# ---- line_burst_rd_responder ----
==> line_burst_rd_responder/port_nets.png <==
(4 px per µm)
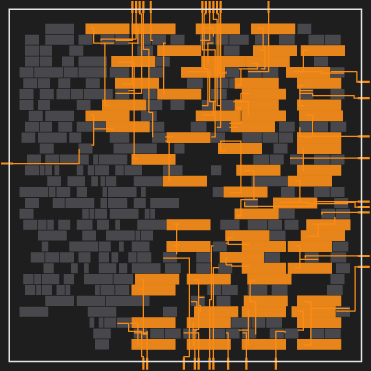

**src/rtl/line_burst_rd_responder.sv**
```systemverilog
// Line-refill read responder: accepts one line-aligned request, waits ACCESS_LAT cycles,
// then streams BURST_LEN words from a 1-cycle-latency SRAM through a 2-entry output FIFO.
module line_burst_rd_responder #(
  parameter int BURST_LEN  = 8,
  parameter int SRAM_AW    = 12,
  parameter int ACCESS_LAT = 2
) (
  input  logic               clk,
  input  logic               rst,
  input  logic               rd_req_valid,
  input  logic [31:0]        rd_req_addr,
  output logic               rd_req_ready,
  output logic               rd_rsp_valid,
  output logic [31:0]        rd_rsp_data,
  output logic               rd_rsp_last,
  input  logic               rd_rsp_ready,
  output logic               sram_ren,
  output logic [SRAM_AW-1:0] sram_addr,
  input  logic [31:0]        sram_rdata
);

  localparam int LB = $clog2(BURST_LEN);
  localparam int IW = LB + 1;
  localparam int LW = (ACCESS_LAT > 0) ? $clog2(ACCESS_LAT + 1) : 1;

  typedef enum logic [1:0] {
    S_IDLE   = 2'd0,
    S_WAIT   = 2'd1,
    S_STREAM = 2'd2
  } state_t;

  state_t              r_state;
  logic [SRAM_AW-LB-1:0] r_line;
  logic [IW-1:0]       r_issue_cnt;
  logic [LB-1:0]       r_out_cnt;
  logic [LW-1:0]       r_lat_cnt;
  logic                r_inflight;
  logic [31:0]         r_fifo [2];
  logic                r_rd_ptr;
  logic                r_wr_ptr;
  logic [1:0]          r_fifo_cnt;

  logic                w_accept;
  logic                w_pop;
  logic                w_push;
  logic [2:0]          w_occ;
  logic                w_ren;
  logic                w_unused;

  assign rd_req_ready = (r_state == S_IDLE) && !rst;
  assign w_accept     = rd_req_valid && rd_req_ready;
  assign rd_rsp_valid = (r_fifo_cnt != 2'd0);
  assign rd_rsp_data  = r_fifo[r_rd_ptr];
  assign rd_rsp_last  = rd_rsp_valid && (r_out_cnt == LB'(BURST_LEN - 1));
  assign w_pop        = rd_rsp_valid && rd_rsp_ready;
  assign w_push       = r_inflight;

  // Credit: buffered beats plus the read in flight, after this cycle's pop, must leave a slot.
  assign w_occ     = {1'b0, r_fifo_cnt} + {2'b00, r_inflight} - {2'b00, w_pop};
  assign w_ren     = !rst && (r_state == S_STREAM) && !r_issue_cnt[LB] && (w_occ < 3'd2);
  assign sram_ren  = w_ren;
  assign sram_addr = {r_line, r_issue_cnt[LB-1:0]};

  assign w_unused = ^{rd_req_addr[31:SRAM_AW+2], rd_req_addr[LB+1:0]};

  always_ff @(posedge clk) begin
    if (rst) begin
      r_state     <= S_IDLE;
      r_line      <= '0;
      r_issue_cnt <= '0;
      r_out_cnt   <= '0;
      r_lat_cnt   <= '0;
      r_inflight  <= 1'b0;
      r_rd_ptr    <= 1'b0;
      r_wr_ptr    <= 1'b0;
      r_fifo_cnt  <= 2'd0;
    end else begin
      r_inflight <= w_ren;
      r_fifo_cnt <= r_fifo_cnt + {1'b0, w_push} - {1'b0, w_pop};
      if (w_ren) begin
        r_issue_cnt <= r_issue_cnt + IW'(1);
      end
      if (w_push) begin
        r_wr_ptr <= ~r_wr_ptr;
      end
      if (w_pop) begin
        r_rd_ptr  <= ~r_rd_ptr;
        r_out_cnt <= r_out_cnt + LB'(1);
      end
      case (r_state)
        S_IDLE: begin
          if (w_accept) begin
            r_line      <= rd_req_addr[SRAM_AW+1:LB+2];
            r_issue_cnt <= '0;
            r_out_cnt   <= '0;
            r_lat_cnt   <= LW'(ACCESS_LAT);
            r_state     <= (ACCESS_LAT > 0) ? S_WAIT : S_STREAM;
          end
        end
        S_WAIT: begin
          r_lat_cnt <= r_lat_cnt - LW'(1);
          if (r_lat_cnt <= LW'(1)) begin
            r_state <= S_STREAM;
          end
        end
        S_STREAM: begin
          if (w_pop && rd_rsp_last) begin
            r_state <= S_IDLE;
          end
        end
        default: r_state <= S_IDLE;
      endcase
    end
  end

  // FIFO storage is plain data; occupancy and pointers above decide what is visible.
  always_ff @(posedge clk) begin
    if (!rst && w_push) begin
      r_fifo[r_wr_ptr] <= sram_rdata;
    end
  end

endmodule

```
**config.mk**
```make
export PLATFORM = sky130hd
export DESIGN_NAME = line_burst_rd_responder
export DESIGN_NICKNAME = d
export VERILOG_FILES = /design/src/rtl/line_burst_rd_responder.sv
export SDC_FILE = /design/constraint.sdc
export NUM_CORES = 1
export LEC_CHECK = 0
export ABC_AREA = 0
export ABC_CLOCK_PERIOD_IN_PS = 11200
export CAP_MARGIN = 25
export CORE_MARGIN = 2
export CORE_UTILIZATION = 49
export DETAILED_ROUTE_END_ITERATION = 8
export PLACE_DENSITY_LB_ADDON = 0.08
export SLEW_MARGIN = 20
export SYNTH_ARGS = -nofsm -noshare
export SYNTH_HDL_FRONTEND = slang
export SYNTH_SLANG_ARGS = --single-unit
```
**constraint.sdc**
```tcl
create_clock -name clk -period 11.2 [get_ports clk]
set_input_delay 1.68 -clock clk [delete_from_list [all_inputs] [get_ports clk]]
set_output_delay 1.68 -clock clk [all_outputs]
set_load 0.1 [all_outputs]
```
# ---- alarm_core ----
$ cat config.mk
export PLATFORM = sky130hd
export DESIGN_NAME = alarm_core
export DESIGN_NICKNAME = d
export VERILOG_FILES = /design/src/rtl/alarm_core.sv
export SDC_FILE = /design/constraint.sdc
export NUM_CORES = 1
export LEC_CHECK = 0
export ABC_AREA = 1
export CELL_PAD_IN_SITES_DETAIL_PLACEMENT = 0
export CELL_PAD_IN_SITES_GLOBAL_PLACEMENT = 1
export CORE_MARGIN = 5
export CORE_UTILIZATION = 35
export CTS_CLUSTER_SIZE = 40
export DETAILED_ROUTE_END_ITERATION = 6
export PLACE_DENSITY = 0.75
export SYNTH_ARGS = -nofsm -noshare
export SYNTH_HDL_FRONTEND = slang
export SYNTH_SLANG_ARGS = --single-unit
$ cat constraint.sdc
create_clock -name CLOCK_50 -period 1.49 [get_ports CLOCK_50]
set_input_delay 0.2235 -clock CLOCK_50 [delete_from_list [all_inputs] [get_ports CLOCK_50]]
set_output_delay 0.2235 -clock CLOCK_50 [all_outputs]
set_load 0.02 [all_outputs]
$ cat src/rtl/alarm_core.sv
// ---------------------------------------------------------------------------
// alarm_core
//
// Alarm register and ring engine sitting behind the push-button controller.
// The controller's alarm pulses are edge-detected and decoded into an
// editable BCD HH:MM alarm time plus an armed flag.  The alarm time is then
// compared against the running BCD clock, and a timed ring is produced for
// the buzzer/LED and the LCD alarm indicator.
//
// Parameters
//   TICK_DIV      CLOCK_50 cycles per second of ring timing
//   RING_SECONDS  ring duration in seconds (>= 1)
//
// Ports
//   CLOCK_50      in   system clock, all logic on the rising edge
//   reset         in   synchronous active-high reset
//   adjust_alarm  in   level, high while the controller is in alarm-adjust
//   flip_state    in   toggle armed flag (rising edge, adjust only)
//   select_add    in   advance digit select (rising edge, adjust only)
//   alarm_add     in   increment selected digit (rising edge, adjust only)
//   alarm_clr     in   zero selected digit (rising edge, adjust only)
//   cur_time      in   running time {h_tens,h_ones,m_tens,m_ones,s_tens,s_ones}
//   alarm_time    out  alarm time {h_tens,h_ones,m_tens,m_ones}
//   alarm_on      out  alarm armed
//   sel           out  selected digit: 0 m_ones, 1 m_tens, 2 h_ones, 3 h_tens
//   ringing       out  alarm sounding
// ---------------------------------------------------------------------------
module alarm_core #(
  parameter int TICK_DIV     = 50_000_000,
  parameter int RING_SECONDS = 60
) (
  input  logic        CLOCK_50,
  input  logic        reset,
  input  logic        adjust_alarm,
  input  logic        flip_state,
  input  logic        select_add,
  input  logic        alarm_add,
  input  logic        alarm_clr,
  input  logic [23:0] cur_time,
  output logic [15:0] alarm_time,
  output logic        alarm_on,
  output logic [1:0]  sel,
  output logic        ringing
);

  // A TICK_DIV of 1 would give a zero-width counter, so keep at least one bit.
  localparam int TICK_W = (TICK_DIV > 1) ? $clog2(TICK_DIV) : 1;
  localparam int SEC_W  = $clog2(RING_SECONDS + 1);

  localparam logic [TICK_W-1:0] TICK_MAX  = TICK_W'(TICK_DIV - 1);
  localparam logic [TICK_W-1:0] TICK_ONE  = TICK_W'(1);
  localparam logic [SEC_W-1:0]  SEC_LOAD  = SEC_W'(RING_SECONDS);
  localparam logic [SEC_W-1:0]  SEC_ONE   = SEC_W'(1);

  typedef enum logic {
    IDLE = 1'b0,
    RING = 1'b1
  } ring_state_t;

  // Edge-detect registers
  logic adj_q,     adj_d;
  logic flip_q,    flip_d;
  logic sel_add_q, sel_add_d;
  logic add_q,     add_d;
  logic clr_q,     clr_d;

  // Alarm register state
  logic [15:0] alarm_time_q, alarm_time_d;
  logic        alarm_on_q,   alarm_on_d;
  logic [1:0]  sel_q,        sel_d;

  // Ring engine state
  ring_state_t       state_q, state_d;
  logic              match_q, match_d;
  logic [TICK_W-1:0] tick_q,  tick_d;
  logic [SEC_W-1:0]  secs_q,  secs_d;

  logic adj_rise, flip_ev, sel_ev, add_ev, clr_ev;
  logic match;

  logic [3:0]  h_tens, h_ones, m_tens, m_ones;
  logic [3:0]  new_h_tens, new_h_ones;
  logic [15:0] inc_time, clr_time;

  assign h_tens = alarm_time_q[15:12];
  assign h_ones = alarm_time_q[11:8];
  assign m_tens = alarm_time_q[7:4];
  assign m_ones = alarm_time_q[3:0];

  assign adj_rise = adjust_alarm & ~adj_q;
  assign flip_ev  = flip_state   & ~flip_q;
  assign sel_ev   = select_add   & ~sel_add_q;
  assign add_ev   = alarm_add    & ~add_q;
  assign clr_ev   = alarm_clr    & ~clr_q;

  assign match = (cur_time == {alarm_time_q, 8'h00});

  // Edge registers and the match history simply track their inputs.
  always_comb begin
    adj_d     = adjust_alarm;
    flip_d    = flip_state;
    sel_add_d = select_add;
    add_d     = alarm_add;
    clr_d     = alarm_clr;
    match_d   = match;
  end

  // Per-digit increment with independent wrap.  The hours digits keep the
  // value inside 00..23: h_ones stops at 3 when h_tens is 2, and moving
  // h_tens up to 2 pulls an out-of-range h_ones down to 3.
  always_comb begin
    inc_time   = alarm_time_q;
    new_h_tens = h_tens;
    new_h_ones = h_ones;
    case (sel_q)
      2'd0: inc_time[3:0] = (m_ones >= 4'd9) ? 4'd0 : m_ones + 4'd1;
      2'd1: inc_time[7:4] = (m_tens >= 4'd5) ? 4'd0 : m_tens + 4'd1;
      2'd2: begin
        if (h_tens == 4'd2) begin
          inc_time[11:8] = (h_ones >= 4'd3) ? 4'd0 : h_ones + 4'd1;
        end else begin
          inc_time[11:8] = (h_ones >= 4'd9) ? 4'd0 : h_ones + 4'd1;
        end
      end
      default: begin
        new_h_tens = (h_tens >= 4'd2) ? 4'd0 : h_tens + 4'd1;
        if ((new_h_tens == 4'd2) && (h_ones > 4'd3)) begin
          new_h_ones = 4'd3;
        end
        inc_time[15:12] = new_h_tens;
        inc_time[11:8]  = new_h_ones;
      end
    endcase
  end

  // Clearing touches only the selected digit.
  always_comb begin
    clr_time = alarm_time_q;
    case (sel_q)
      2'd0:    clr_time[3:0]   = 4'd0;
      2'd1:    clr_time[7:4]   = 4'd0;
      2'd2:    clr_time[11:8]  = 4'd0;
      default: clr_time[15:12] = 4'd0;
    endcase
  end

  // Edit decoder: only one event acts per cycle, flip first, then select,
  // then add, then clear.  Entering adjust always restarts at m_ones.
  always_comb begin
    alarm_time_d = alarm_time_q;
    alarm_on_d   = alarm_on_q;
    sel_d        = sel_q;
    if (adjust_alarm) begin
      if (flip_ev) begin
        alarm_on_d = ~alarm_on_q;
      end else if (sel_ev) begin
        sel_d = sel_q + 2'd1;
      end else if (add_ev) begin
        alarm_time_d = inc_time;
      end else if (clr_ev) begin
        alarm_time_d = clr_time;
      end
    end
    if (adj_rise) begin
      sel_d = 2'd0;
    end
  end

  // Ring FSM: start only on a fresh match edge while armed and not editing,
  // so a held match or an edit into the current time never rings.  The ring
  // ends on the last tick of the last second, on entering adjust, or as soon
  // as the alarm is disarmed.
  always_comb begin
    state_d = state_q;
    tick_d  = tick_q;
    secs_d  = secs_q;
    case (state_q)
      IDLE: begin
        if (alarm_on_q && !adjust_alarm && match && !match_q) begin
          state_d = RING;
          tick_d  = '0;
          secs_d  = SEC_LOAD;
        end
      end
      default: begin
        if (tick_q == TICK_MAX) begin
          tick_d = '0;
          secs_d = secs_q - SEC_ONE;
          if (secs_q <= SEC_ONE) begin
            state_d = IDLE;
          end
        end else begin
          tick_d = tick_q + TICK_ONE;
        end
        if (adj_rise || !alarm_on_d) begin
          state_d = IDLE;
        end
      end
    endcase
  end

  // State register with synchronous reset.
  always_ff @(posedge CLOCK_50) begin
    if (reset) begin
      adj_q        <= 1'b0;
      flip_q       <= 1'b0;
      sel_add_q    <= 1'b0;
      add_q        <= 1'b0;
      clr_q        <= 1'b0;
      alarm_time_q <= 16'h0000;
      alarm_on_q   <= 1'b0;
      sel_q        <= 2'd0;
      state_q      <= IDLE;
      match_q      <= 1'b0;
      tick_q       <= '0;
      secs_q       <= '0;
    end else begin
      adj_q        <= adj_d;
      flip_q       <= flip_d;
      sel_add_q    <= sel_add_d;
      add_q        <= add_d;
      clr_q        <= clr_d;
      alarm_time_q <= alarm_time_d;
      alarm_on_q   <= alarm_on_d;
      sel_q        <= sel_d;
      state_q      <= state_d;
      match_q      <= match_d;
      tick_q       <= tick_d;
      secs_q       <= secs_d;
    end
  end

  assign alarm_time = alarm_time_q;
  assign alarm_on   = alarm_on_q;
  assign sel        = sel_q;
  assign ringing    = (state_q == RING);

endmodule

==> alarm_core/port_nets.png <==
(3 px per µm)
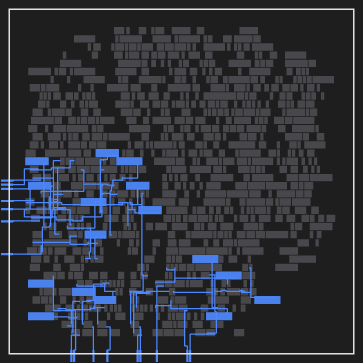
| color | port | bits | direction | edge | end cells | buffers | wire |
|---|---|---|---|---|---|---|---|
| blue | alarm_time | 16 | output | 9 south, 7 west | 16 | 30 | 998 µm |

==> alarm_core/pins.png <==
(2 px per µm) Pins as bars across the die edge, other pins in gray.
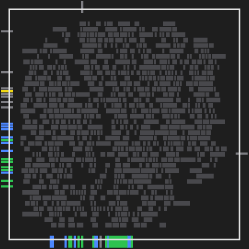
| color | port | pins | direction | edge |
|---|---|---|---|---|
| green | cur_time | 24 | input | 17 south, 7 west |
| blue | alarm_time | 16 | output | 9 south, 7 west |
| yellow | alarm_add | 1 | input | west |
all pins by edge: 27 south, 22 west, 1 north, 1 east

==> impl_report.txt, alarm_core <==
FLOW METRICS REPORT
----------------------------------------------------
[Finish]
  Synthesis-to-layout area growth ........................ 66.2%
  Fill cells ........................ 1063
  Fraction of layout cells with a size suffix above 1 ........................ 42.9%
  Clock network area share ........................ 2.91%

[Synth]
  Top cells by area in the synthesized netlist ........................ dfxtp_1, nand2_1, inv_1, nor2_1, nand3_1
  Syn Area/Cell ........................ 6.58 µm²
  Instance tally after logic synthesis ........................ 579
  Biggest combinational cell group after synthesis ........................ simple AND/OR/NAND/NOR gates

[Worst setup path]
  Most common cell type on the critical path ........................ nor2_1

[Global routing]
  Via count of the first global-routing pass ........................ 4346
  Met2 GRT Util ........................ 32.9%

[Floorplanning]
  Number of placed I/O pins ........................ 51
  Initial core utilization ........................ 35.5%

[Final timing]
  Timing-limited maximum frequency ........................ 619 MHz
  Clock period minus worst slack ........................ 1.62 ns
  Post-layout worst setup margin ........................ -0.126 ns
  Final setup vio count ........................ 28
  Setup TNS after final layout ........................ -2.03 ns
  Setup repair after global routing missed its margin ........................ yes
  Worst Clk Skew ........................ 0.0129 ns

[Outcome]
  Failing checks ........................ setup timing
  Run status ........................ finished with violations

[Clocking]
  TritonCTS clock tree ........................ yes
  H-tree depth reported by CTS ........................ 3

[Placed design]
  Hpwl dp ........................ 8920 µm

[Drt]
  Metal1 wirelength ........................ 5450 µm
  Highest metal layer with signal wires ........................ met4

----------------------------------------------------
==> alarm_core: flip-flops by register name, summed over array words and instances, names as in the netlist <==
name,flops
ringing,1
sel,2
clr_q,1
add_q,1
flip_q,1
alarm_on,1
alarm_time,16
tick_q,26
adj_q,1
sel_add_q,1
secs_q,6
match_q,1
==> alarm_core: cells by family after synthesis <==
logic type / count (synthesis)
XOR/XNOR: 7
adder cells (fa/ha/maj): 18
AND-OR/OR-AND: 82
AND/OR/NAND/NOR: 317
buffers and inverters: 97
flip-flops: 58
==> line_burst_rd_responder/registers.png <==
(3 px per µm)
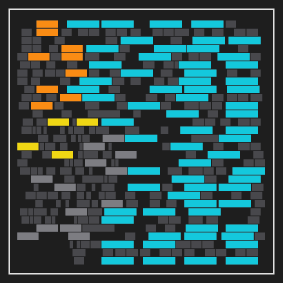
| color | signal | sequential cells |
|---|---|---|
| yellow | r_issue_cnt | 4 |
| orange | r_line | 9 |
| cyan | r_fifo | 64 |
area of all sequential standard cells: 2440 µm²
final design utilization: 68.7%

## Picture notes: line_burst_rd_responder/port_nets.png
| color | port | bits | direction | edge | end cells | buffers | wire |
|---|---|---|---|---|---|---|---|
| orange | sram_rdata | 32 | input | 12 north, 10 south, 9 east, 1 west | 64 | 32 | 1040 µm |

==> impl_report.txt, line_burst_rd_responder <==
FLOW METRICS REPORT
----------------------------------------------------
[Finish]
  Non-clock buffer contribution to total cell area ........................ 20.2%
  Most common cell after layout, fill and taps aside ........................ clkdlybuf4s50_1
  Area of combinational cells with multiple inputs ........................ 886 µm²
  Final Instance Count excl. Fillers ........................ 405
  Final std cell area, no fill ........................ 4670 µm²

[Worst hold path]
  Min-Delay Startpoint ........................ r_line[2]
  WHS Endpoint ........................ r_line[2]
  Class of the tightest hold or removal check ........................ reg -> reg

[Placed design]
  Instance count after placement with tap cells included ........................ 389
  Worst slack at placement ........................ 4.34 ns

[Worst setup path]
  Kind of launch point of the worst setup path ........................ input pin

[Synth]
  Most used DFF post-synth ........................ edfxtp_1
  Async S/R FF share, synth ........................ 0%
  Synth Area in XOR/XNOR ........................ 1.28%
  Seq/Total Area, Yosys ........................ 71.2%

[Clocking]
  Post-CTS Setup Inserts ........................ 0

[Power and ir drop]
  Combinational cell fraction of total power ........................ 24.9%

[Outcome]
  Run status ........................ finished clean

[Final timing]
  Final setup vio count ........................ 0
  Setup repair after global routing missed its margin ........................ no

[Drt]
  Residual DRC count ........................ 0

----------------------------------------------------
line_burst_rd_responder: flip-flops by register name, indices dropped and copies added (netlist names), 2 cells and up, named ones only:
register,cells
r_fifo,64
r_line,9
r_issue_cnt,4
r_out_cnt,3
r_fifo_cnt,2
r_lat_cnt,2
r_state,2
line_burst_rd_responder: per-layer routing:
layer / vias to the layer above / global-route usage [%] / routed length (µm)
li1: 972 / - / -
met1: 961 / 17.1 / 2340
met2: 63 / 28.9 / 3090
met3: 11 / 4.71 / 379
met4: 0 / 8.39 / 110
met5: - / 0 / 0

# ---- chip_eval_sequencer ----
==> chip_eval_sequencer/pins.png <==
(2 px per µm) Pins as bars across the die edge, other pins in gray.
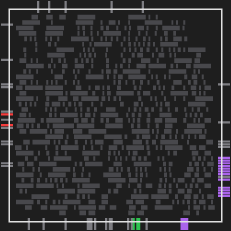

`src/rtl/chip_eval_sequencer.sv`:
```
// ---------------------------------------------------------------------------
// chip_eval_sequencer
//
// Drives one evaluation run of an external notch-filter test chip:
//   1. pulses the chip reset low for RST_CYCLES cycles,
//   2. shifts NUM_COEFFS coefficients into the chip, MSB first,
//   3. for each of NUM_STEPS frequency steps, kicks the ADC and waits for the
//      chip to report the step as evaluated (bounded by TIMEOUT cycles),
//   4. reads READ_WORDS words back from each of the three SRAM selects over a
//      gapped serial stream and presents each one as a captured word.
//
// Ports
//   clk, rst             clock and asynchronous active-high reset
//   kernel_start         run request, sampled only while IDLE or DONE
//   bypass_adc_eval      ADC bypass request, latched when a run starts
//   coeff_word/index     coefficient source and the index being loaded
//   freq_eval_done       chip reports the current frequency step finished
//   serial_out(_valid)   readout bit stream from the chip
//   dut_rst_n, load_en, debug_en, serial_in, sram_select,
//   adc_start, adc_bypass_en           chip control
//   cap_data, cap_sel, cap_valid        deserialized readout word and strobe
//   busy, eval_done, timeout_err        run status
// ---------------------------------------------------------------------------
module chip_eval_sequencer #(
   parameter int COEFF_BITS = 16,
   parameter int NUM_COEFFS = 5,
   parameter int NUM_STEPS  = 64,
   parameter int READ_WORDS = 16,
   parameter int RST_CYCLES = 4,
   parameter int TIMEOUT    = 4096
) (
   input  logic                  clk,
   input  logic                  rst,
   input  logic                  kernel_start,
   input  logic                  bypass_adc_eval,
   input  logic [COEFF_BITS-1:0] coeff_word,
   output logic [2:0]            coeff_index,
   input  logic                  freq_eval_done,
   input  logic                  serial_out,
   input  logic                  serial_out_valid,
   output logic                  dut_rst_n,
   output logic                  load_en,
   output logic                  debug_en,
   output logic                  serial_in,
   output logic [1:0]            sram_select,
   output logic                  adc_start,
   output logic                  adc_bypass_en,
   output logic [COEFF_BITS-1:0] cap_data,
   output logic [1:0]            cap_sel,
   output logic                  cap_valid,
   output logic                  busy,
   output logic                  eval_done,
   output logic                  timeout_err
);

   localparam int BIT_W  = (COEFF_BITS > 1) ? $clog2(COEFF_BITS) : 1;
   localparam int RST_W  = $clog2(RST_CYCLES + 1);
   localparam int STEP_W = $clog2(NUM_STEPS + 1);
   localparam int WORD_W = $clog2(READ_WORDS + 1);
   localparam int TMO_W  = $clog2(TIMEOUT + 1);

   typedef enum logic [2:0] {
      IDLE,
      DUT_RST,
      LOAD,
      ADC_KICK,
      WAIT_EVAL,
      READOUT,
      DONE
   } state_t;

   state_t                state_q, state_d;
   logic [RST_W-1:0]      rstCnt_q, rstCnt_d;
   logic [BIT_W-1:0]      bitIdx_q, bitIdx_d;
   logic [2:0]            coeffIdx_q, coeffIdx_d;
   logic [STEP_W-1:0]     stepCnt_q, stepCnt_d;
   logic [TMO_W-1:0]      tmoCnt_q, tmoCnt_d;
   logic [COEFF_BITS-1:0] shift_q, shift_d;
   logic [BIT_W-1:0]      rdBits_q, rdBits_d;
   logic [WORD_W-1:0]     wordCnt_q, wordCnt_d;
   logic [1:0]            sel_q, sel_d;
   logic [COEFF_BITS-1:0] capData_q, capData_d;
   logic [1:0]            capSel_q, capSel_d;
   logic                  capValid_q, capValid_d;
   logic                  bypass_q, bypass_d;
   logic                  timeoutErr_q, timeoutErr_d;

   // State and datapath registers. Reset is asynchronous so a mid-run reset
   // immediately returns every output to its idle value and throws away any
   // half-assembled readout word.
   always_ff @(posedge clk or posedge rst) begin
      if (rst) begin
         state_q      <= IDLE;
         rstCnt_q     <= '0;
         bitIdx_q     <= '0;
         coeffIdx_q   <= '0;
         stepCnt_q    <= '0;
         tmoCnt_q     <= '0;
         shift_q      <= '0;
         rdBits_q     <= '0;
         wordCnt_q    <= '0;
         sel_q        <= '0;
         capData_q    <= '0;
         capSel_q     <= '0;
         capValid_q   <= 1'b0;
         bypass_q     <= 1'b0;
         timeoutErr_q <= 1'b0;
      end else begin
         state_q      <= state_d;
         rstCnt_q     <= rstCnt_d;
         bitIdx_q     <= bitIdx_d;
         coeffIdx_q   <= coeffIdx_d;
         stepCnt_q    <= stepCnt_d;
         tmoCnt_q     <= tmoCnt_d;
         shift_q      <= shift_d;
         rdBits_q     <= rdBits_d;
         wordCnt_q    <= wordCnt_d;
         sel_q        <= sel_d;
         capData_q    <= capData_d;
         capSel_q     <= capSel_d;
         capValid_q   <= capValid_d;
         bypass_q     <= bypass_d;
         timeoutErr_q <= timeoutErr_d;
      end
   end

   // Next-state and chip-control decode. Everything holds by default; the
   // control outputs idle at their inactive levels so only the active state
   // has to mention them. The timeout counter only runs while waiting on the
   // chip (step evaluation or readout bits) and a response arriving on the
   // expiry cycle still wins.
   always_comb begin
      state_d      = state_q;
      rstCnt_d     = rstCnt_q;
      bitIdx_d     = bitIdx_q;
      coeffIdx_d   = coeffIdx_q;
      stepCnt_d    = stepCnt_q;
      tmoCnt_d     = tmoCnt_q;
      shift_d      = shift_q;
      rdBits_d     = rdBits_q;
      wordCnt_d    = wordCnt_q;
      sel_d        = sel_q;
      capData_d    = capData_q;
      capSel_d     = capSel_q;
      capValid_d   = 1'b0;
      bypass_d     = bypass_q;
      timeoutErr_d = timeoutErr_q;

      dut_rst_n    = 1'b1;
      load_en      = 1'b0;
      debug_en     = 1'b0;
      serial_in    = 1'b0;
      adc_start    = 1'b0;
      sram_select  = 2'd0;

      case (state_q)
         IDLE, DONE: begin
            if (kernel_start) begin
               state_d      = DUT_RST;
               rstCnt_d     = '0;
               bitIdx_d     = BIT_W'(COEFF_BITS - 1);
               coeffIdx_d   = '0;
               stepCnt_d    = '0;
               tmoCnt_d     = '0;
               shift_d      = '0;
               rdBits_d     = '0;
               wordCnt_d    = '0;
               sel_d        = '0;
               timeoutErr_d = 1'b0;
               bypass_d     = bypass_adc_eval;
            end
         end

         DUT_RST: begin
            dut_rst_n = 1'b0;
            if (rstCnt_q == RST_W'(RST_CYCLES - 1)) begin
               state_d = LOAD;
            end else begin
               rstCnt_d = rstCnt_q + 1'b1;
            end
         end

         LOAD: begin
            load_en   = 1'b1;
            serial_in = coeff_word[bitIdx_q];
            if (bitIdx_q == '0) begin
               bitIdx_d = BIT_W'(COEFF_BITS - 1);
               if (coeffIdx_q == 3'(NUM_COEFFS - 1)) begin
                  coeffIdx_d = '0;
                  state_d    = ADC_KICK;
               end else begin
                  coeffIdx_d = coeffIdx_q + 1'b1;
               end
            end else begin
               bitIdx_d = bitIdx_q - 1'b1;
            end
         end

         ADC_KICK: begin
            adc_start = 1'b1;
            tmoCnt_d  = '0;
            state_d   = WAIT_EVAL;
         end

         WAIT_EVAL: begin
            if (freq_eval_done) begin
               stepCnt_d = stepCnt_q + 1'b1;
               if (stepCnt_q == STEP_W'(NUM_STEPS - 1)) begin
                  state_d   = READOUT;
                  tmoCnt_d  = '0;
                  rdBits_d  = '0;
                  wordCnt_d = '0;
                  sel_d     = '0;
                  shift_d   = '0;
               end else begin
                  state_d = ADC_KICK;
               end
            end else if (tmoCnt_q == TMO_W'(TIMEOUT - 1)) begin
               timeoutErr_d = 1'b1;
               state_d      = DONE;
            end else begin
               tmoCnt_d = tmoCnt_q + 1'b1;
            end
         end

         READOUT: begin
            debug_en    = 1'b1;
            sram_select = sel_q;
            if (serial_out_valid) begin
               shift_d  = {shift_q[COEFF_BITS-2:0], serial_out};
               tmoCnt_d = '0;
               if (rdBits_q == BIT_W'(COEFF_BITS - 1)) begin
                  rdBits_d   = '0;
                  capData_d  = {shift_q[COEFF_BITS-2:0], serial_out};
                  capSel_d   = sel_q;
                  capValid_d = 1'b1;
                  if (wordCnt_q == WORD_W'(READ_WORDS - 1)) begin
                     wordCnt_d = '0;
                     if (sel_q == 2'd2) begin
                        state_d = DONE;
                     end else begin
                        sel_d = sel_q + 1'b1;
                     end
                  end else begin
                     wordCnt_d = wordCnt_q + 1'b1;
                  end
               end else begin
                  rdBits_d = rdBits_q + 1'b1;
               end
            end else if (tmoCnt_q == TMO_W'(TIMEOUT - 1)) begin
               timeoutErr_d = 1'b1;
               rdBits_d     = '0;
               shift_d      = '0;
               state_d      = DONE;
            end else begin
               tmoCnt_d = tmoCnt_q + 1'b1;
            end
         end

         default: begin
            state_d = IDLE;
         end
      endcase
   end

   // Status and captured-word outputs come straight from registers so they
   // are glitch-free toward the chip and the host.
   always_comb begin
      coeff_index   = coeffIdx_q;
      adc_bypass_en = bypass_q;
      cap_data      = capData_q;
      cap_sel       = capSel_q;
      cap_valid     = capValid_q;
      timeout_err   = timeoutErr_q;
      eval_done     = (state_q == DONE);
      busy          = (state_q != IDLE) && (state_q != DONE);
   end

endmodule

```
`config.mk`:
```
export PLATFORM = sky130hd
export DESIGN_NAME = chip_eval_sequencer
export DESIGN_NICKNAME = d
export VERILOG_FILES = /design/src/rtl/chip_eval_sequencer.sv
export SDC_FILE = /design/constraint.sdc
export NUM_CORES = 1
export LEC_CHECK = 0
export ABC_AREA = 1
export CAP_MARGIN = 20
export CELL_PAD_IN_SITES_DETAIL_PLACEMENT = 1
export CELL_PAD_IN_SITES_GLOBAL_PLACEMENT = 1
export CORE_MARGIN = 2
export CORE_UTILIZATION = 40
export DETAILED_ROUTE_END_ITERATION = 10
export PLACE_DENSITY_LB_ADDON = 0.1
export SYNTH_ARGS = -nofsm -noshare
export SYNTH_HDL_FRONTEND = slang
export SYNTH_SLANG_ARGS = --single-unit
```
`constraint.sdc`:
```
create_clock -name clk -period 3.98 [get_ports clk]
set_clock_uncertainty 0.15 [all_clocks]
set_input_delay 0.398 -clock clk [delete_from_list [all_inputs] [get_ports clk]]
set_output_delay 0.398 -clock clk [all_outputs]
set_load 0.02 [all_outputs]
```
# ---- button_conditioner ----
`config.mk`:
```
export PLATFORM = sky130hd
export DESIGN_NAME = button_conditioner
export DESIGN_NICKNAME = d
export VERILOG_FILES = /design/src/rtl/button_conditioner.sv
export SDC_FILE = /design/constraint.sdc
export NUM_CORES = 1
export LEC_CHECK = 0
export CORE_MARGIN = 5
export CORE_UTILIZATION = 48
export DETAILED_ROUTE_END_ITERATION = 8
export HOLD_SLACK_MARGIN = 0.05
export PLACE_DENSITY_LB_ADDON = 0.05
export SYNTH_ARGS = -nofsm -noshare
export SYNTH_HDL_FRONTEND = slang
export SYNTH_SLANG_ARGS = --single-unit
```
`constraint.sdc`:
```
create_clock -name clk -period 3.2 [get_ports clk]
set_input_delay 0.96 -clock clk [delete_from_list [all_inputs] [get_ports clk]]
set_output_delay 0.96 -clock clk [all_outputs]
set_load 0.005 [all_outputs]
```
`src/rtl/button_conditioner.sv`:
```
// button_conditioner: input conditioning for the breakout game buttons.
// Each channel is synchronised (two flops), debounced with a per-channel
// counter, and turned into a clean level plus single-cycle press/release
// strobes.
//
// Optional feature macro: BTN_AUTOREPEAT_EN
//   When defined, channels selected by REPEAT_MASK emit extra btn_press
//   strobes while held: the first REPEAT_DELAY cycles after the accepted
//   press, then every REPEAT_PERIOD cycles.
//
// Ports:
//   clk          system clock (pixel clock domain)
//   rst          synchronous reset, active-high
//   btn_raw      asynchronous raw button pins, 1 = pressed
//   btn_level    debounced level, 1 = pressed
//   btn_press    1-cycle strobe on accepted press (and on auto-repeat)
//   btn_release  1-cycle strobe on accepted release
module button_conditioner #(
  parameter int unsigned        NUM_BTN         = 3,
  parameter int unsigned        DEBOUNCE_CYCLES = 65536,
  parameter int unsigned        REPEAT_DELAY    = 6250000,
  parameter int unsigned        REPEAT_PERIOD   = 1562500,
  parameter logic [NUM_BTN-1:0] REPEAT_MASK     = NUM_BTN'(3'b011)
) (
  input  logic               clk,
  input  logic               rst,
  input  logic [NUM_BTN-1:0] btn_raw,
  output logic [NUM_BTN-1:0] btn_level,
  output logic [NUM_BTN-1:0] btn_press,
  output logic [NUM_BTN-1:0] btn_release
);

  localparam int unsigned      CNT_W    = $clog2(DEBOUNCE_CYCLES + 1);
  localparam logic [CNT_W-1:0] CNT_LAST = CNT_W'(DEBOUNCE_CYCLES - 1);

  logic [NUM_BTN-1:0] sync1_q;
  logic [NUM_BTN-1:0] sync2_q;
  logic [NUM_BTN-1:0] stable_q, stable_d;
  logic [NUM_BTN-1:0] press_q, press_d;
  logic [NUM_BTN-1:0] release_q, release_d;
  logic [CNT_W-1:0]   cnt_q [NUM_BTN];
  logic [CNT_W-1:0]   cnt_d [NUM_BTN];

`ifdef BTN_AUTOREPEAT_EN
  localparam int unsigned       REP_MAX    = (REPEAT_DELAY > REPEAT_PERIOD) ? REPEAT_DELAY
                                                                            : REPEAT_PERIOD;
  localparam int unsigned       RCNT_W     = $clog2(REP_MAX + 1);
  localparam logic [RCNT_W-1:0] RPT_DELAY  = RCNT_W'(REPEAT_DELAY);
  localparam logic [RCNT_W-1:0] RPT_PERIOD = RCNT_W'(REPEAT_PERIOD);

  logic [RCNT_W-1:0]  rcnt_q [NUM_BTN];
  logic [RCNT_W-1:0]  rcnt_d [NUM_BTN];
  // Set once the first repeat has fired; selects PERIOD instead of DELAY.
  logic [NUM_BTN-1:0] rep_q, rep_d;
`else
  // Repeat configuration has no effect in this build.
  logic unused_repeat_cfg;
  assign unused_repeat_cfg = ^{REPEAT_DELAY, REPEAT_PERIOD, REPEAT_MASK};
`endif

  // Debounce and strobe generation.
  always_comb begin
    stable_d  = stable_q;
    press_d   = '0;
    release_d = '0;
    for (int i = 0; i < int'(NUM_BTN); i++) begin
      cnt_d[i] = '0;
      if (sync2_q[i] != stable_q[i]) begin
        if (cnt_q[i] == CNT_LAST) begin
          stable_d[i]  = sync2_q[i];
          press_d[i]   = sync2_q[i];
          release_d[i] = ~sync2_q[i];
        end else begin
          cnt_d[i] = cnt_q[i] + CNT_W'(1);
        end
      end
    end
`ifdef BTN_AUTOREPEAT_EN
    // Repeat counter runs only while held; the release cycle clears it
    // and suppresses any repeat so press and release never coincide.
    for (int i = 0; i < int'(NUM_BTN); i++) begin
      rcnt_d[i] = '0;
      rep_d[i]  = 1'b0;
      if (REPEAT_MASK[i] && stable_q[i] && !release_d[i]) begin
        rcnt_d[i] = rcnt_q[i] + RCNT_W'(1);
        rep_d[i]  = rep_q[i];
        if (rcnt_d[i] == (rep_q[i] ? RPT_PERIOD : RPT_DELAY)) begin
          press_d[i] = 1'b1;
          rcnt_d[i]  = '0;
          rep_d[i]   = 1'b1;
        end
      end
    end
`endif
  end

  // State registers with synchronous reset.
  always_ff @(posedge clk) begin
    if (rst) begin
      sync1_q   <= '0;
      sync2_q   <= '0;
      stable_q  <= '0;
      press_q   <= '0;
      release_q <= '0;
      cnt_q     <= '{default: '0};
`ifdef BTN_AUTOREPEAT_EN
      rcnt_q    <= '{default: '0};
      rep_q     <= '0;
`endif
    end else begin
      sync1_q   <= btn_raw;
      sync2_q   <= sync1_q;
      stable_q  <= stable_d;
      press_q   <= press_d;
      release_q <= release_d;
      cnt_q     <= cnt_d;
`ifdef BTN_AUTOREPEAT_EN
      rcnt_q    <= rcnt_d;
      rep_q     <= rep_d;
`endif
    end
  end

  assign btn_level   = stable_q;
  assign btn_press   = press_q;
  assign btn_release = release_q;

endmodule

```
==> chip_eval_sequencer/final_congestion.png <==
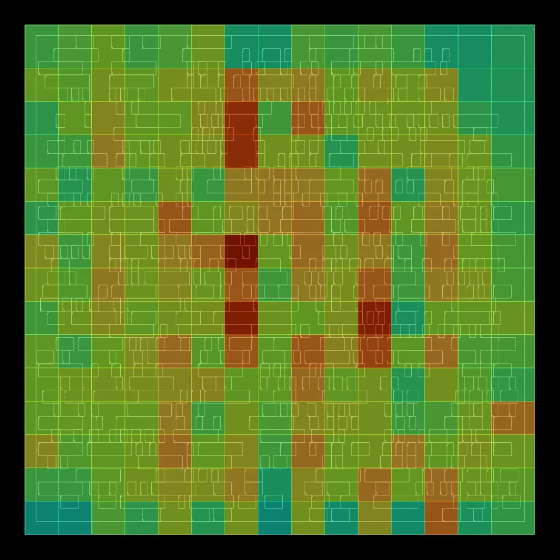
total track usage: 19.4%
final design utilization: 49.3%
met3 track demand over resource in global routing: 3.46%
drt wl/cell: 13.9 µm
layer carrying the most global-route usage: met2

## Picture notes: chip_eval_sequencer/pins.png
| color | port | pins | direction | edge |
|---|---|---|---|---|
| red | cap_sel | 2 | output | west |
| purple | coeff_word | 16 | input | 12 east, 4 south |
| green | coeff_index | 3 | output | south |
buffers added on ports: 55
floorplan die width: 106 µm
chip height: 106 µm

==> impl_report.txt, chip_eval_sequencer <==
FLOW METRICS REPORT
----------------------------------------------------
[Drt]
  DR vias ........................ 3644
  Remaining antenna violation count after routing ........................ 0
  Met2 wirelength from detailed routing ........................ 4910 µm
  Vias per cell ........................ 5.03

[Clocking]
  Latency at later pin ........................ 0.35 ns
  Clock Sink Count ........................ 80
  Root buffer cell ........................ clkbuf_8
  Clock buffer depth ........................ 2

[Power and ir drop]
  Max rail drop VDD ........................ 0.240 mV
  Combinational cell fraction of total power ........................ 41.8%
  Power share of the clock group ........................ 22.8%

[Worst setup path]
  Crit path required time ........................ 3.43 ns
  Biggest cell delay along the critical path ........................ 0.62 ns
  Category of the most critical setup path ........................ reg -> out
  Worst R2R Path Depth ........................ 8

[Finish]
  Area of all sequential standard cells ........................ 2000 µm²
  Clock network area share ........................ 4.06%
  Number of non-clock buffers in the layout ........................ 57
  Layout Nets ........................ 618
  Flop count ........................ 80

[Placed design]
  Hpwl dp ........................ 7610 µm
  Worst slack at placement ........................ 1.33 ns

[Synth]
  Post-synthesis register bit count ........................ 80
  Net count after synthesis ........................ 558

[Final timing]
  Setup repair after global routing missed its margin ........................ no
  Post-layout worst setup margin ........................ 1.02 ns
  Clock period minus worst slack ........................ 2.96 ns

[Outcome]
  Run status ........................ finished clean

----------------------------------------------------
[chip_eval_sequencer: registers in the layout, summed over array words and instances, names as in the netlist]
| signal | flops |
|---|---|
| state_q | 3 |
| timeout_err | 1 |
| cap_data | 16 |
| wordCnt_q | 5 |
| shift_q | 15 |
| sel_q | 2 |
| coeff_index | 3 |
| stepCnt_q | 7 |
| rdBits_q | 4 |
| bitIdx_q | 4 |
| cap_valid | 1 |
| rstCnt_q | 3 |
| cap_sel | 2 |
| adc_bypass_en | 1 |
| tmoCnt_q | 13 |
==> button_conditioner/pins.png <==
(3 px per µm) Pins as bars across the die edge, other pins in gray.
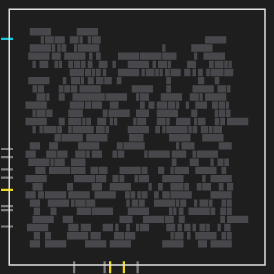
| color | port | pins | direction | edge |
|---|---|---|---|---|
| yellow | btn_press | 3 | output | 2 south, 1 west |
| cyan | clk | 1 | input | west |

==> impl_report.txt, button_conditioner <==
FLOW METRICS REPORT
----------------------------------------------------
[Worst setup path]
  Most common cell type on the critical path ........................ ha_1
  Type of destination of the critical path ........................ flip-flop
  Startpoint of the lowest-slack register-to-register path ........................ cnt_q[34]

[Placed design]
  Final GP Congestion ........................ 0.720

[Final timing]
  Hold Vio Cnt, Final ........................ 0
  Worst Clk Skew ........................ 0.00846 ns

[Finish]
  Non-clock buffer contribution to total cell area ........................ 4.47%
  Antenna diode count ........................ 0
  Multi-input logic portion of the cell area ........................ 41.7%
  Biggest area consumer among cell classes ........................ flip-flops and latches
  Max FFs per register ........................ 51

[Synth]
  Area of the synthesized netlist per yosys stat ........................ 2680 µm²
  Yosys Instances ........................ 292
  Portion of synthesized cell area occupied by the leading cell type ........................ 49.3%

[Floorplanning]
  Floorplan die width ........................ 84.8 µm
  Chip height ........................ 84.8 µm

[Outcome]
  Run status ........................ finished clean

[Power and ir drop]
  Power density relative to cell area ........................ 501 nW/µm²

[Drt]
  Initial detailed-routing violation count ........................ 73

[Global routing]
  Met3 track demand over resource in global routing ........................ 3.93%

----------------------------------------------------
==> button_conditioner: report_power, final <==
part / internal, mW / switching, mW / leakage (nW)
logic: 0.00954 / 0.0107 / 0.290
clock network: 0.403 / 0.291 / 0.101
registers: 0.826 / 0.00301 / 0.533
==> button_conditioner: stage by stage <==
stage / instances / instance area [µm²] / hold WS, ns
floorplan: 292 / 2680 / 0.414
global placement: 370 / 2880 / 0.419
detailed placement: 370 / 2880 / 0.428
CTS: 386 / 3080 / 0.445
global route: 386 / 3080 / 0.468
finish: 386 / 3080 / 0.436

# ---- pulse_pattern_gen ----
<file path="config.mk">
export PLATFORM = sky130hd
export DESIGN_NAME = pulse_pattern_gen
export DESIGN_NICKNAME = d
export VERILOG_FILES = /design/src/rtl/pattern_pkg.sv /design/src/rtl/pulse_timer.sv /design/src/rtl/pulse_pattern_gen.sv
export SDC_FILE = /design/constraint.sdc
export NUM_CORES = 1
export LEC_CHECK = 0
export CAP_MARGIN = 5
export CORE_UTILIZATION = 37
export CTS_BUF_LIST = sky130_fd_sc_hd__clkbuf_4
export DETAILED_ROUTE_END_ITERATION = 7
export GPL_TIMING_DRIVEN = 0
export PLACE_DENSITY_LB_ADDON = 0.1
export REMOVE_ABC_BUFFERS = 1
export SYNTH_ARGS = -nofsm -noshare
export SYNTH_HDL_FRONTEND = slang
export SYNTH_SLANG_ARGS = --single-unit
</file>
<file path="constraint.sdc">
create_clock -name CLK -period 4.8 [get_ports CLK]
set_clock_uncertainty 0.2 [all_clocks]
set_input_delay 1.2 -clock CLK [delete_from_list [all_inputs] [get_ports CLK]]
set_output_delay 1.2 -clock CLK [all_outputs]
set_load 0.05 [all_outputs]
</file>
<file path="src/rtl/pattern_pkg.sv">
// -----------------------------------------------------------------------------
// pattern_pkg
// Shared definitions for the pulse pattern generator:
//   - state_t      : FSM state enumeration (IDLE, HIGH, LOW, FIN)
//   - *_CYC_DEF    : default symbol/gap widths in clock cycles
//   - MAX_SYMBOLS  : largest number of symbols one pattern can carry
//   - clamp_len()  : limits a requested symbol count to MAX_SYMBOLS
//   - max3()       : largest of three ints, used to size the dwell counter
// -----------------------------------------------------------------------------
package pattern_pkg;

  typedef enum logic [1:0] {
    IDLE = 2'd0,
    HIGH = 2'd1,
    LOW  = 2'd2,
    FIN  = 2'd3
  } state_t;

  localparam int SHORT_CYC_DEF = 2;
  localparam int LONG_CYC_DEF  = 6;
  localparam int GAP_CYC_DEF   = 4;
  localparam int MAX_SYMBOLS   = 8;

  function automatic logic [3:0] clamp_len(input logic [3:0] len);
    return (len > 4'(MAX_SYMBOLS)) ? 4'(MAX_SYMBOLS) : len;
  endfunction

  function automatic int max3(input int a, input int b, input int c);
    int m;
    m = (a > b) ? a : b;
    return (m > c) ? m : c;
  endfunction

endpackage

</file>
<file path="src/rtl/pulse_timer.sv">
// -----------------------------------------------------------------------------
// pulse_timer
// Loadable down-counter that times each dwell of the pattern generator.
// Loading N makes expire rise N cycles later, so loading (width-1) gives a
// dwell of exactly width cycles. Once the count reaches zero it holds there.
// Ports:
//   clk    in  rising-edge clock
//   rst    in  synchronous active-high reset (clears the count)
//   load   in  load value into the counter this edge
//   value  in  W-bit load value
//   expire out high while the count is zero (last cycle of a dwell)
// -----------------------------------------------------------------------------
module pulse_timer #(
  parameter int W = 3
) (
  input  logic         clk,
  input  logic         rst,
  input  logic         load,
  input  logic [W-1:0] value,
  output logic         expire
);

  logic [W-1:0] count;

  // NOTE: sequential state is always updated with non-blocking assignments so
  // every register samples the values from before the clock edge.
  always_ff @(posedge clk) begin
    if (rst) begin
      count <= '0;
    end else if (load) begin
      count <= value;
    end else if (count != '0) begin
      count <= count - W'(1);
    end
  end

  assign expire = (count == '0);

endmodule

</file>
<file path="src/rtl/pulse_pattern_gen.sv">
// -----------------------------------------------------------------------------
// pulse_pattern_gen
// Serialises up to 8 symbols as pulses on DOUT: a '1' symbol is a LONG_CYC
// high pulse, a '0' symbol a SHORT_CYC high pulse, each followed by GAP_CYC
// low cycles. Bit 0 of PATTERN is sent first. A one-cycle DONE strobe marks
// the end of every accepted request (including an empty LEN=0 request).
// Ports:
//   CLK     in  rising-edge clock
//   RST     in  synchronous active-high reset
//   START   in  start request, only sampled in IDLE
//   PATTERN in  8 symbol bits (1=long, 0=short)
//   LEN     in  symbol count 0..15, clamped to 8
//   DOUT    out registered pulse output
//   BUSY    out high while symbols are being emitted
//   DONE    out one-cycle completion strobe
// -----------------------------------------------------------------------------
module pulse_pattern_gen
  import pattern_pkg::*;
#(
  parameter int SHORT_CYC = SHORT_CYC_DEF,
  parameter int LONG_CYC  = LONG_CYC_DEF,
  parameter int GAP_CYC   = GAP_CYC_DEF
) (
  input  logic       CLK,
  input  logic       RST,
  input  logic       START,
  input  logic [7:0] PATTERN,
  input  logic [3:0] LEN,
  output logic       DOUT,
  output logic       BUSY,
  output logic       DONE
);

  localparam int CW = $clog2(max3(SHORT_CYC, LONG_CYC, GAP_CYC) + 1);

  // Timer load values are one less than the dwell length.
  localparam logic [CW-1:0] SHORT_LD = CW'(SHORT_CYC - 1);
  localparam logic [CW-1:0] LONG_LD  = CW'(LONG_CYC - 1);
  localparam logic [CW-1:0] GAP_LD   = CW'(GAP_CYC - 1);

  if (SHORT_CYC < 1 || LONG_CYC < 1 || GAP_CYC < 1) begin : g_bad_zero
    $error("pulse_pattern_gen: SHORT_CYC, LONG_CYC and GAP_CYC must all be >= 1");
  end
  if (LONG_CYC <= SHORT_CYC) begin : g_bad_order
    $error("pulse_pattern_gen: LONG_CYC must be greater than SHORT_CYC");
  end

  state_t          state;
  logic [7:0]      pat;        // latched pattern, current symbol in bit 0
  logic [3:0]      remaining;  // symbols left, including the current one
  logic            load;
  logic [CW-1:0]   value;
  logic            expire;

  pulse_timer #(.W(CW)) u_timer (
    .clk    (CLK),
    .rst    (RST),
    .load   (load),
    .value  (value),
    .expire (expire)
  );

  // Timer reload is decided alongside the state transition so the new dwell
  // starts counting on the same edge the FSM enters HIGH or LOW.
  // NOTE: every signal written here gets a default first; otherwise paths that
  // skip an assignment would infer a latch.
  always_comb begin
    load  = 1'b0;
    value = '0;
    case (state)
      IDLE: if (START && LEN != '0) begin
        load  = 1'b1;
        value = PATTERN[0] ? LONG_LD : SHORT_LD;
      end
      HIGH: if (expire) begin
        load  = 1'b1;
        value = GAP_LD;
      end
      LOW: if (expire && remaining > 4'd1) begin
        load  = 1'b1;
        value = pat[1] ? LONG_LD : SHORT_LD;
      end
      default: ;
    endcase
  end

  // NOTE: all control registers, including the latched pattern, are reset so
  // an aborted pattern leaves nothing behind for the next request.
  always_ff @(posedge CLK) begin
    if (RST) begin
      state     <= IDLE;
      pat       <= '0;
      remaining <= '0;
      DOUT      <= 1'b0;
      BUSY      <= 1'b0;
      DONE      <= 1'b0;
    end else begin
      DONE <= 1'b0;
      case (state)
        IDLE: begin
          if (START) begin
            if (LEN != '0) begin
              pat       <= PATTERN;
              remaining <= clamp_len(LEN);
              state     <= HIGH;
              DOUT      <= 1'b1;
              BUSY      <= 1'b1;
            end else begin
              state <= FIN;
              DONE  <= 1'b1;
            end
          end
        end
        HIGH: begin
          if (expire) begin
            state <= LOW;
            DOUT  <= 1'b0;
          end
        end
        LOW: begin
          if (expire) begin
            if (remaining > 4'd1) begin
              remaining <= remaining - 4'd1;
              pat       <= pat >> 1;
              state     <= HIGH;
              DOUT      <= 1'b1;
            end else begin
              state <= FIN;
              BUSY  <= 1'b0;
              DONE  <= 1'b1;
            end
          end
        end
        FIN: begin
          state <= IDLE;
        end
        default: state <= IDLE;
      endcase
    end
  end

endmodule
</file>
# ---- vga_timing_gen_flat ----
## src/rtl/vga_timing_gen_if.sv

```systemverilog
// vga_timing_gen_if
//   Bundles the run/hold enable and every timing output of vga_timing_gen.
//   master : the timing generator (takes en, drives the timing signals)
//   slave  : the consumer (renderer / connector side), drives en
// Signals:
//   en          run (1) / hold (0)
//   p_tick      one-clk pulse per pixel period
//   hsync/vsync sync outputs, polarity set by the generator parameters
//   video_on    (x,y) inside the visible area
//   x, y        pixel coordinates, CW bits
//   line_start  pulse on the tick of pixel x=0
//   frame_start pulse on the tick of pixel (0,0)
//   frame_cnt   completed-frame count, FRAME_W bits
interface vga_timing_gen_if #(
  parameter int unsigned CW      = 10,
  parameter int unsigned FRAME_W = 16
);
  logic               en;
  logic               p_tick;
  logic               hsync;
  logic               vsync;
  logic               video_on;
  logic [CW-1:0]      x;
  logic [CW-1:0]      y;
  logic               line_start;
  logic               frame_start;
  logic [FRAME_W-1:0] frame_cnt;

  modport master (
    input  en,
    output p_tick, hsync, vsync, video_on, x, y,
           line_start, frame_start, frame_cnt
  );

  modport slave (
    output en,
    input  p_tick, hsync, vsync, video_on, x, y,
           line_start, frame_start, frame_cnt
  );
endinterface

```

## src/rtl/vga_timing_gen.sv

```systemverilog
// vga_timing_gen
//   Parametrised VGA display timing generator. Divides the system clock by
//   CLK_DIV to form the pixel tick, walks x/y across the full raster
//   (active + porches + sync) and decodes hsync, vsync and video_on.
// Ports:
//   clk  system clock
//   rst  asynchronous, active-low reset
//   bus  vga_timing_gen_if.master : en in; p_tick, hsync, vsync, video_on,
//        x, y, line_start, frame_start, frame_cnt out
module vga_timing_gen #(
  parameter int unsigned CLK_DIV  = 4,
  parameter int unsigned H_ACTIVE = 640,
  parameter int unsigned H_FP     = 16,
  parameter int unsigned H_SYNC   = 96,
  parameter int unsigned H_BP     = 48,
  parameter int unsigned V_ACTIVE = 480,
  parameter int unsigned V_FP     = 10,
  parameter int unsigned V_SYNC   = 2,
  parameter int unsigned V_BP     = 33,
  parameter bit          HS_POL   = 1'b0,
  parameter bit          VS_POL   = 1'b0,
  parameter int unsigned CW       = 10,
  parameter int unsigned FRAME_W  = 16
) (
  input  logic               clk,
  input  logic               rst,
  vga_timing_gen_if.master   bus
);

  localparam int unsigned H_TOTAL = H_ACTIVE + H_FP + H_SYNC + H_BP;
  localparam int unsigned V_TOTAL = V_ACTIVE + V_FP + V_SYNC + V_BP;
  localparam int unsigned PW      = (CLK_DIV > 1) ? $clog2(CLK_DIV) : 1;

  localparam logic [PW-1:0] PRESC_LAST = PW'(CLK_DIV - 1);
  localparam logic [CW-1:0] X_LAST     = CW'(H_TOTAL - 1);
  localparam logic [CW-1:0] Y_LAST     = CW'(V_TOTAL - 1);
  localparam logic [CW-1:0] HS_FIRST   = CW'(H_ACTIVE + H_FP);
  localparam logic [CW-1:0] HS_LAST    = CW'(H_ACTIVE + H_FP + H_SYNC - 1);
  localparam logic [CW-1:0] VS_FIRST   = CW'(V_ACTIVE + V_FP);
  localparam logic [CW-1:0] VS_LAST    = CW'(V_ACTIVE + V_FP + V_SYNC - 1);
  localparam logic [CW-1:0] X_VIS      = CW'(H_ACTIVE);
  localparam logic [CW-1:0] Y_VIS      = CW'(V_ACTIVE);

  logic [PW-1:0]      presc_q;
  logic [CW-1:0]      x_q, y_q;
  logic [CW-1:0]      x_d, y_d;
  logic [FRAME_W-1:0] frame_q;
  logic               hs_q, vs_q, vid_q;
  logic               hs_d, vs_d, vid_d;
  logic               tick;
  logic               tick_out;
  logic               x_wrap, y_wrap;

  // tick drives the state update; with CLK_DIV=1 it equals en.
  always_comb begin
    tick   = bus.en && (presc_q == PRESC_LAST);
    x_wrap = (x_q == X_LAST);
    y_wrap = (y_q == Y_LAST);
  end

  // Next-state coordinates and the sync/video decode of those coordinates,
  // so the registered decode lands on the same edge as x/y.
  always_comb begin
    x_d = x_q;
    y_d = y_q;
    if (tick) begin
      x_d = x_wrap ? '0 : x_q + CW'(1);
      if (x_wrap) begin
        y_d = y_wrap ? '0 : y_q + CW'(1);
      end
    end
    hs_d  = ((x_d >= HS_FIRST) && (x_d <= HS_LAST)) ? HS_POL : ~HS_POL;
    vs_d  = ((y_d >= VS_FIRST) && (y_d <= VS_LAST)) ? VS_POL : ~VS_POL;
    vid_d = (x_d < X_VIS) && (y_d < Y_VIS);
  end

  always_ff @(posedge clk or negedge rst) begin
    if (!rst) begin
      presc_q <= '0;
      x_q     <= '0;
      y_q     <= '0;
      frame_q <= '0;
      hs_q    <= ~HS_POL;
      vs_q    <= ~VS_POL;
      vid_q   <= 1'b1;
    end else begin
      if (bus.en) begin
        presc_q <= (presc_q == PRESC_LAST) ? '0 : presc_q + PW'(1);
      end
      if (tick) begin
        x_q   <= x_d;
        y_q   <= y_d;
        hs_q  <= hs_d;
        vs_q  <= vs_d;
        vid_q <= vid_d;
        if (x_wrap && y_wrap) begin
          frame_q <= frame_q + FRAME_W'(1);
        end
      end
    end
  end

  // Masking with rst keeps the visible tick low during reset even when
  // CLK_DIV=1, where the prescaler compare is always true.
  always_comb begin
    tick_out = tick && rst;
  end

  assign bus.p_tick      = tick_out;
  assign bus.hsync       = hs_q;
  assign bus.vsync       = vs_q;
  assign bus.video_on    = vid_q;
  assign bus.x           = x_q;
  assign bus.y           = y_q;
  assign bus.line_start  = tick_out && (x_q == '0);
  assign bus.frame_start = tick_out && (x_q == '0) && (y_q == '0);
  assign bus.frame_cnt   = frame_q;

endmodule

```

## src/flat_wrapper.sv

```systemverilog
// flat-port wrapper written by rule: the top's interface ports become plain ports
module vga_timing_gen_flat 
#(
  parameter int unsigned CLK_DIV  = 4,
  parameter int unsigned H_ACTIVE = 640,
  parameter int unsigned H_FP     = 16,
  parameter int unsigned H_SYNC   = 96,
  parameter int unsigned H_BP     = 48,
  parameter int unsigned V_ACTIVE = 480,
  parameter int unsigned V_FP     = 10,
  parameter int unsigned V_SYNC   = 2,
  parameter int unsigned V_BP     = 33,
  parameter bit          HS_POL   = 1'b0,
  parameter bit          VS_POL   = 1'b0,
  parameter int unsigned CW       = 10,
  parameter int unsigned FRAME_W  = 16
)
  (clk, rst, bus_en, bus_p_tick, bus_hsync, bus_vsync, bus_video_on, bus_x, bus_y, bus_line_start, bus_frame_start, bus_frame_cnt);
  vga_timing_gen_if #(.CW(CW), .FRAME_W(FRAME_W)) bus_i ();
  input  logic clk;
  input  logic rst;
  input wire logic [$bits(bus_i.en)-1:0] bus_en;
  output wire logic [$bits(bus_i.p_tick)-1:0] bus_p_tick;
  output wire logic [$bits(bus_i.hsync)-1:0] bus_hsync;
  output wire logic [$bits(bus_i.vsync)-1:0] bus_vsync;
  output wire logic [$bits(bus_i.video_on)-1:0] bus_video_on;
  output wire logic [$bits(bus_i.x)-1:0] bus_x;
  output wire logic [$bits(bus_i.y)-1:0] bus_y;
  output wire logic [$bits(bus_i.line_start)-1:0] bus_line_start;
  output wire logic [$bits(bus_i.frame_start)-1:0] bus_frame_start;
  output wire logic [$bits(bus_i.frame_cnt)-1:0] bus_frame_cnt;
  assign bus_i.en = bus_en;
  assign bus_p_tick = bus_i.p_tick;
  assign bus_hsync = bus_i.hsync;
  assign bus_vsync = bus_i.vsync;
  assign bus_video_on = bus_i.video_on;
  assign bus_x = bus_i.x;
  assign bus_y = bus_i.y;
  assign bus_line_start = bus_i.line_start;
  assign bus_frame_start = bus_i.frame_start;
  assign bus_frame_cnt = bus_i.frame_cnt;
  vga_timing_gen #(.CLK_DIV(CLK_DIV), .H_ACTIVE(H_ACTIVE), .H_FP(H_FP), .H_SYNC(H_SYNC), .H_BP(H_BP), .V_ACTIVE(V_ACTIVE), .V_FP(V_FP), .V_SYNC(V_SYNC), .V_BP(V_BP), .HS_POL(HS_POL), .VS_POL(VS_POL), .CW(CW), .FRAME_W(FRAME_W)) u_core (.clk(clk), .rst(rst), .bus(bus_i));
endmodule
```

## config.mk

```make
export PLATFORM = sky130hd
export DESIGN_NAME = vga_timing_gen_flat
export DESIGN_NICKNAME = d
export VERILOG_FILES = /design/src/rtl/vga_timing_gen_if.sv /design/src/rtl/vga_timing_gen.sv /design/src/flat_wrapper.sv
export SDC_FILE = /design/constraint.sdc
export NUM_CORES = 1
export LEC_CHECK = 0
export ABC_AREA = 0
export CAP_MARGIN = 10
export CORE_UTILIZATION = 51
export DETAILED_ROUTE_END_ITERATION = 16
export GPL_TIMING_DRIVEN = 0
export PLACE_DENSITY = 0.75
export RECOVER_POWER = 100
export SETUP_SLACK_MARGIN = 0.3
export SYNTH_ARGS = -nofsm -noshare
export SYNTH_HDL_FRONTEND = slang
export SYNTH_SLANG_ARGS = --single-unit
```

## constraint.sdc

```tcl
create_clock -name clk -period 2.9 [get_ports clk]
set_clock_uncertainty 0.05 [all_clocks]
set_input_delay 0.58 -clock clk [delete_from_list [all_inputs] [get_ports clk]]
set_output_delay 0.58 -clock clk [all_outputs]
set_load 0.02 [all_outputs]
```

# ---- mem_io_responder ----
[config.mk]
export PLATFORM = sky130hd
export DESIGN_NAME = mem_io_responder
export DESIGN_NICKNAME = d
export VERILOG_FILES = /design/src/rtl/arrozYleche_pkg.sv /design/src/rtl/mem_io_responder_sync2.sv /design/src/rtl/mem_io_responder.sv
export SDC_FILE = /design/constraint.sdc
export NUM_CORES = 1
export LEC_CHECK = 0
export CAP_MARGIN = 15
export CELL_PAD_IN_SITES_DETAIL_PLACEMENT = 1
export CELL_PAD_IN_SITES_GLOBAL_PLACEMENT = 2
export CORE_UTILIZATION = 35
export DETAILED_ROUTE_END_ITERATION = 8
export HOLD_SLACK_MARGIN = 0.02
export MAX_ROUTING_LAYER = met4
export PLACE_DENSITY = 0.86
export REMOVE_ABC_BUFFERS = 1
export SLEW_MARGIN = 40
export SYNTH_ARGS = -nofsm -noshare
export SYNTH_HDL_FRONTEND = slang
export SYNTH_SLANG_ARGS = --single-unit
[constraint.sdc]
create_clock -name clk -period 4.7 [get_ports clk]
set_input_delay 0.705 -clock clk [delete_from_list [all_inputs] [get_ports clk]]
set_output_delay 0.705 -clock clk [all_outputs]
set_load 0.02 [all_outputs]
[src/rtl/arrozYleche_pkg.sv]
// arrozYleche_pkg: address map, region select and register offsets shared by the memory responder
package arrozYleche_pkg;

    localparam logic [15:0] INSTR_BASE = 16'h0000;
    localparam logic [15:0] INTC_BASE  = 16'h5FFF;
    localparam logic [15:0] DSTK_BASE  = 16'h6FFE;
    localparam logic [15:0] IO_BASE    = 16'hCFFD;

    typedef enum logic [1:0] {
        RGN_RAM,
        RGN_INTC,
        RGN_IO
    } rgn_t;

    localparam int INTC_PEND = 0;
    localparam int INTC_MASK = 1;
    localparam int IO_LEDS   = 0;
    localparam int IO_SW     = 1;
    localparam int IO_TCNT   = 2;
    localparam int IO_TCMP   = 3;

    localparam int PEND_TMR = 0;
    localparam int PEND_EXT = 1;

endpackage

[src/rtl/mem_io_responder_sync2.sv]
// sync2: two-flop synchronizer for asynchronous board inputs
module sync2 #(
    parameter int W = 1
) (
    input  logic         clk,
    input  logic         reset,
    input  logic [W-1:0] d,
    output logic [W-1:0] q
);

    logic [W-1:0] meta;

    // two register stages to settle metastability before use
    always_ff @(posedge clk or negedge reset) begin
        if (!reset) begin
            meta <= '0;
            q    <= '0;
        end else begin
            meta <= d;
            q    <= meta;
        end
    end

endmodule

[src/rtl/mem_io_responder.sv]
// mem_io_responder: decodes CPU accesses to RAM, interrupt-control and IO registers with 1-cycle read latency
module mem_io_responder
    import arrozYleche_pkg::*;
#(
    parameter int               WIDTH             = 16,
    parameter logic [WIDTH-1:0] INSTRUCTION_MEM   = WIDTH'(INSTR_BASE),
    parameter logic [WIDTH-1:0] INTERRUPT_CONTROL = WIDTH'(INTC_BASE),
    parameter logic [WIDTH-1:0] DATA_STACK        = WIDTH'(DSTK_BASE),
    parameter logic [WIDTH-1:0] IO_MEM            = WIDTH'(IO_BASE)
) (
    input  logic             clk,
    input  logic             reset,
    input  logic [WIDTH-1:0] adr,
    input  logic [WIDTH-1:0] memOut,
    input  logic             memwrite_a,
    input  logic             memwrite_b,
    output logic [WIDTH-1:0] memdata,
    output logic [WIDTH-1:0] ram_adr,
    output logic [WIDTH-1:0] ram_wdata,
    output logic             ram_we,
    input  logic [WIDTH-1:0] ram_rdata,
    input  logic [WIDTH-1:0] switches,
    input  logic             ext_irq,
    output logic [WIDTH-1:0] leds,
    output logic             irq
);

    logic             wr;
    logic             intc_wr;
    logic             io_wr;
    logic             match;
    logic             ext_s;
    logic             ext_d;
    logic [1:0]       pend;
    logic [1:0]       mask;
    logic [1:0]       set;
    logic [1:0]       clr;
    logic [WIDTH-1:0] off;
    logic [WIDTH-1:0] rd_val;
    logic [WIDTH-1:0] rd_q;
    logic [WIDTH-1:0] tcnt;
    logic [WIDTH-1:0] tcmp;
    logic [WIDTH-1:0] sw_s;
    rgn_t             rgn;
    rgn_t             sel_q;

    sync2 #(.W(WIDTH)) u_sw  (.clk(clk), .reset(reset), .d(switches), .q(sw_s));
    sync2 #(.W(1))     u_ext (.clk(clk), .reset(reset), .d(ext_irq),  .q(ext_s));

    assign ram_adr   = adr;
    assign ram_wdata = memOut;
    assign ram_we    = wr && (rgn == RGN_RAM);
    assign memdata   = !reset ? '0 : (sel_q == RGN_RAM) ? ram_rdata : rd_q;

    // address decode, register read mux and interrupt set/clear terms
    always_comb begin
        wr      = memwrite_a | memwrite_b;
        rgn     = (adr < INTERRUPT_CONTROL) ? RGN_RAM :
                  (adr < DATA_STACK)        ? RGN_INTC :
                  (adr < IO_MEM)            ? RGN_RAM : RGN_IO;
        off     = adr - ((rgn == RGN_INTC) ? INTERRUPT_CONTROL :
                         (rgn == RGN_IO)   ? IO_MEM : INSTRUCTION_MEM);
        intc_wr = wr && (rgn == RGN_INTC);
        io_wr   = wr && (rgn == RGN_IO);
        match   = (tcmp != '0) && (tcnt == tcmp);
        clr     = (intc_wr && off == WIDTH'(INTC_PEND)) ? memOut[1:0] : 2'b00;
        set     = 2'b00;
        set[PEND_TMR] = match;
        set[PEND_EXT] = ext_s & ~ext_d;
        rd_val  = (rgn == RGN_INTC) ?
                      ((off == WIDTH'(INTC_PEND)) ? {{(WIDTH-2){1'b0}}, pend} :
                       (off == WIDTH'(INTC_MASK)) ? {{(WIDTH-2){1'b0}}, mask} : '0) :
                  (rgn == RGN_IO) ?
                      ((off == WIDTH'(IO_LEDS)) ? leds :
                       (off == WIDTH'(IO_SW))   ? sw_s :
                       (off == WIDTH'(IO_TCNT)) ? tcnt :
                       (off == WIDTH'(IO_TCMP)) ? tcmp : '0) : '0;
    end

    // read pipeline, peripheral registers, timer and interrupt state
    always_ff @(posedge clk or negedge reset) begin
        if (!reset) begin
            sel_q <= RGN_RAM;
            rd_q  <= '0;
            ext_d <= 1'b0;
            pend  <= 2'b00;
            mask  <= 2'b00;
            irq   <= 1'b0;
            leds  <= '0;
            tcnt  <= '0;
            tcmp  <= '0;
        end else begin
            sel_q <= rgn;
            rd_q  <= rd_val;
            ext_d <= ext_s;
            pend  <= (pend & ~clr) | set;
            irq   <= |(pend & mask);
            tcnt  <= (match || (io_wr && off == WIDTH'(IO_TCNT))) ? '0 : tcnt + WIDTH'(1);
            if (intc_wr && off == WIDTH'(INTC_MASK))
                mask <= memOut[1:0];
            if (io_wr && off == WIDTH'(IO_LEDS))
                leds <= memOut;
            if (io_wr && off == WIDTH'(IO_TCMP))
                tcmp <= memOut;
        end
    end

endmodule

# ---- bytecode_assembler ----
`config.mk`:
```
export PLATFORM = sky130hd
export DESIGN_NAME = bytecode_assembler
export DESIGN_NICKNAME = d
export VERILOG_FILES = /design/src/rtl/bytecode_assembler.sv
export SDC_FILE = /design/constraint.sdc
export NUM_CORES = 1
export LEC_CHECK = 0
export CORE_MARGIN = 1
export CORE_UTILIZATION = 30
export CTS_CLUSTER_SIZE = 25
export DETAILED_ROUTE_END_ITERATION = 7
export GPL_ROUTABILITY_DRIVEN = 0
export SLEW_MARGIN = 20
export SYNTH_ARGS = -nofsm -noshare
export SYNTH_HDL_FRONTEND = slang
export SYNTH_SLANG_ARGS = --single-unit
```
`constraint.sdc`:
```
create_clock -name clk -period 2.5 [get_ports clk]
set_input_delay 0.75 -clock clk [delete_from_list [all_inputs] [get_ports clk]]
set_output_delay 0.75 -clock clk [all_outputs]
set_load 0.005 [all_outputs]
```
`src/rtl/bytecode_assembler.sv`:
```
`default_nettype none
// ============================================================================
//  Module      : bytecode_assembler
//  Description : Groups a bytecode byte stream into whole instructions
//                (opcode + 0..2 big-endian operand bytes) and flags
//                opcodes the core does not implement.
//  Revision    : 1.0 - initial release
// ============================================================================
module bytecode_assembler #(
    parameter int PC_W = 12
) (
    input  logic            clk,
    input  logic            rst_n,
    input  logic            flush,
    input  logic            in_valid,
    input  logic [7:0]      in_byte,
    input  logic [PC_W-1:0] in_pc,
    output logic            in_ready,
    output logic            out_valid,
    input  logic            out_ready,
    output logic [7:0]      out_opcode,
    output logic [15:0]     out_operand,
    output logic [1:0]      out_len,
    output logic [PC_W-1:0] out_pc,
    output logic            out_illegal
);

    typedef enum logic [1:0] {
        ST_OPC = 2'd0,
        ST_OP1 = 2'd1,
        ST_OP2 = 2'd2
    } state_t;

    state_t          r_state;
    state_t          w_state_nxt;
    logic            r_two_left;     // current instruction carries two operand bytes
    logic [7:0]      r_opc;
    logic [PC_W-1:0] r_pc;
    logic [7:0]      r_b1;

    logic            w_accept;
    logic [1:0]      w_dec_len;
    logic            w_dec_illegal;

    logic            w_done;
    logic [7:0]      w_done_opcode;
    logic [15:0]     w_done_operand;
    logic [1:0]      w_done_len;
    logic [PC_W-1:0] w_done_pc;
    logic            w_done_illegal;

    // A byte may only enter when the output register is free or draining now;
    // flush blocks the byte presented in its own cycle.
    assign in_ready = !flush && (!out_valid || out_ready);
    assign w_accept = in_valid && in_ready;

    // Operand-length table, indexed by the incoming byte as an opcode.
    always_comb begin
        w_dec_len     = 2'd0;
        w_dec_illegal = 1'b0;
        case (in_byte)
            8'h10, 8'h12,
            8'h15, 8'h16, 8'h17, 8'h18, 8'h19,
            8'h36, 8'h37, 8'h38, 8'h39, 8'h3A,
            8'hA9, 8'hBC:
                w_dec_len = 2'd1;
            8'h11, 8'h13, 8'h14, 8'h84,
            8'h99, 8'h9A, 8'h9B, 8'h9C, 8'h9D, 8'h9E, 8'h9F, 8'hA0,
            8'hA1, 8'hA2, 8'hA3, 8'hA4, 8'hA5, 8'hA6, 8'hA7, 8'hA8,
            8'hB2, 8'hB3, 8'hB4, 8'hB5, 8'hB6, 8'hB7, 8'hB8,
            8'hBB, 8'hBD, 8'hC0, 8'hC1, 8'hC6, 8'hC7:
                w_dec_len = 2'd2;
            8'hAA, 8'hAB, 8'hB9, 8'hBA, 8'hC4, 8'hC5, 8'hC8, 8'hC9:
                w_dec_illegal = 1'b1;
            default: ;
        endcase
    end

    // Next state and the instruction completed by this cycle's byte, if any.
    always_comb begin
        w_state_nxt    = r_state;
        w_done         = 1'b0;
        w_done_opcode  = r_opc;
        w_done_operand = 16'h0000;
        w_done_len     = 2'd0;
        w_done_pc      = r_pc;
        w_done_illegal = 1'b0;
        case (r_state)
            ST_OPC: begin
                if (w_accept) begin
                    w_done_opcode = in_byte;
                    w_done_pc     = in_pc;
                    if (w_dec_illegal) begin
                        w_done         = 1'b1;
                        w_done_illegal = 1'b1;
                    end else if (w_dec_len == 2'd0) begin
                        w_done = 1'b1;
                    end else begin
                        w_state_nxt = ST_OP1;
                    end
                end
            end
            ST_OP1: begin
                if (w_accept) begin
                    if (r_two_left) begin
                        w_state_nxt = ST_OP2;
                    end else begin
                        w_done         = 1'b1;
                        w_done_operand = {8'h00, in_byte};
                        w_done_len     = 2'd1;
                        w_state_nxt    = ST_OPC;
                    end
                end
            end
            ST_OP2: begin
                if (w_accept) begin
                    w_done         = 1'b1;
                    w_done_operand = {r_b1, in_byte};
                    w_done_len     = 2'd2;
                    w_state_nxt    = ST_OPC;
                end
            end
            default: w_state_nxt = ST_OPC;
        endcase
        if (flush) begin
            w_state_nxt = ST_OPC;
        end
    end

    // State register.
    always_ff @(posedge clk or negedge rst_n) begin
        if (!rst_n) begin
            r_state <= ST_OPC;
        end else begin
            r_state <= w_state_nxt;
        end
    end

    // Partial-instruction registers: opcode/PC on the opcode byte, b1 in OP1.
    always_ff @(posedge clk or negedge rst_n) begin
        if (!rst_n) begin
            r_opc      <= 8'h00;
            r_pc       <= '0;
            r_two_left <= 1'b0;
            r_b1       <= 8'h00;
        end else if (w_accept) begin
            if (r_state == ST_OPC) begin
                r_opc      <= in_byte;
                r_pc       <= in_pc;
                r_two_left <= (w_dec_len == 2'd2);
                r_b1       <= 8'h00;
            end else if (r_state == ST_OP1) begin
                r_b1 <= in_byte;
            end
        end
    end

    // Output register: flush wins, then a completed instruction, then drain.
    always_ff @(posedge clk or negedge rst_n) begin
        if (!rst_n) begin
            out_valid   <= 1'b0;
            out_opcode  <= 8'h00;
            out_operand <= 16'h0000;
            out_len     <= 2'd0;
            out_pc      <= '0;
            out_illegal <= 1'b0;
        end else if (flush) begin
            out_valid <= 1'b0;
        end else if (w_done) begin
            out_valid   <= 1'b1;
            out_opcode  <= w_done_opcode;
            out_operand <= w_done_operand;
            out_len     <= w_done_len;
            out_pc      <= w_done_pc;
            out_illegal <= w_done_illegal;
        end else if (out_valid && out_ready) begin
            out_valid <= 1'b0;
        end
    end

endmodule
`default_nettype wire

```

==> layout pictures side by side <==
Pin placement.
Plate I
(4 px per µm) Pins as bars across the die edge, other pins in gray.
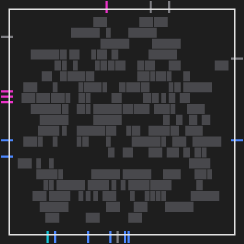
Plate II
(4 px per µm) Pins as bars across the die edge, other pins in gray.
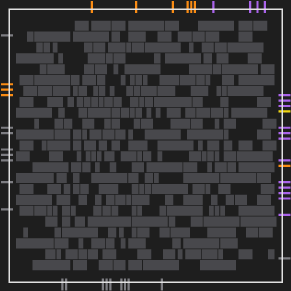
Plate III
(2 px per µm) Pins as bars across the die edge, other pins in gray.
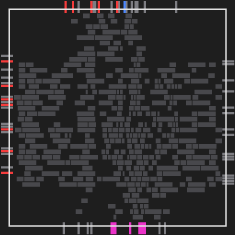
Plate IV
(2 px per µm) Pins as bars across the die edge, other pins in gray.
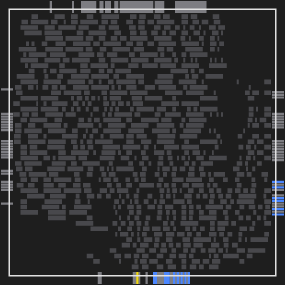
vga_timing_gen_flat -> Plate II
pulse_pattern_gen -> Plate I
bytecode_assembler -> Plate III
mem_io_responder -> Plate IV

Key to Plate I:
| color | port | pins | direction | edge |
|---|---|---|---|---|
| cyan | RST | 1 | input | south |
| blue | PATTERN | 8 | input | 5 south, 2 west, 1 east |
| magenta | LEN | 4 | input | 3 west, 1 north |

==> mem_io_responder/port_nets.png <==
(3 px per µm)
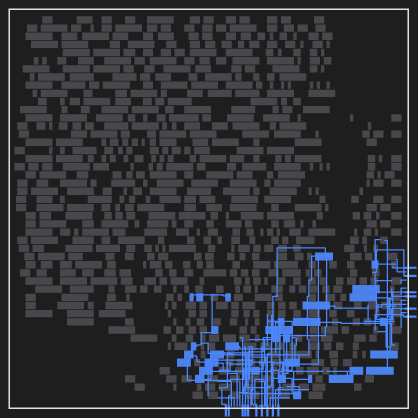
| color | port | bits | direction | edge | end cells | buffers | wire |
|---|---|---|---|---|---|---|---|
| blue | adr | 16 | input | 10 south, 6 east | 32 | 49 | 1360 µm |
buffers added on ports: 134
number of placed I/O pins: 135

==> impl_report.txt, mem_io_responder <==
FLOW METRICS REPORT
----------------------------------------------------
[Finish]
  Synthesis-to-layout area growth ........................ 44.1%
  Most frequent cells in the layout ........................ clkdlybuf4s50_1, dfrtp_1, buf_4, nand2_1, mux2_4

[Drt]
  Remaining antenna violation count after routing ........................ 0

[Final timing]
  Post-layout worst setup margin ........................ -0.0213 ns
  Worst hold margin ........................ 0.350 ns
  Final setup vio count ........................ 10
  Headroom to the max-slew limit ........................ 49.5%

[Outcome]
  Failing checks ........................ setup timing
  Run status ........................ finished with violations

[Synth]
  Syn Area/Cell ........................ 11.5 µm²
  EDFF count, synth ........................ 0
  Async S/R FF share, synth ........................ 100%

[Worst setup path]
  Cell with the largest stage delay on the worst path ........................ ha_4

[Clocking]
  Clock buffer count from CTS ........................ 9

[Worst hold path]
  Class of the tightest hold or removal check ........................ reg -> reg

[Global routing]
  Overflow after GRT ........................ 0

----------------------------------------------------
==> mem_io_responder: registers in the layout (all words and copies together) (netlist names), 2 cells and up <==
register and cells:
mask 2, u_sw.meta 16, rd_q 16, sel_q 2
pend 2, tcnt 16, leds 16, tcmp 16
u_sw.q 16
==> mem_io_responder: kinds of logic (layout without fill, tap and decap cells) <==
family | count (synthesis) | in the layout | synth area share [%]
xor+xnor | 34 | 34 | 5.00
buf+inv | 61 | 257 | 6.51
mux | 54 | 54 | 14.4
compound gates | 71 | 71 | 9.11
flops | 106 | 106 | 44.5
simple gates | 173 | 173 | 16.1
fa+ha+maj | 20 | 20 | 4.32
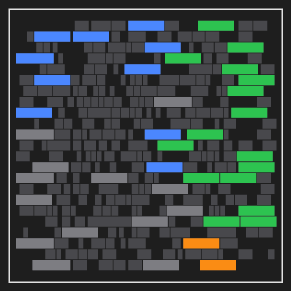
(vga_timing_gen_flat/registers.png)
(4 px per µm)
| color | signal | sequential cells |
|---|---|---|
| blue | u_core.bus.y | 10 |
| green | u_core.bus.frame_cnt | 16 |
| orange | u_core.presc_q | 2 |

==> impl_report.txt, vga_timing_gen_flat <==
FLOW METRICS REPORT
----------------------------------------------------
[Outcome]
  Run status ........................ finished clean

[Synth]
  Most used DFF post-synth ........................ dfrtp_1
  Total number of yosys warnings ........................ 0
  Biggest combinational cell group after synthesis ........................ simple AND/OR/NAND/NOR gates

[Global routing]
  Total track usage ........................ 23.8%

[Clocking]
  Clock Sink Count ........................ 41

[Worst setup path]
  Biggest cell delay along the critical path ........................ 0.55 ns
  CP arrival ........................ 2.81 ns

[Finish]
  Flop count ........................ 41
  Fraction of layout cells with a size suffix above 1 ........................ 13.8%
  Antenna diode count ........................ 0
  Synthesis-to-layout area growth ........................ 33.0%
  Final std cell area, no fill ........................ 2940 µm²

[Drt]
  DR vias ........................ 1956

[Power and ir drop]
  Cell-internal power ........................ 1.06 mW
  P_comb ........................ 0.326 mW
  Max rail drop VDD ........................ 0.300 mV
  Power density relative to cell area ........................ 514 nW/µm²

[Final timing]
  Hold Vio Cnt, Final ........................ 0
  Post-layout worst setup margin ........................ 0.237 ns

[Placed design]
  Cell area after placement ........................ 2730 µm²

[Floorplanning]
  Floorplan die width ........................ 67.9 µm
  Chip height ........................ 67.9 µm

----------------------------------------------------
==> vga_timing_gen_flat: cell usage after synthesis (3+ instances only) <==
cell type,n,area [µm²]
dfstp_2,3,78.8
nor3_1,5,25.0
or3_1,6,37.5
a21oi_1,5,25.0
clkbuf_1,6,22.5
nor4_1,8,50.1
and2_1,5,31.3
dfrtp_1,38,951
nand2_1,25,93.8
o21ai_0,9,45.0
mux2_2,5,56.3
xor2_1,12,105
ha_1,6,75.1
inv_1,9,33.8
nand3_1,12,60.1
nand4_1,12,75.1
nor2_1,18,67.6
and3_1,3,18.8
a31oi_1,4,25.0
xnor2_1,13,114
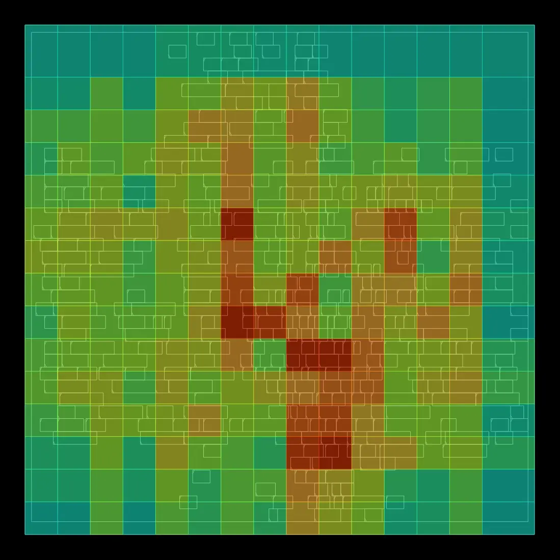
(bytecode_assembler/final_congestion.png)
layer carrying the most global-route usage: met2
final design utilization: 44.5%
met3 track demand over resource in global routing: 4.12%

==> impl_report.txt, bytecode_assembler <==
FLOW METRICS REPORT
----------------------------------------------------
[Finish]
  Max FFs per register ........................ 16
  Biggest regs ........................ out_operand (16), out_pc (12), r_pc (12)
  Share of the final layout cell area in sequential cells ........................ 36.9%
  Most flops, register ........................ out_operand
  Layout Nets ........................ 406
  Flop count ........................ 71
  Antenna diode count ........................ 0
  Synthesis-to-layout area growth ........................ 44.0%

[Power and ir drop]
  Power share of the clock group ........................ 27.8%
  Switching power ........................ 0.926 mW
  Switching share of total power ........................ 25.5%

[Drt]
  DR vias ........................ 2475
  Residual DRC count ........................ 0

[Synth]
  Synth Area in Adders ........................ 1.87%
  Seq/Total Area, Yosys ........................ 53.1%
  Post-synthesis register bit count ........................ 71
  Most used standard cell by instance count after synthesis ........................ dfrtp_1
  Total number of yosys warnings ........................ 0

[Worst setup path]
  Kind of launch point of the worst setup path ........................ input pin
  Biggest cell delay along the critical path ........................ 0.53 ns
  Destination of the critical timing path ........................ out_pc[6]
  Critical Path Start ........................ in_byte[6]

[Floorplanning]
  Core area ........................ 10800 µm²
  Site row count ........................ 38
  Number of placed I/O pins ........................ 66

[Job]
  Number of warnings the tools reported ........................ 32

[Outcome]
  Run status ........................ finished clean

[Clocking]
  H-tree depth reported by CTS ........................ 3
  Clock buffer count from CTS ........................ 9
  Clock Sink Count ........................ 71

----------------------------------------------------
bytecode_assembler: per-layer routing:
layer / up-vias / global-route usage, % / routed length, µm
met5: - / 0 / 0
met4: 0 / 6.36 / 182
met3: 16 / 4.12 / 301
met2: 55 / 22.9 / 3700
met1: 1215 / 18.7 / 3470
li1: 1189 / - / -
bytecode_assembler: per-stage QoR:
step / instance area, µm² / worst slack [ns]
5_1_grt: 4820 / -0.0131
3_3_place_gp: 4440 / -0.717
3_5_place_dp: 4440 / -0.713
6_report: 4820 / 0.0510
4_1_cts: 4820 / -0.0350
2_1_floorplan: 3370 / -0.0443
==> pulse_pattern_gen/metal_stack.png <==
(6 px per µm)
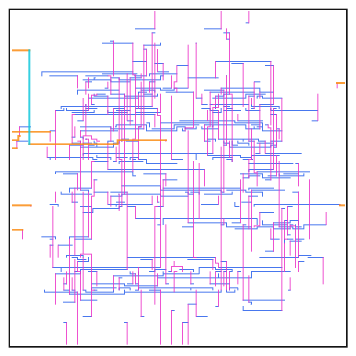
| color | layer | wire length |
|---|---|---|
| orange | met3 | 41.4 µm |
| cyan | met4 | 15.6 µm |
| blue | met1 | 1080 µm |
| magenta | met2 | 1010 µm |

==> impl_report.txt, pulse_pattern_gen <==
FLOW METRICS REPORT
----------------------------------------------------
[Outcome]
  Run status ........................ finished clean

[Global routing]
  Global-route wire length before repair ........................ 3970 µm
  Antenna violations before repair ........................ 0

[Floorplanning]
  Tap Count ........................ 31
  Core area ........................ 2760 µm²
  Total die size ........................ 3140 µm²

[Worst setup path]
  Kind of launch point of the worst setup path ........................ input pin
  Startpoint of the lowest-slack register-to-register path ........................ u_timer.count[0]
  Crit path required time ........................ 4.80 ns

[Finish]
  Most frequent cells in the layout ........................ nand2_1, dfxtp_1, clkdlybuf4s50_1, nor2_1
  Fraction of layout cells with a size suffix above 1 ........................ 12.9%
  Number of ordinary inverters in the final layout ........................ 7
  Antenna diode count ........................ 0
  Clock network area share ........................ 2.37%
  Multi-input logic portion of the cell area ........................ 49.1%
  Layout Nets ........................ 159

[Synth]
  Instance tally after logic synthesis ........................ 125
  EDFF count, synth ........................ 0
  Synth Area in Adders ........................ 4.63%
  Total number of yosys warnings ........................ 0
  Post-synthesis register bit count ........................ 19

[Power and ir drop]
  Max rail drop VDD ........................ 0.272 mV

[Clocking]
  Latency at later pin ........................ 0.29 ns

[Final timing]
  Setup TNS after final layout ........................ 0 ns
  Setup repair after global routing missed its margin ........................ no
  Final setup vio count ........................ 0
  Final-report max-slew violation count ........................ 0

----------------------------------------------------
## pulse_pattern_gen: report_power, final
part           internal [mW]  switching (mW)
Sequential             0.206          0.0357
Clock                 0.0379          0.0501
Combinational          0.135           0.198
Total                  0.379           0.283
## pulse_pattern_gen: state kept, by name, summed over array words and instances, names as in the netlist
signal         flops
pat                7
DONE               1
DOUT               1
u_timer.count      3
BUSY               1
state              2
remaining          4


==> screenshots <==
Register map, names as in the netlist.
picture 1
(2 px per µm)
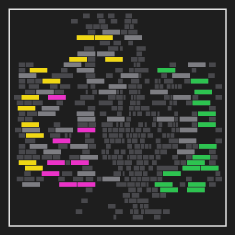
picture 2
(3 px per µm)
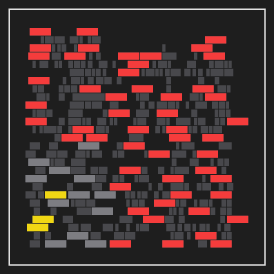
picture 3
(2 px per µm)
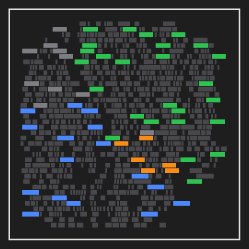
picture 4
(4 px per µm)
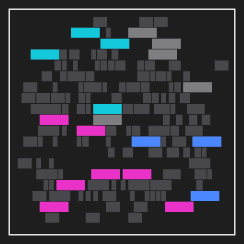
picture 5
(2 px per µm)
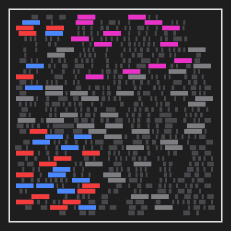
For alarm_core, see picture 3.
For chip_eval_sequencer, see picture 5.
For bytecode_assembler, see picture 1.
For button_conditioner, see picture 2.
For pulse_pattern_gen, see picture 4.
Of these, most cells: picture 3

Key to picture 1:
| color | signal | sequential cells |
|---|---|---|
| yellow | r_pc | 12 |
| magenta | out_opcode | 8 |
| green | out_operand | 16 |


## Gallery

Nets reached from selected ports.
image #1
(6 px per µm)
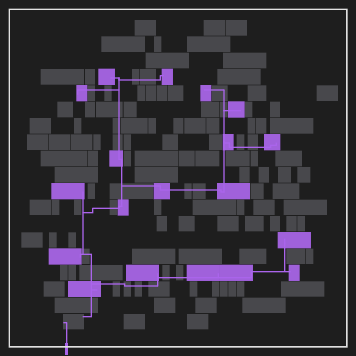
image #2
(6 px per µm)
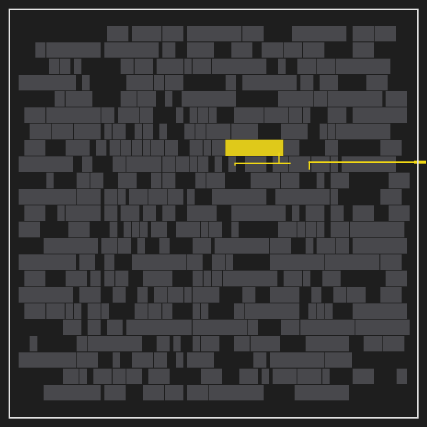
image #3
(4 px per µm)
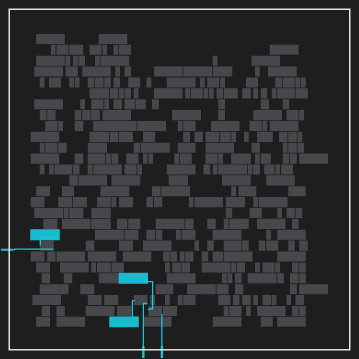
image #4
(3 px per µm)
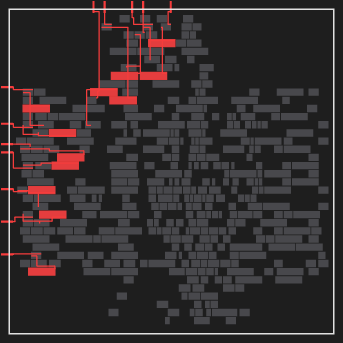
image #5
(4 px per µm)
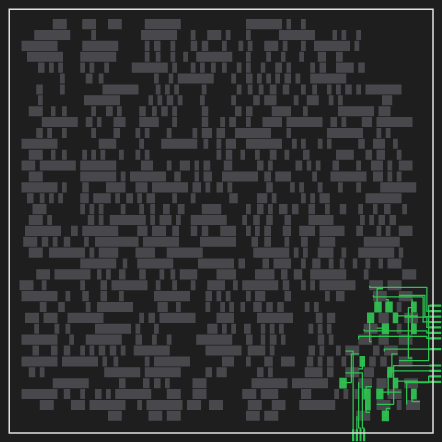
The one with the smallest die is image #1.
The one with the most cells is image #5.
pulse_pattern_gen: image #1
chip_eval_sequencer: image #5
vga_timing_gen_flat: image #2
bytecode_assembler: image #4
button_conditioner: image #3

Key to image #3:
| color | port | bits | direction | edge | end cells | buffers | wire |
|---|---|---|---|---|---|---|---|
| cyan | btn_press | 3 | output | 2 south, 1 west | 3 | 3 | 52.8 µm |

Power figures rest on the tool's default switching activity, not on a simulated workload.
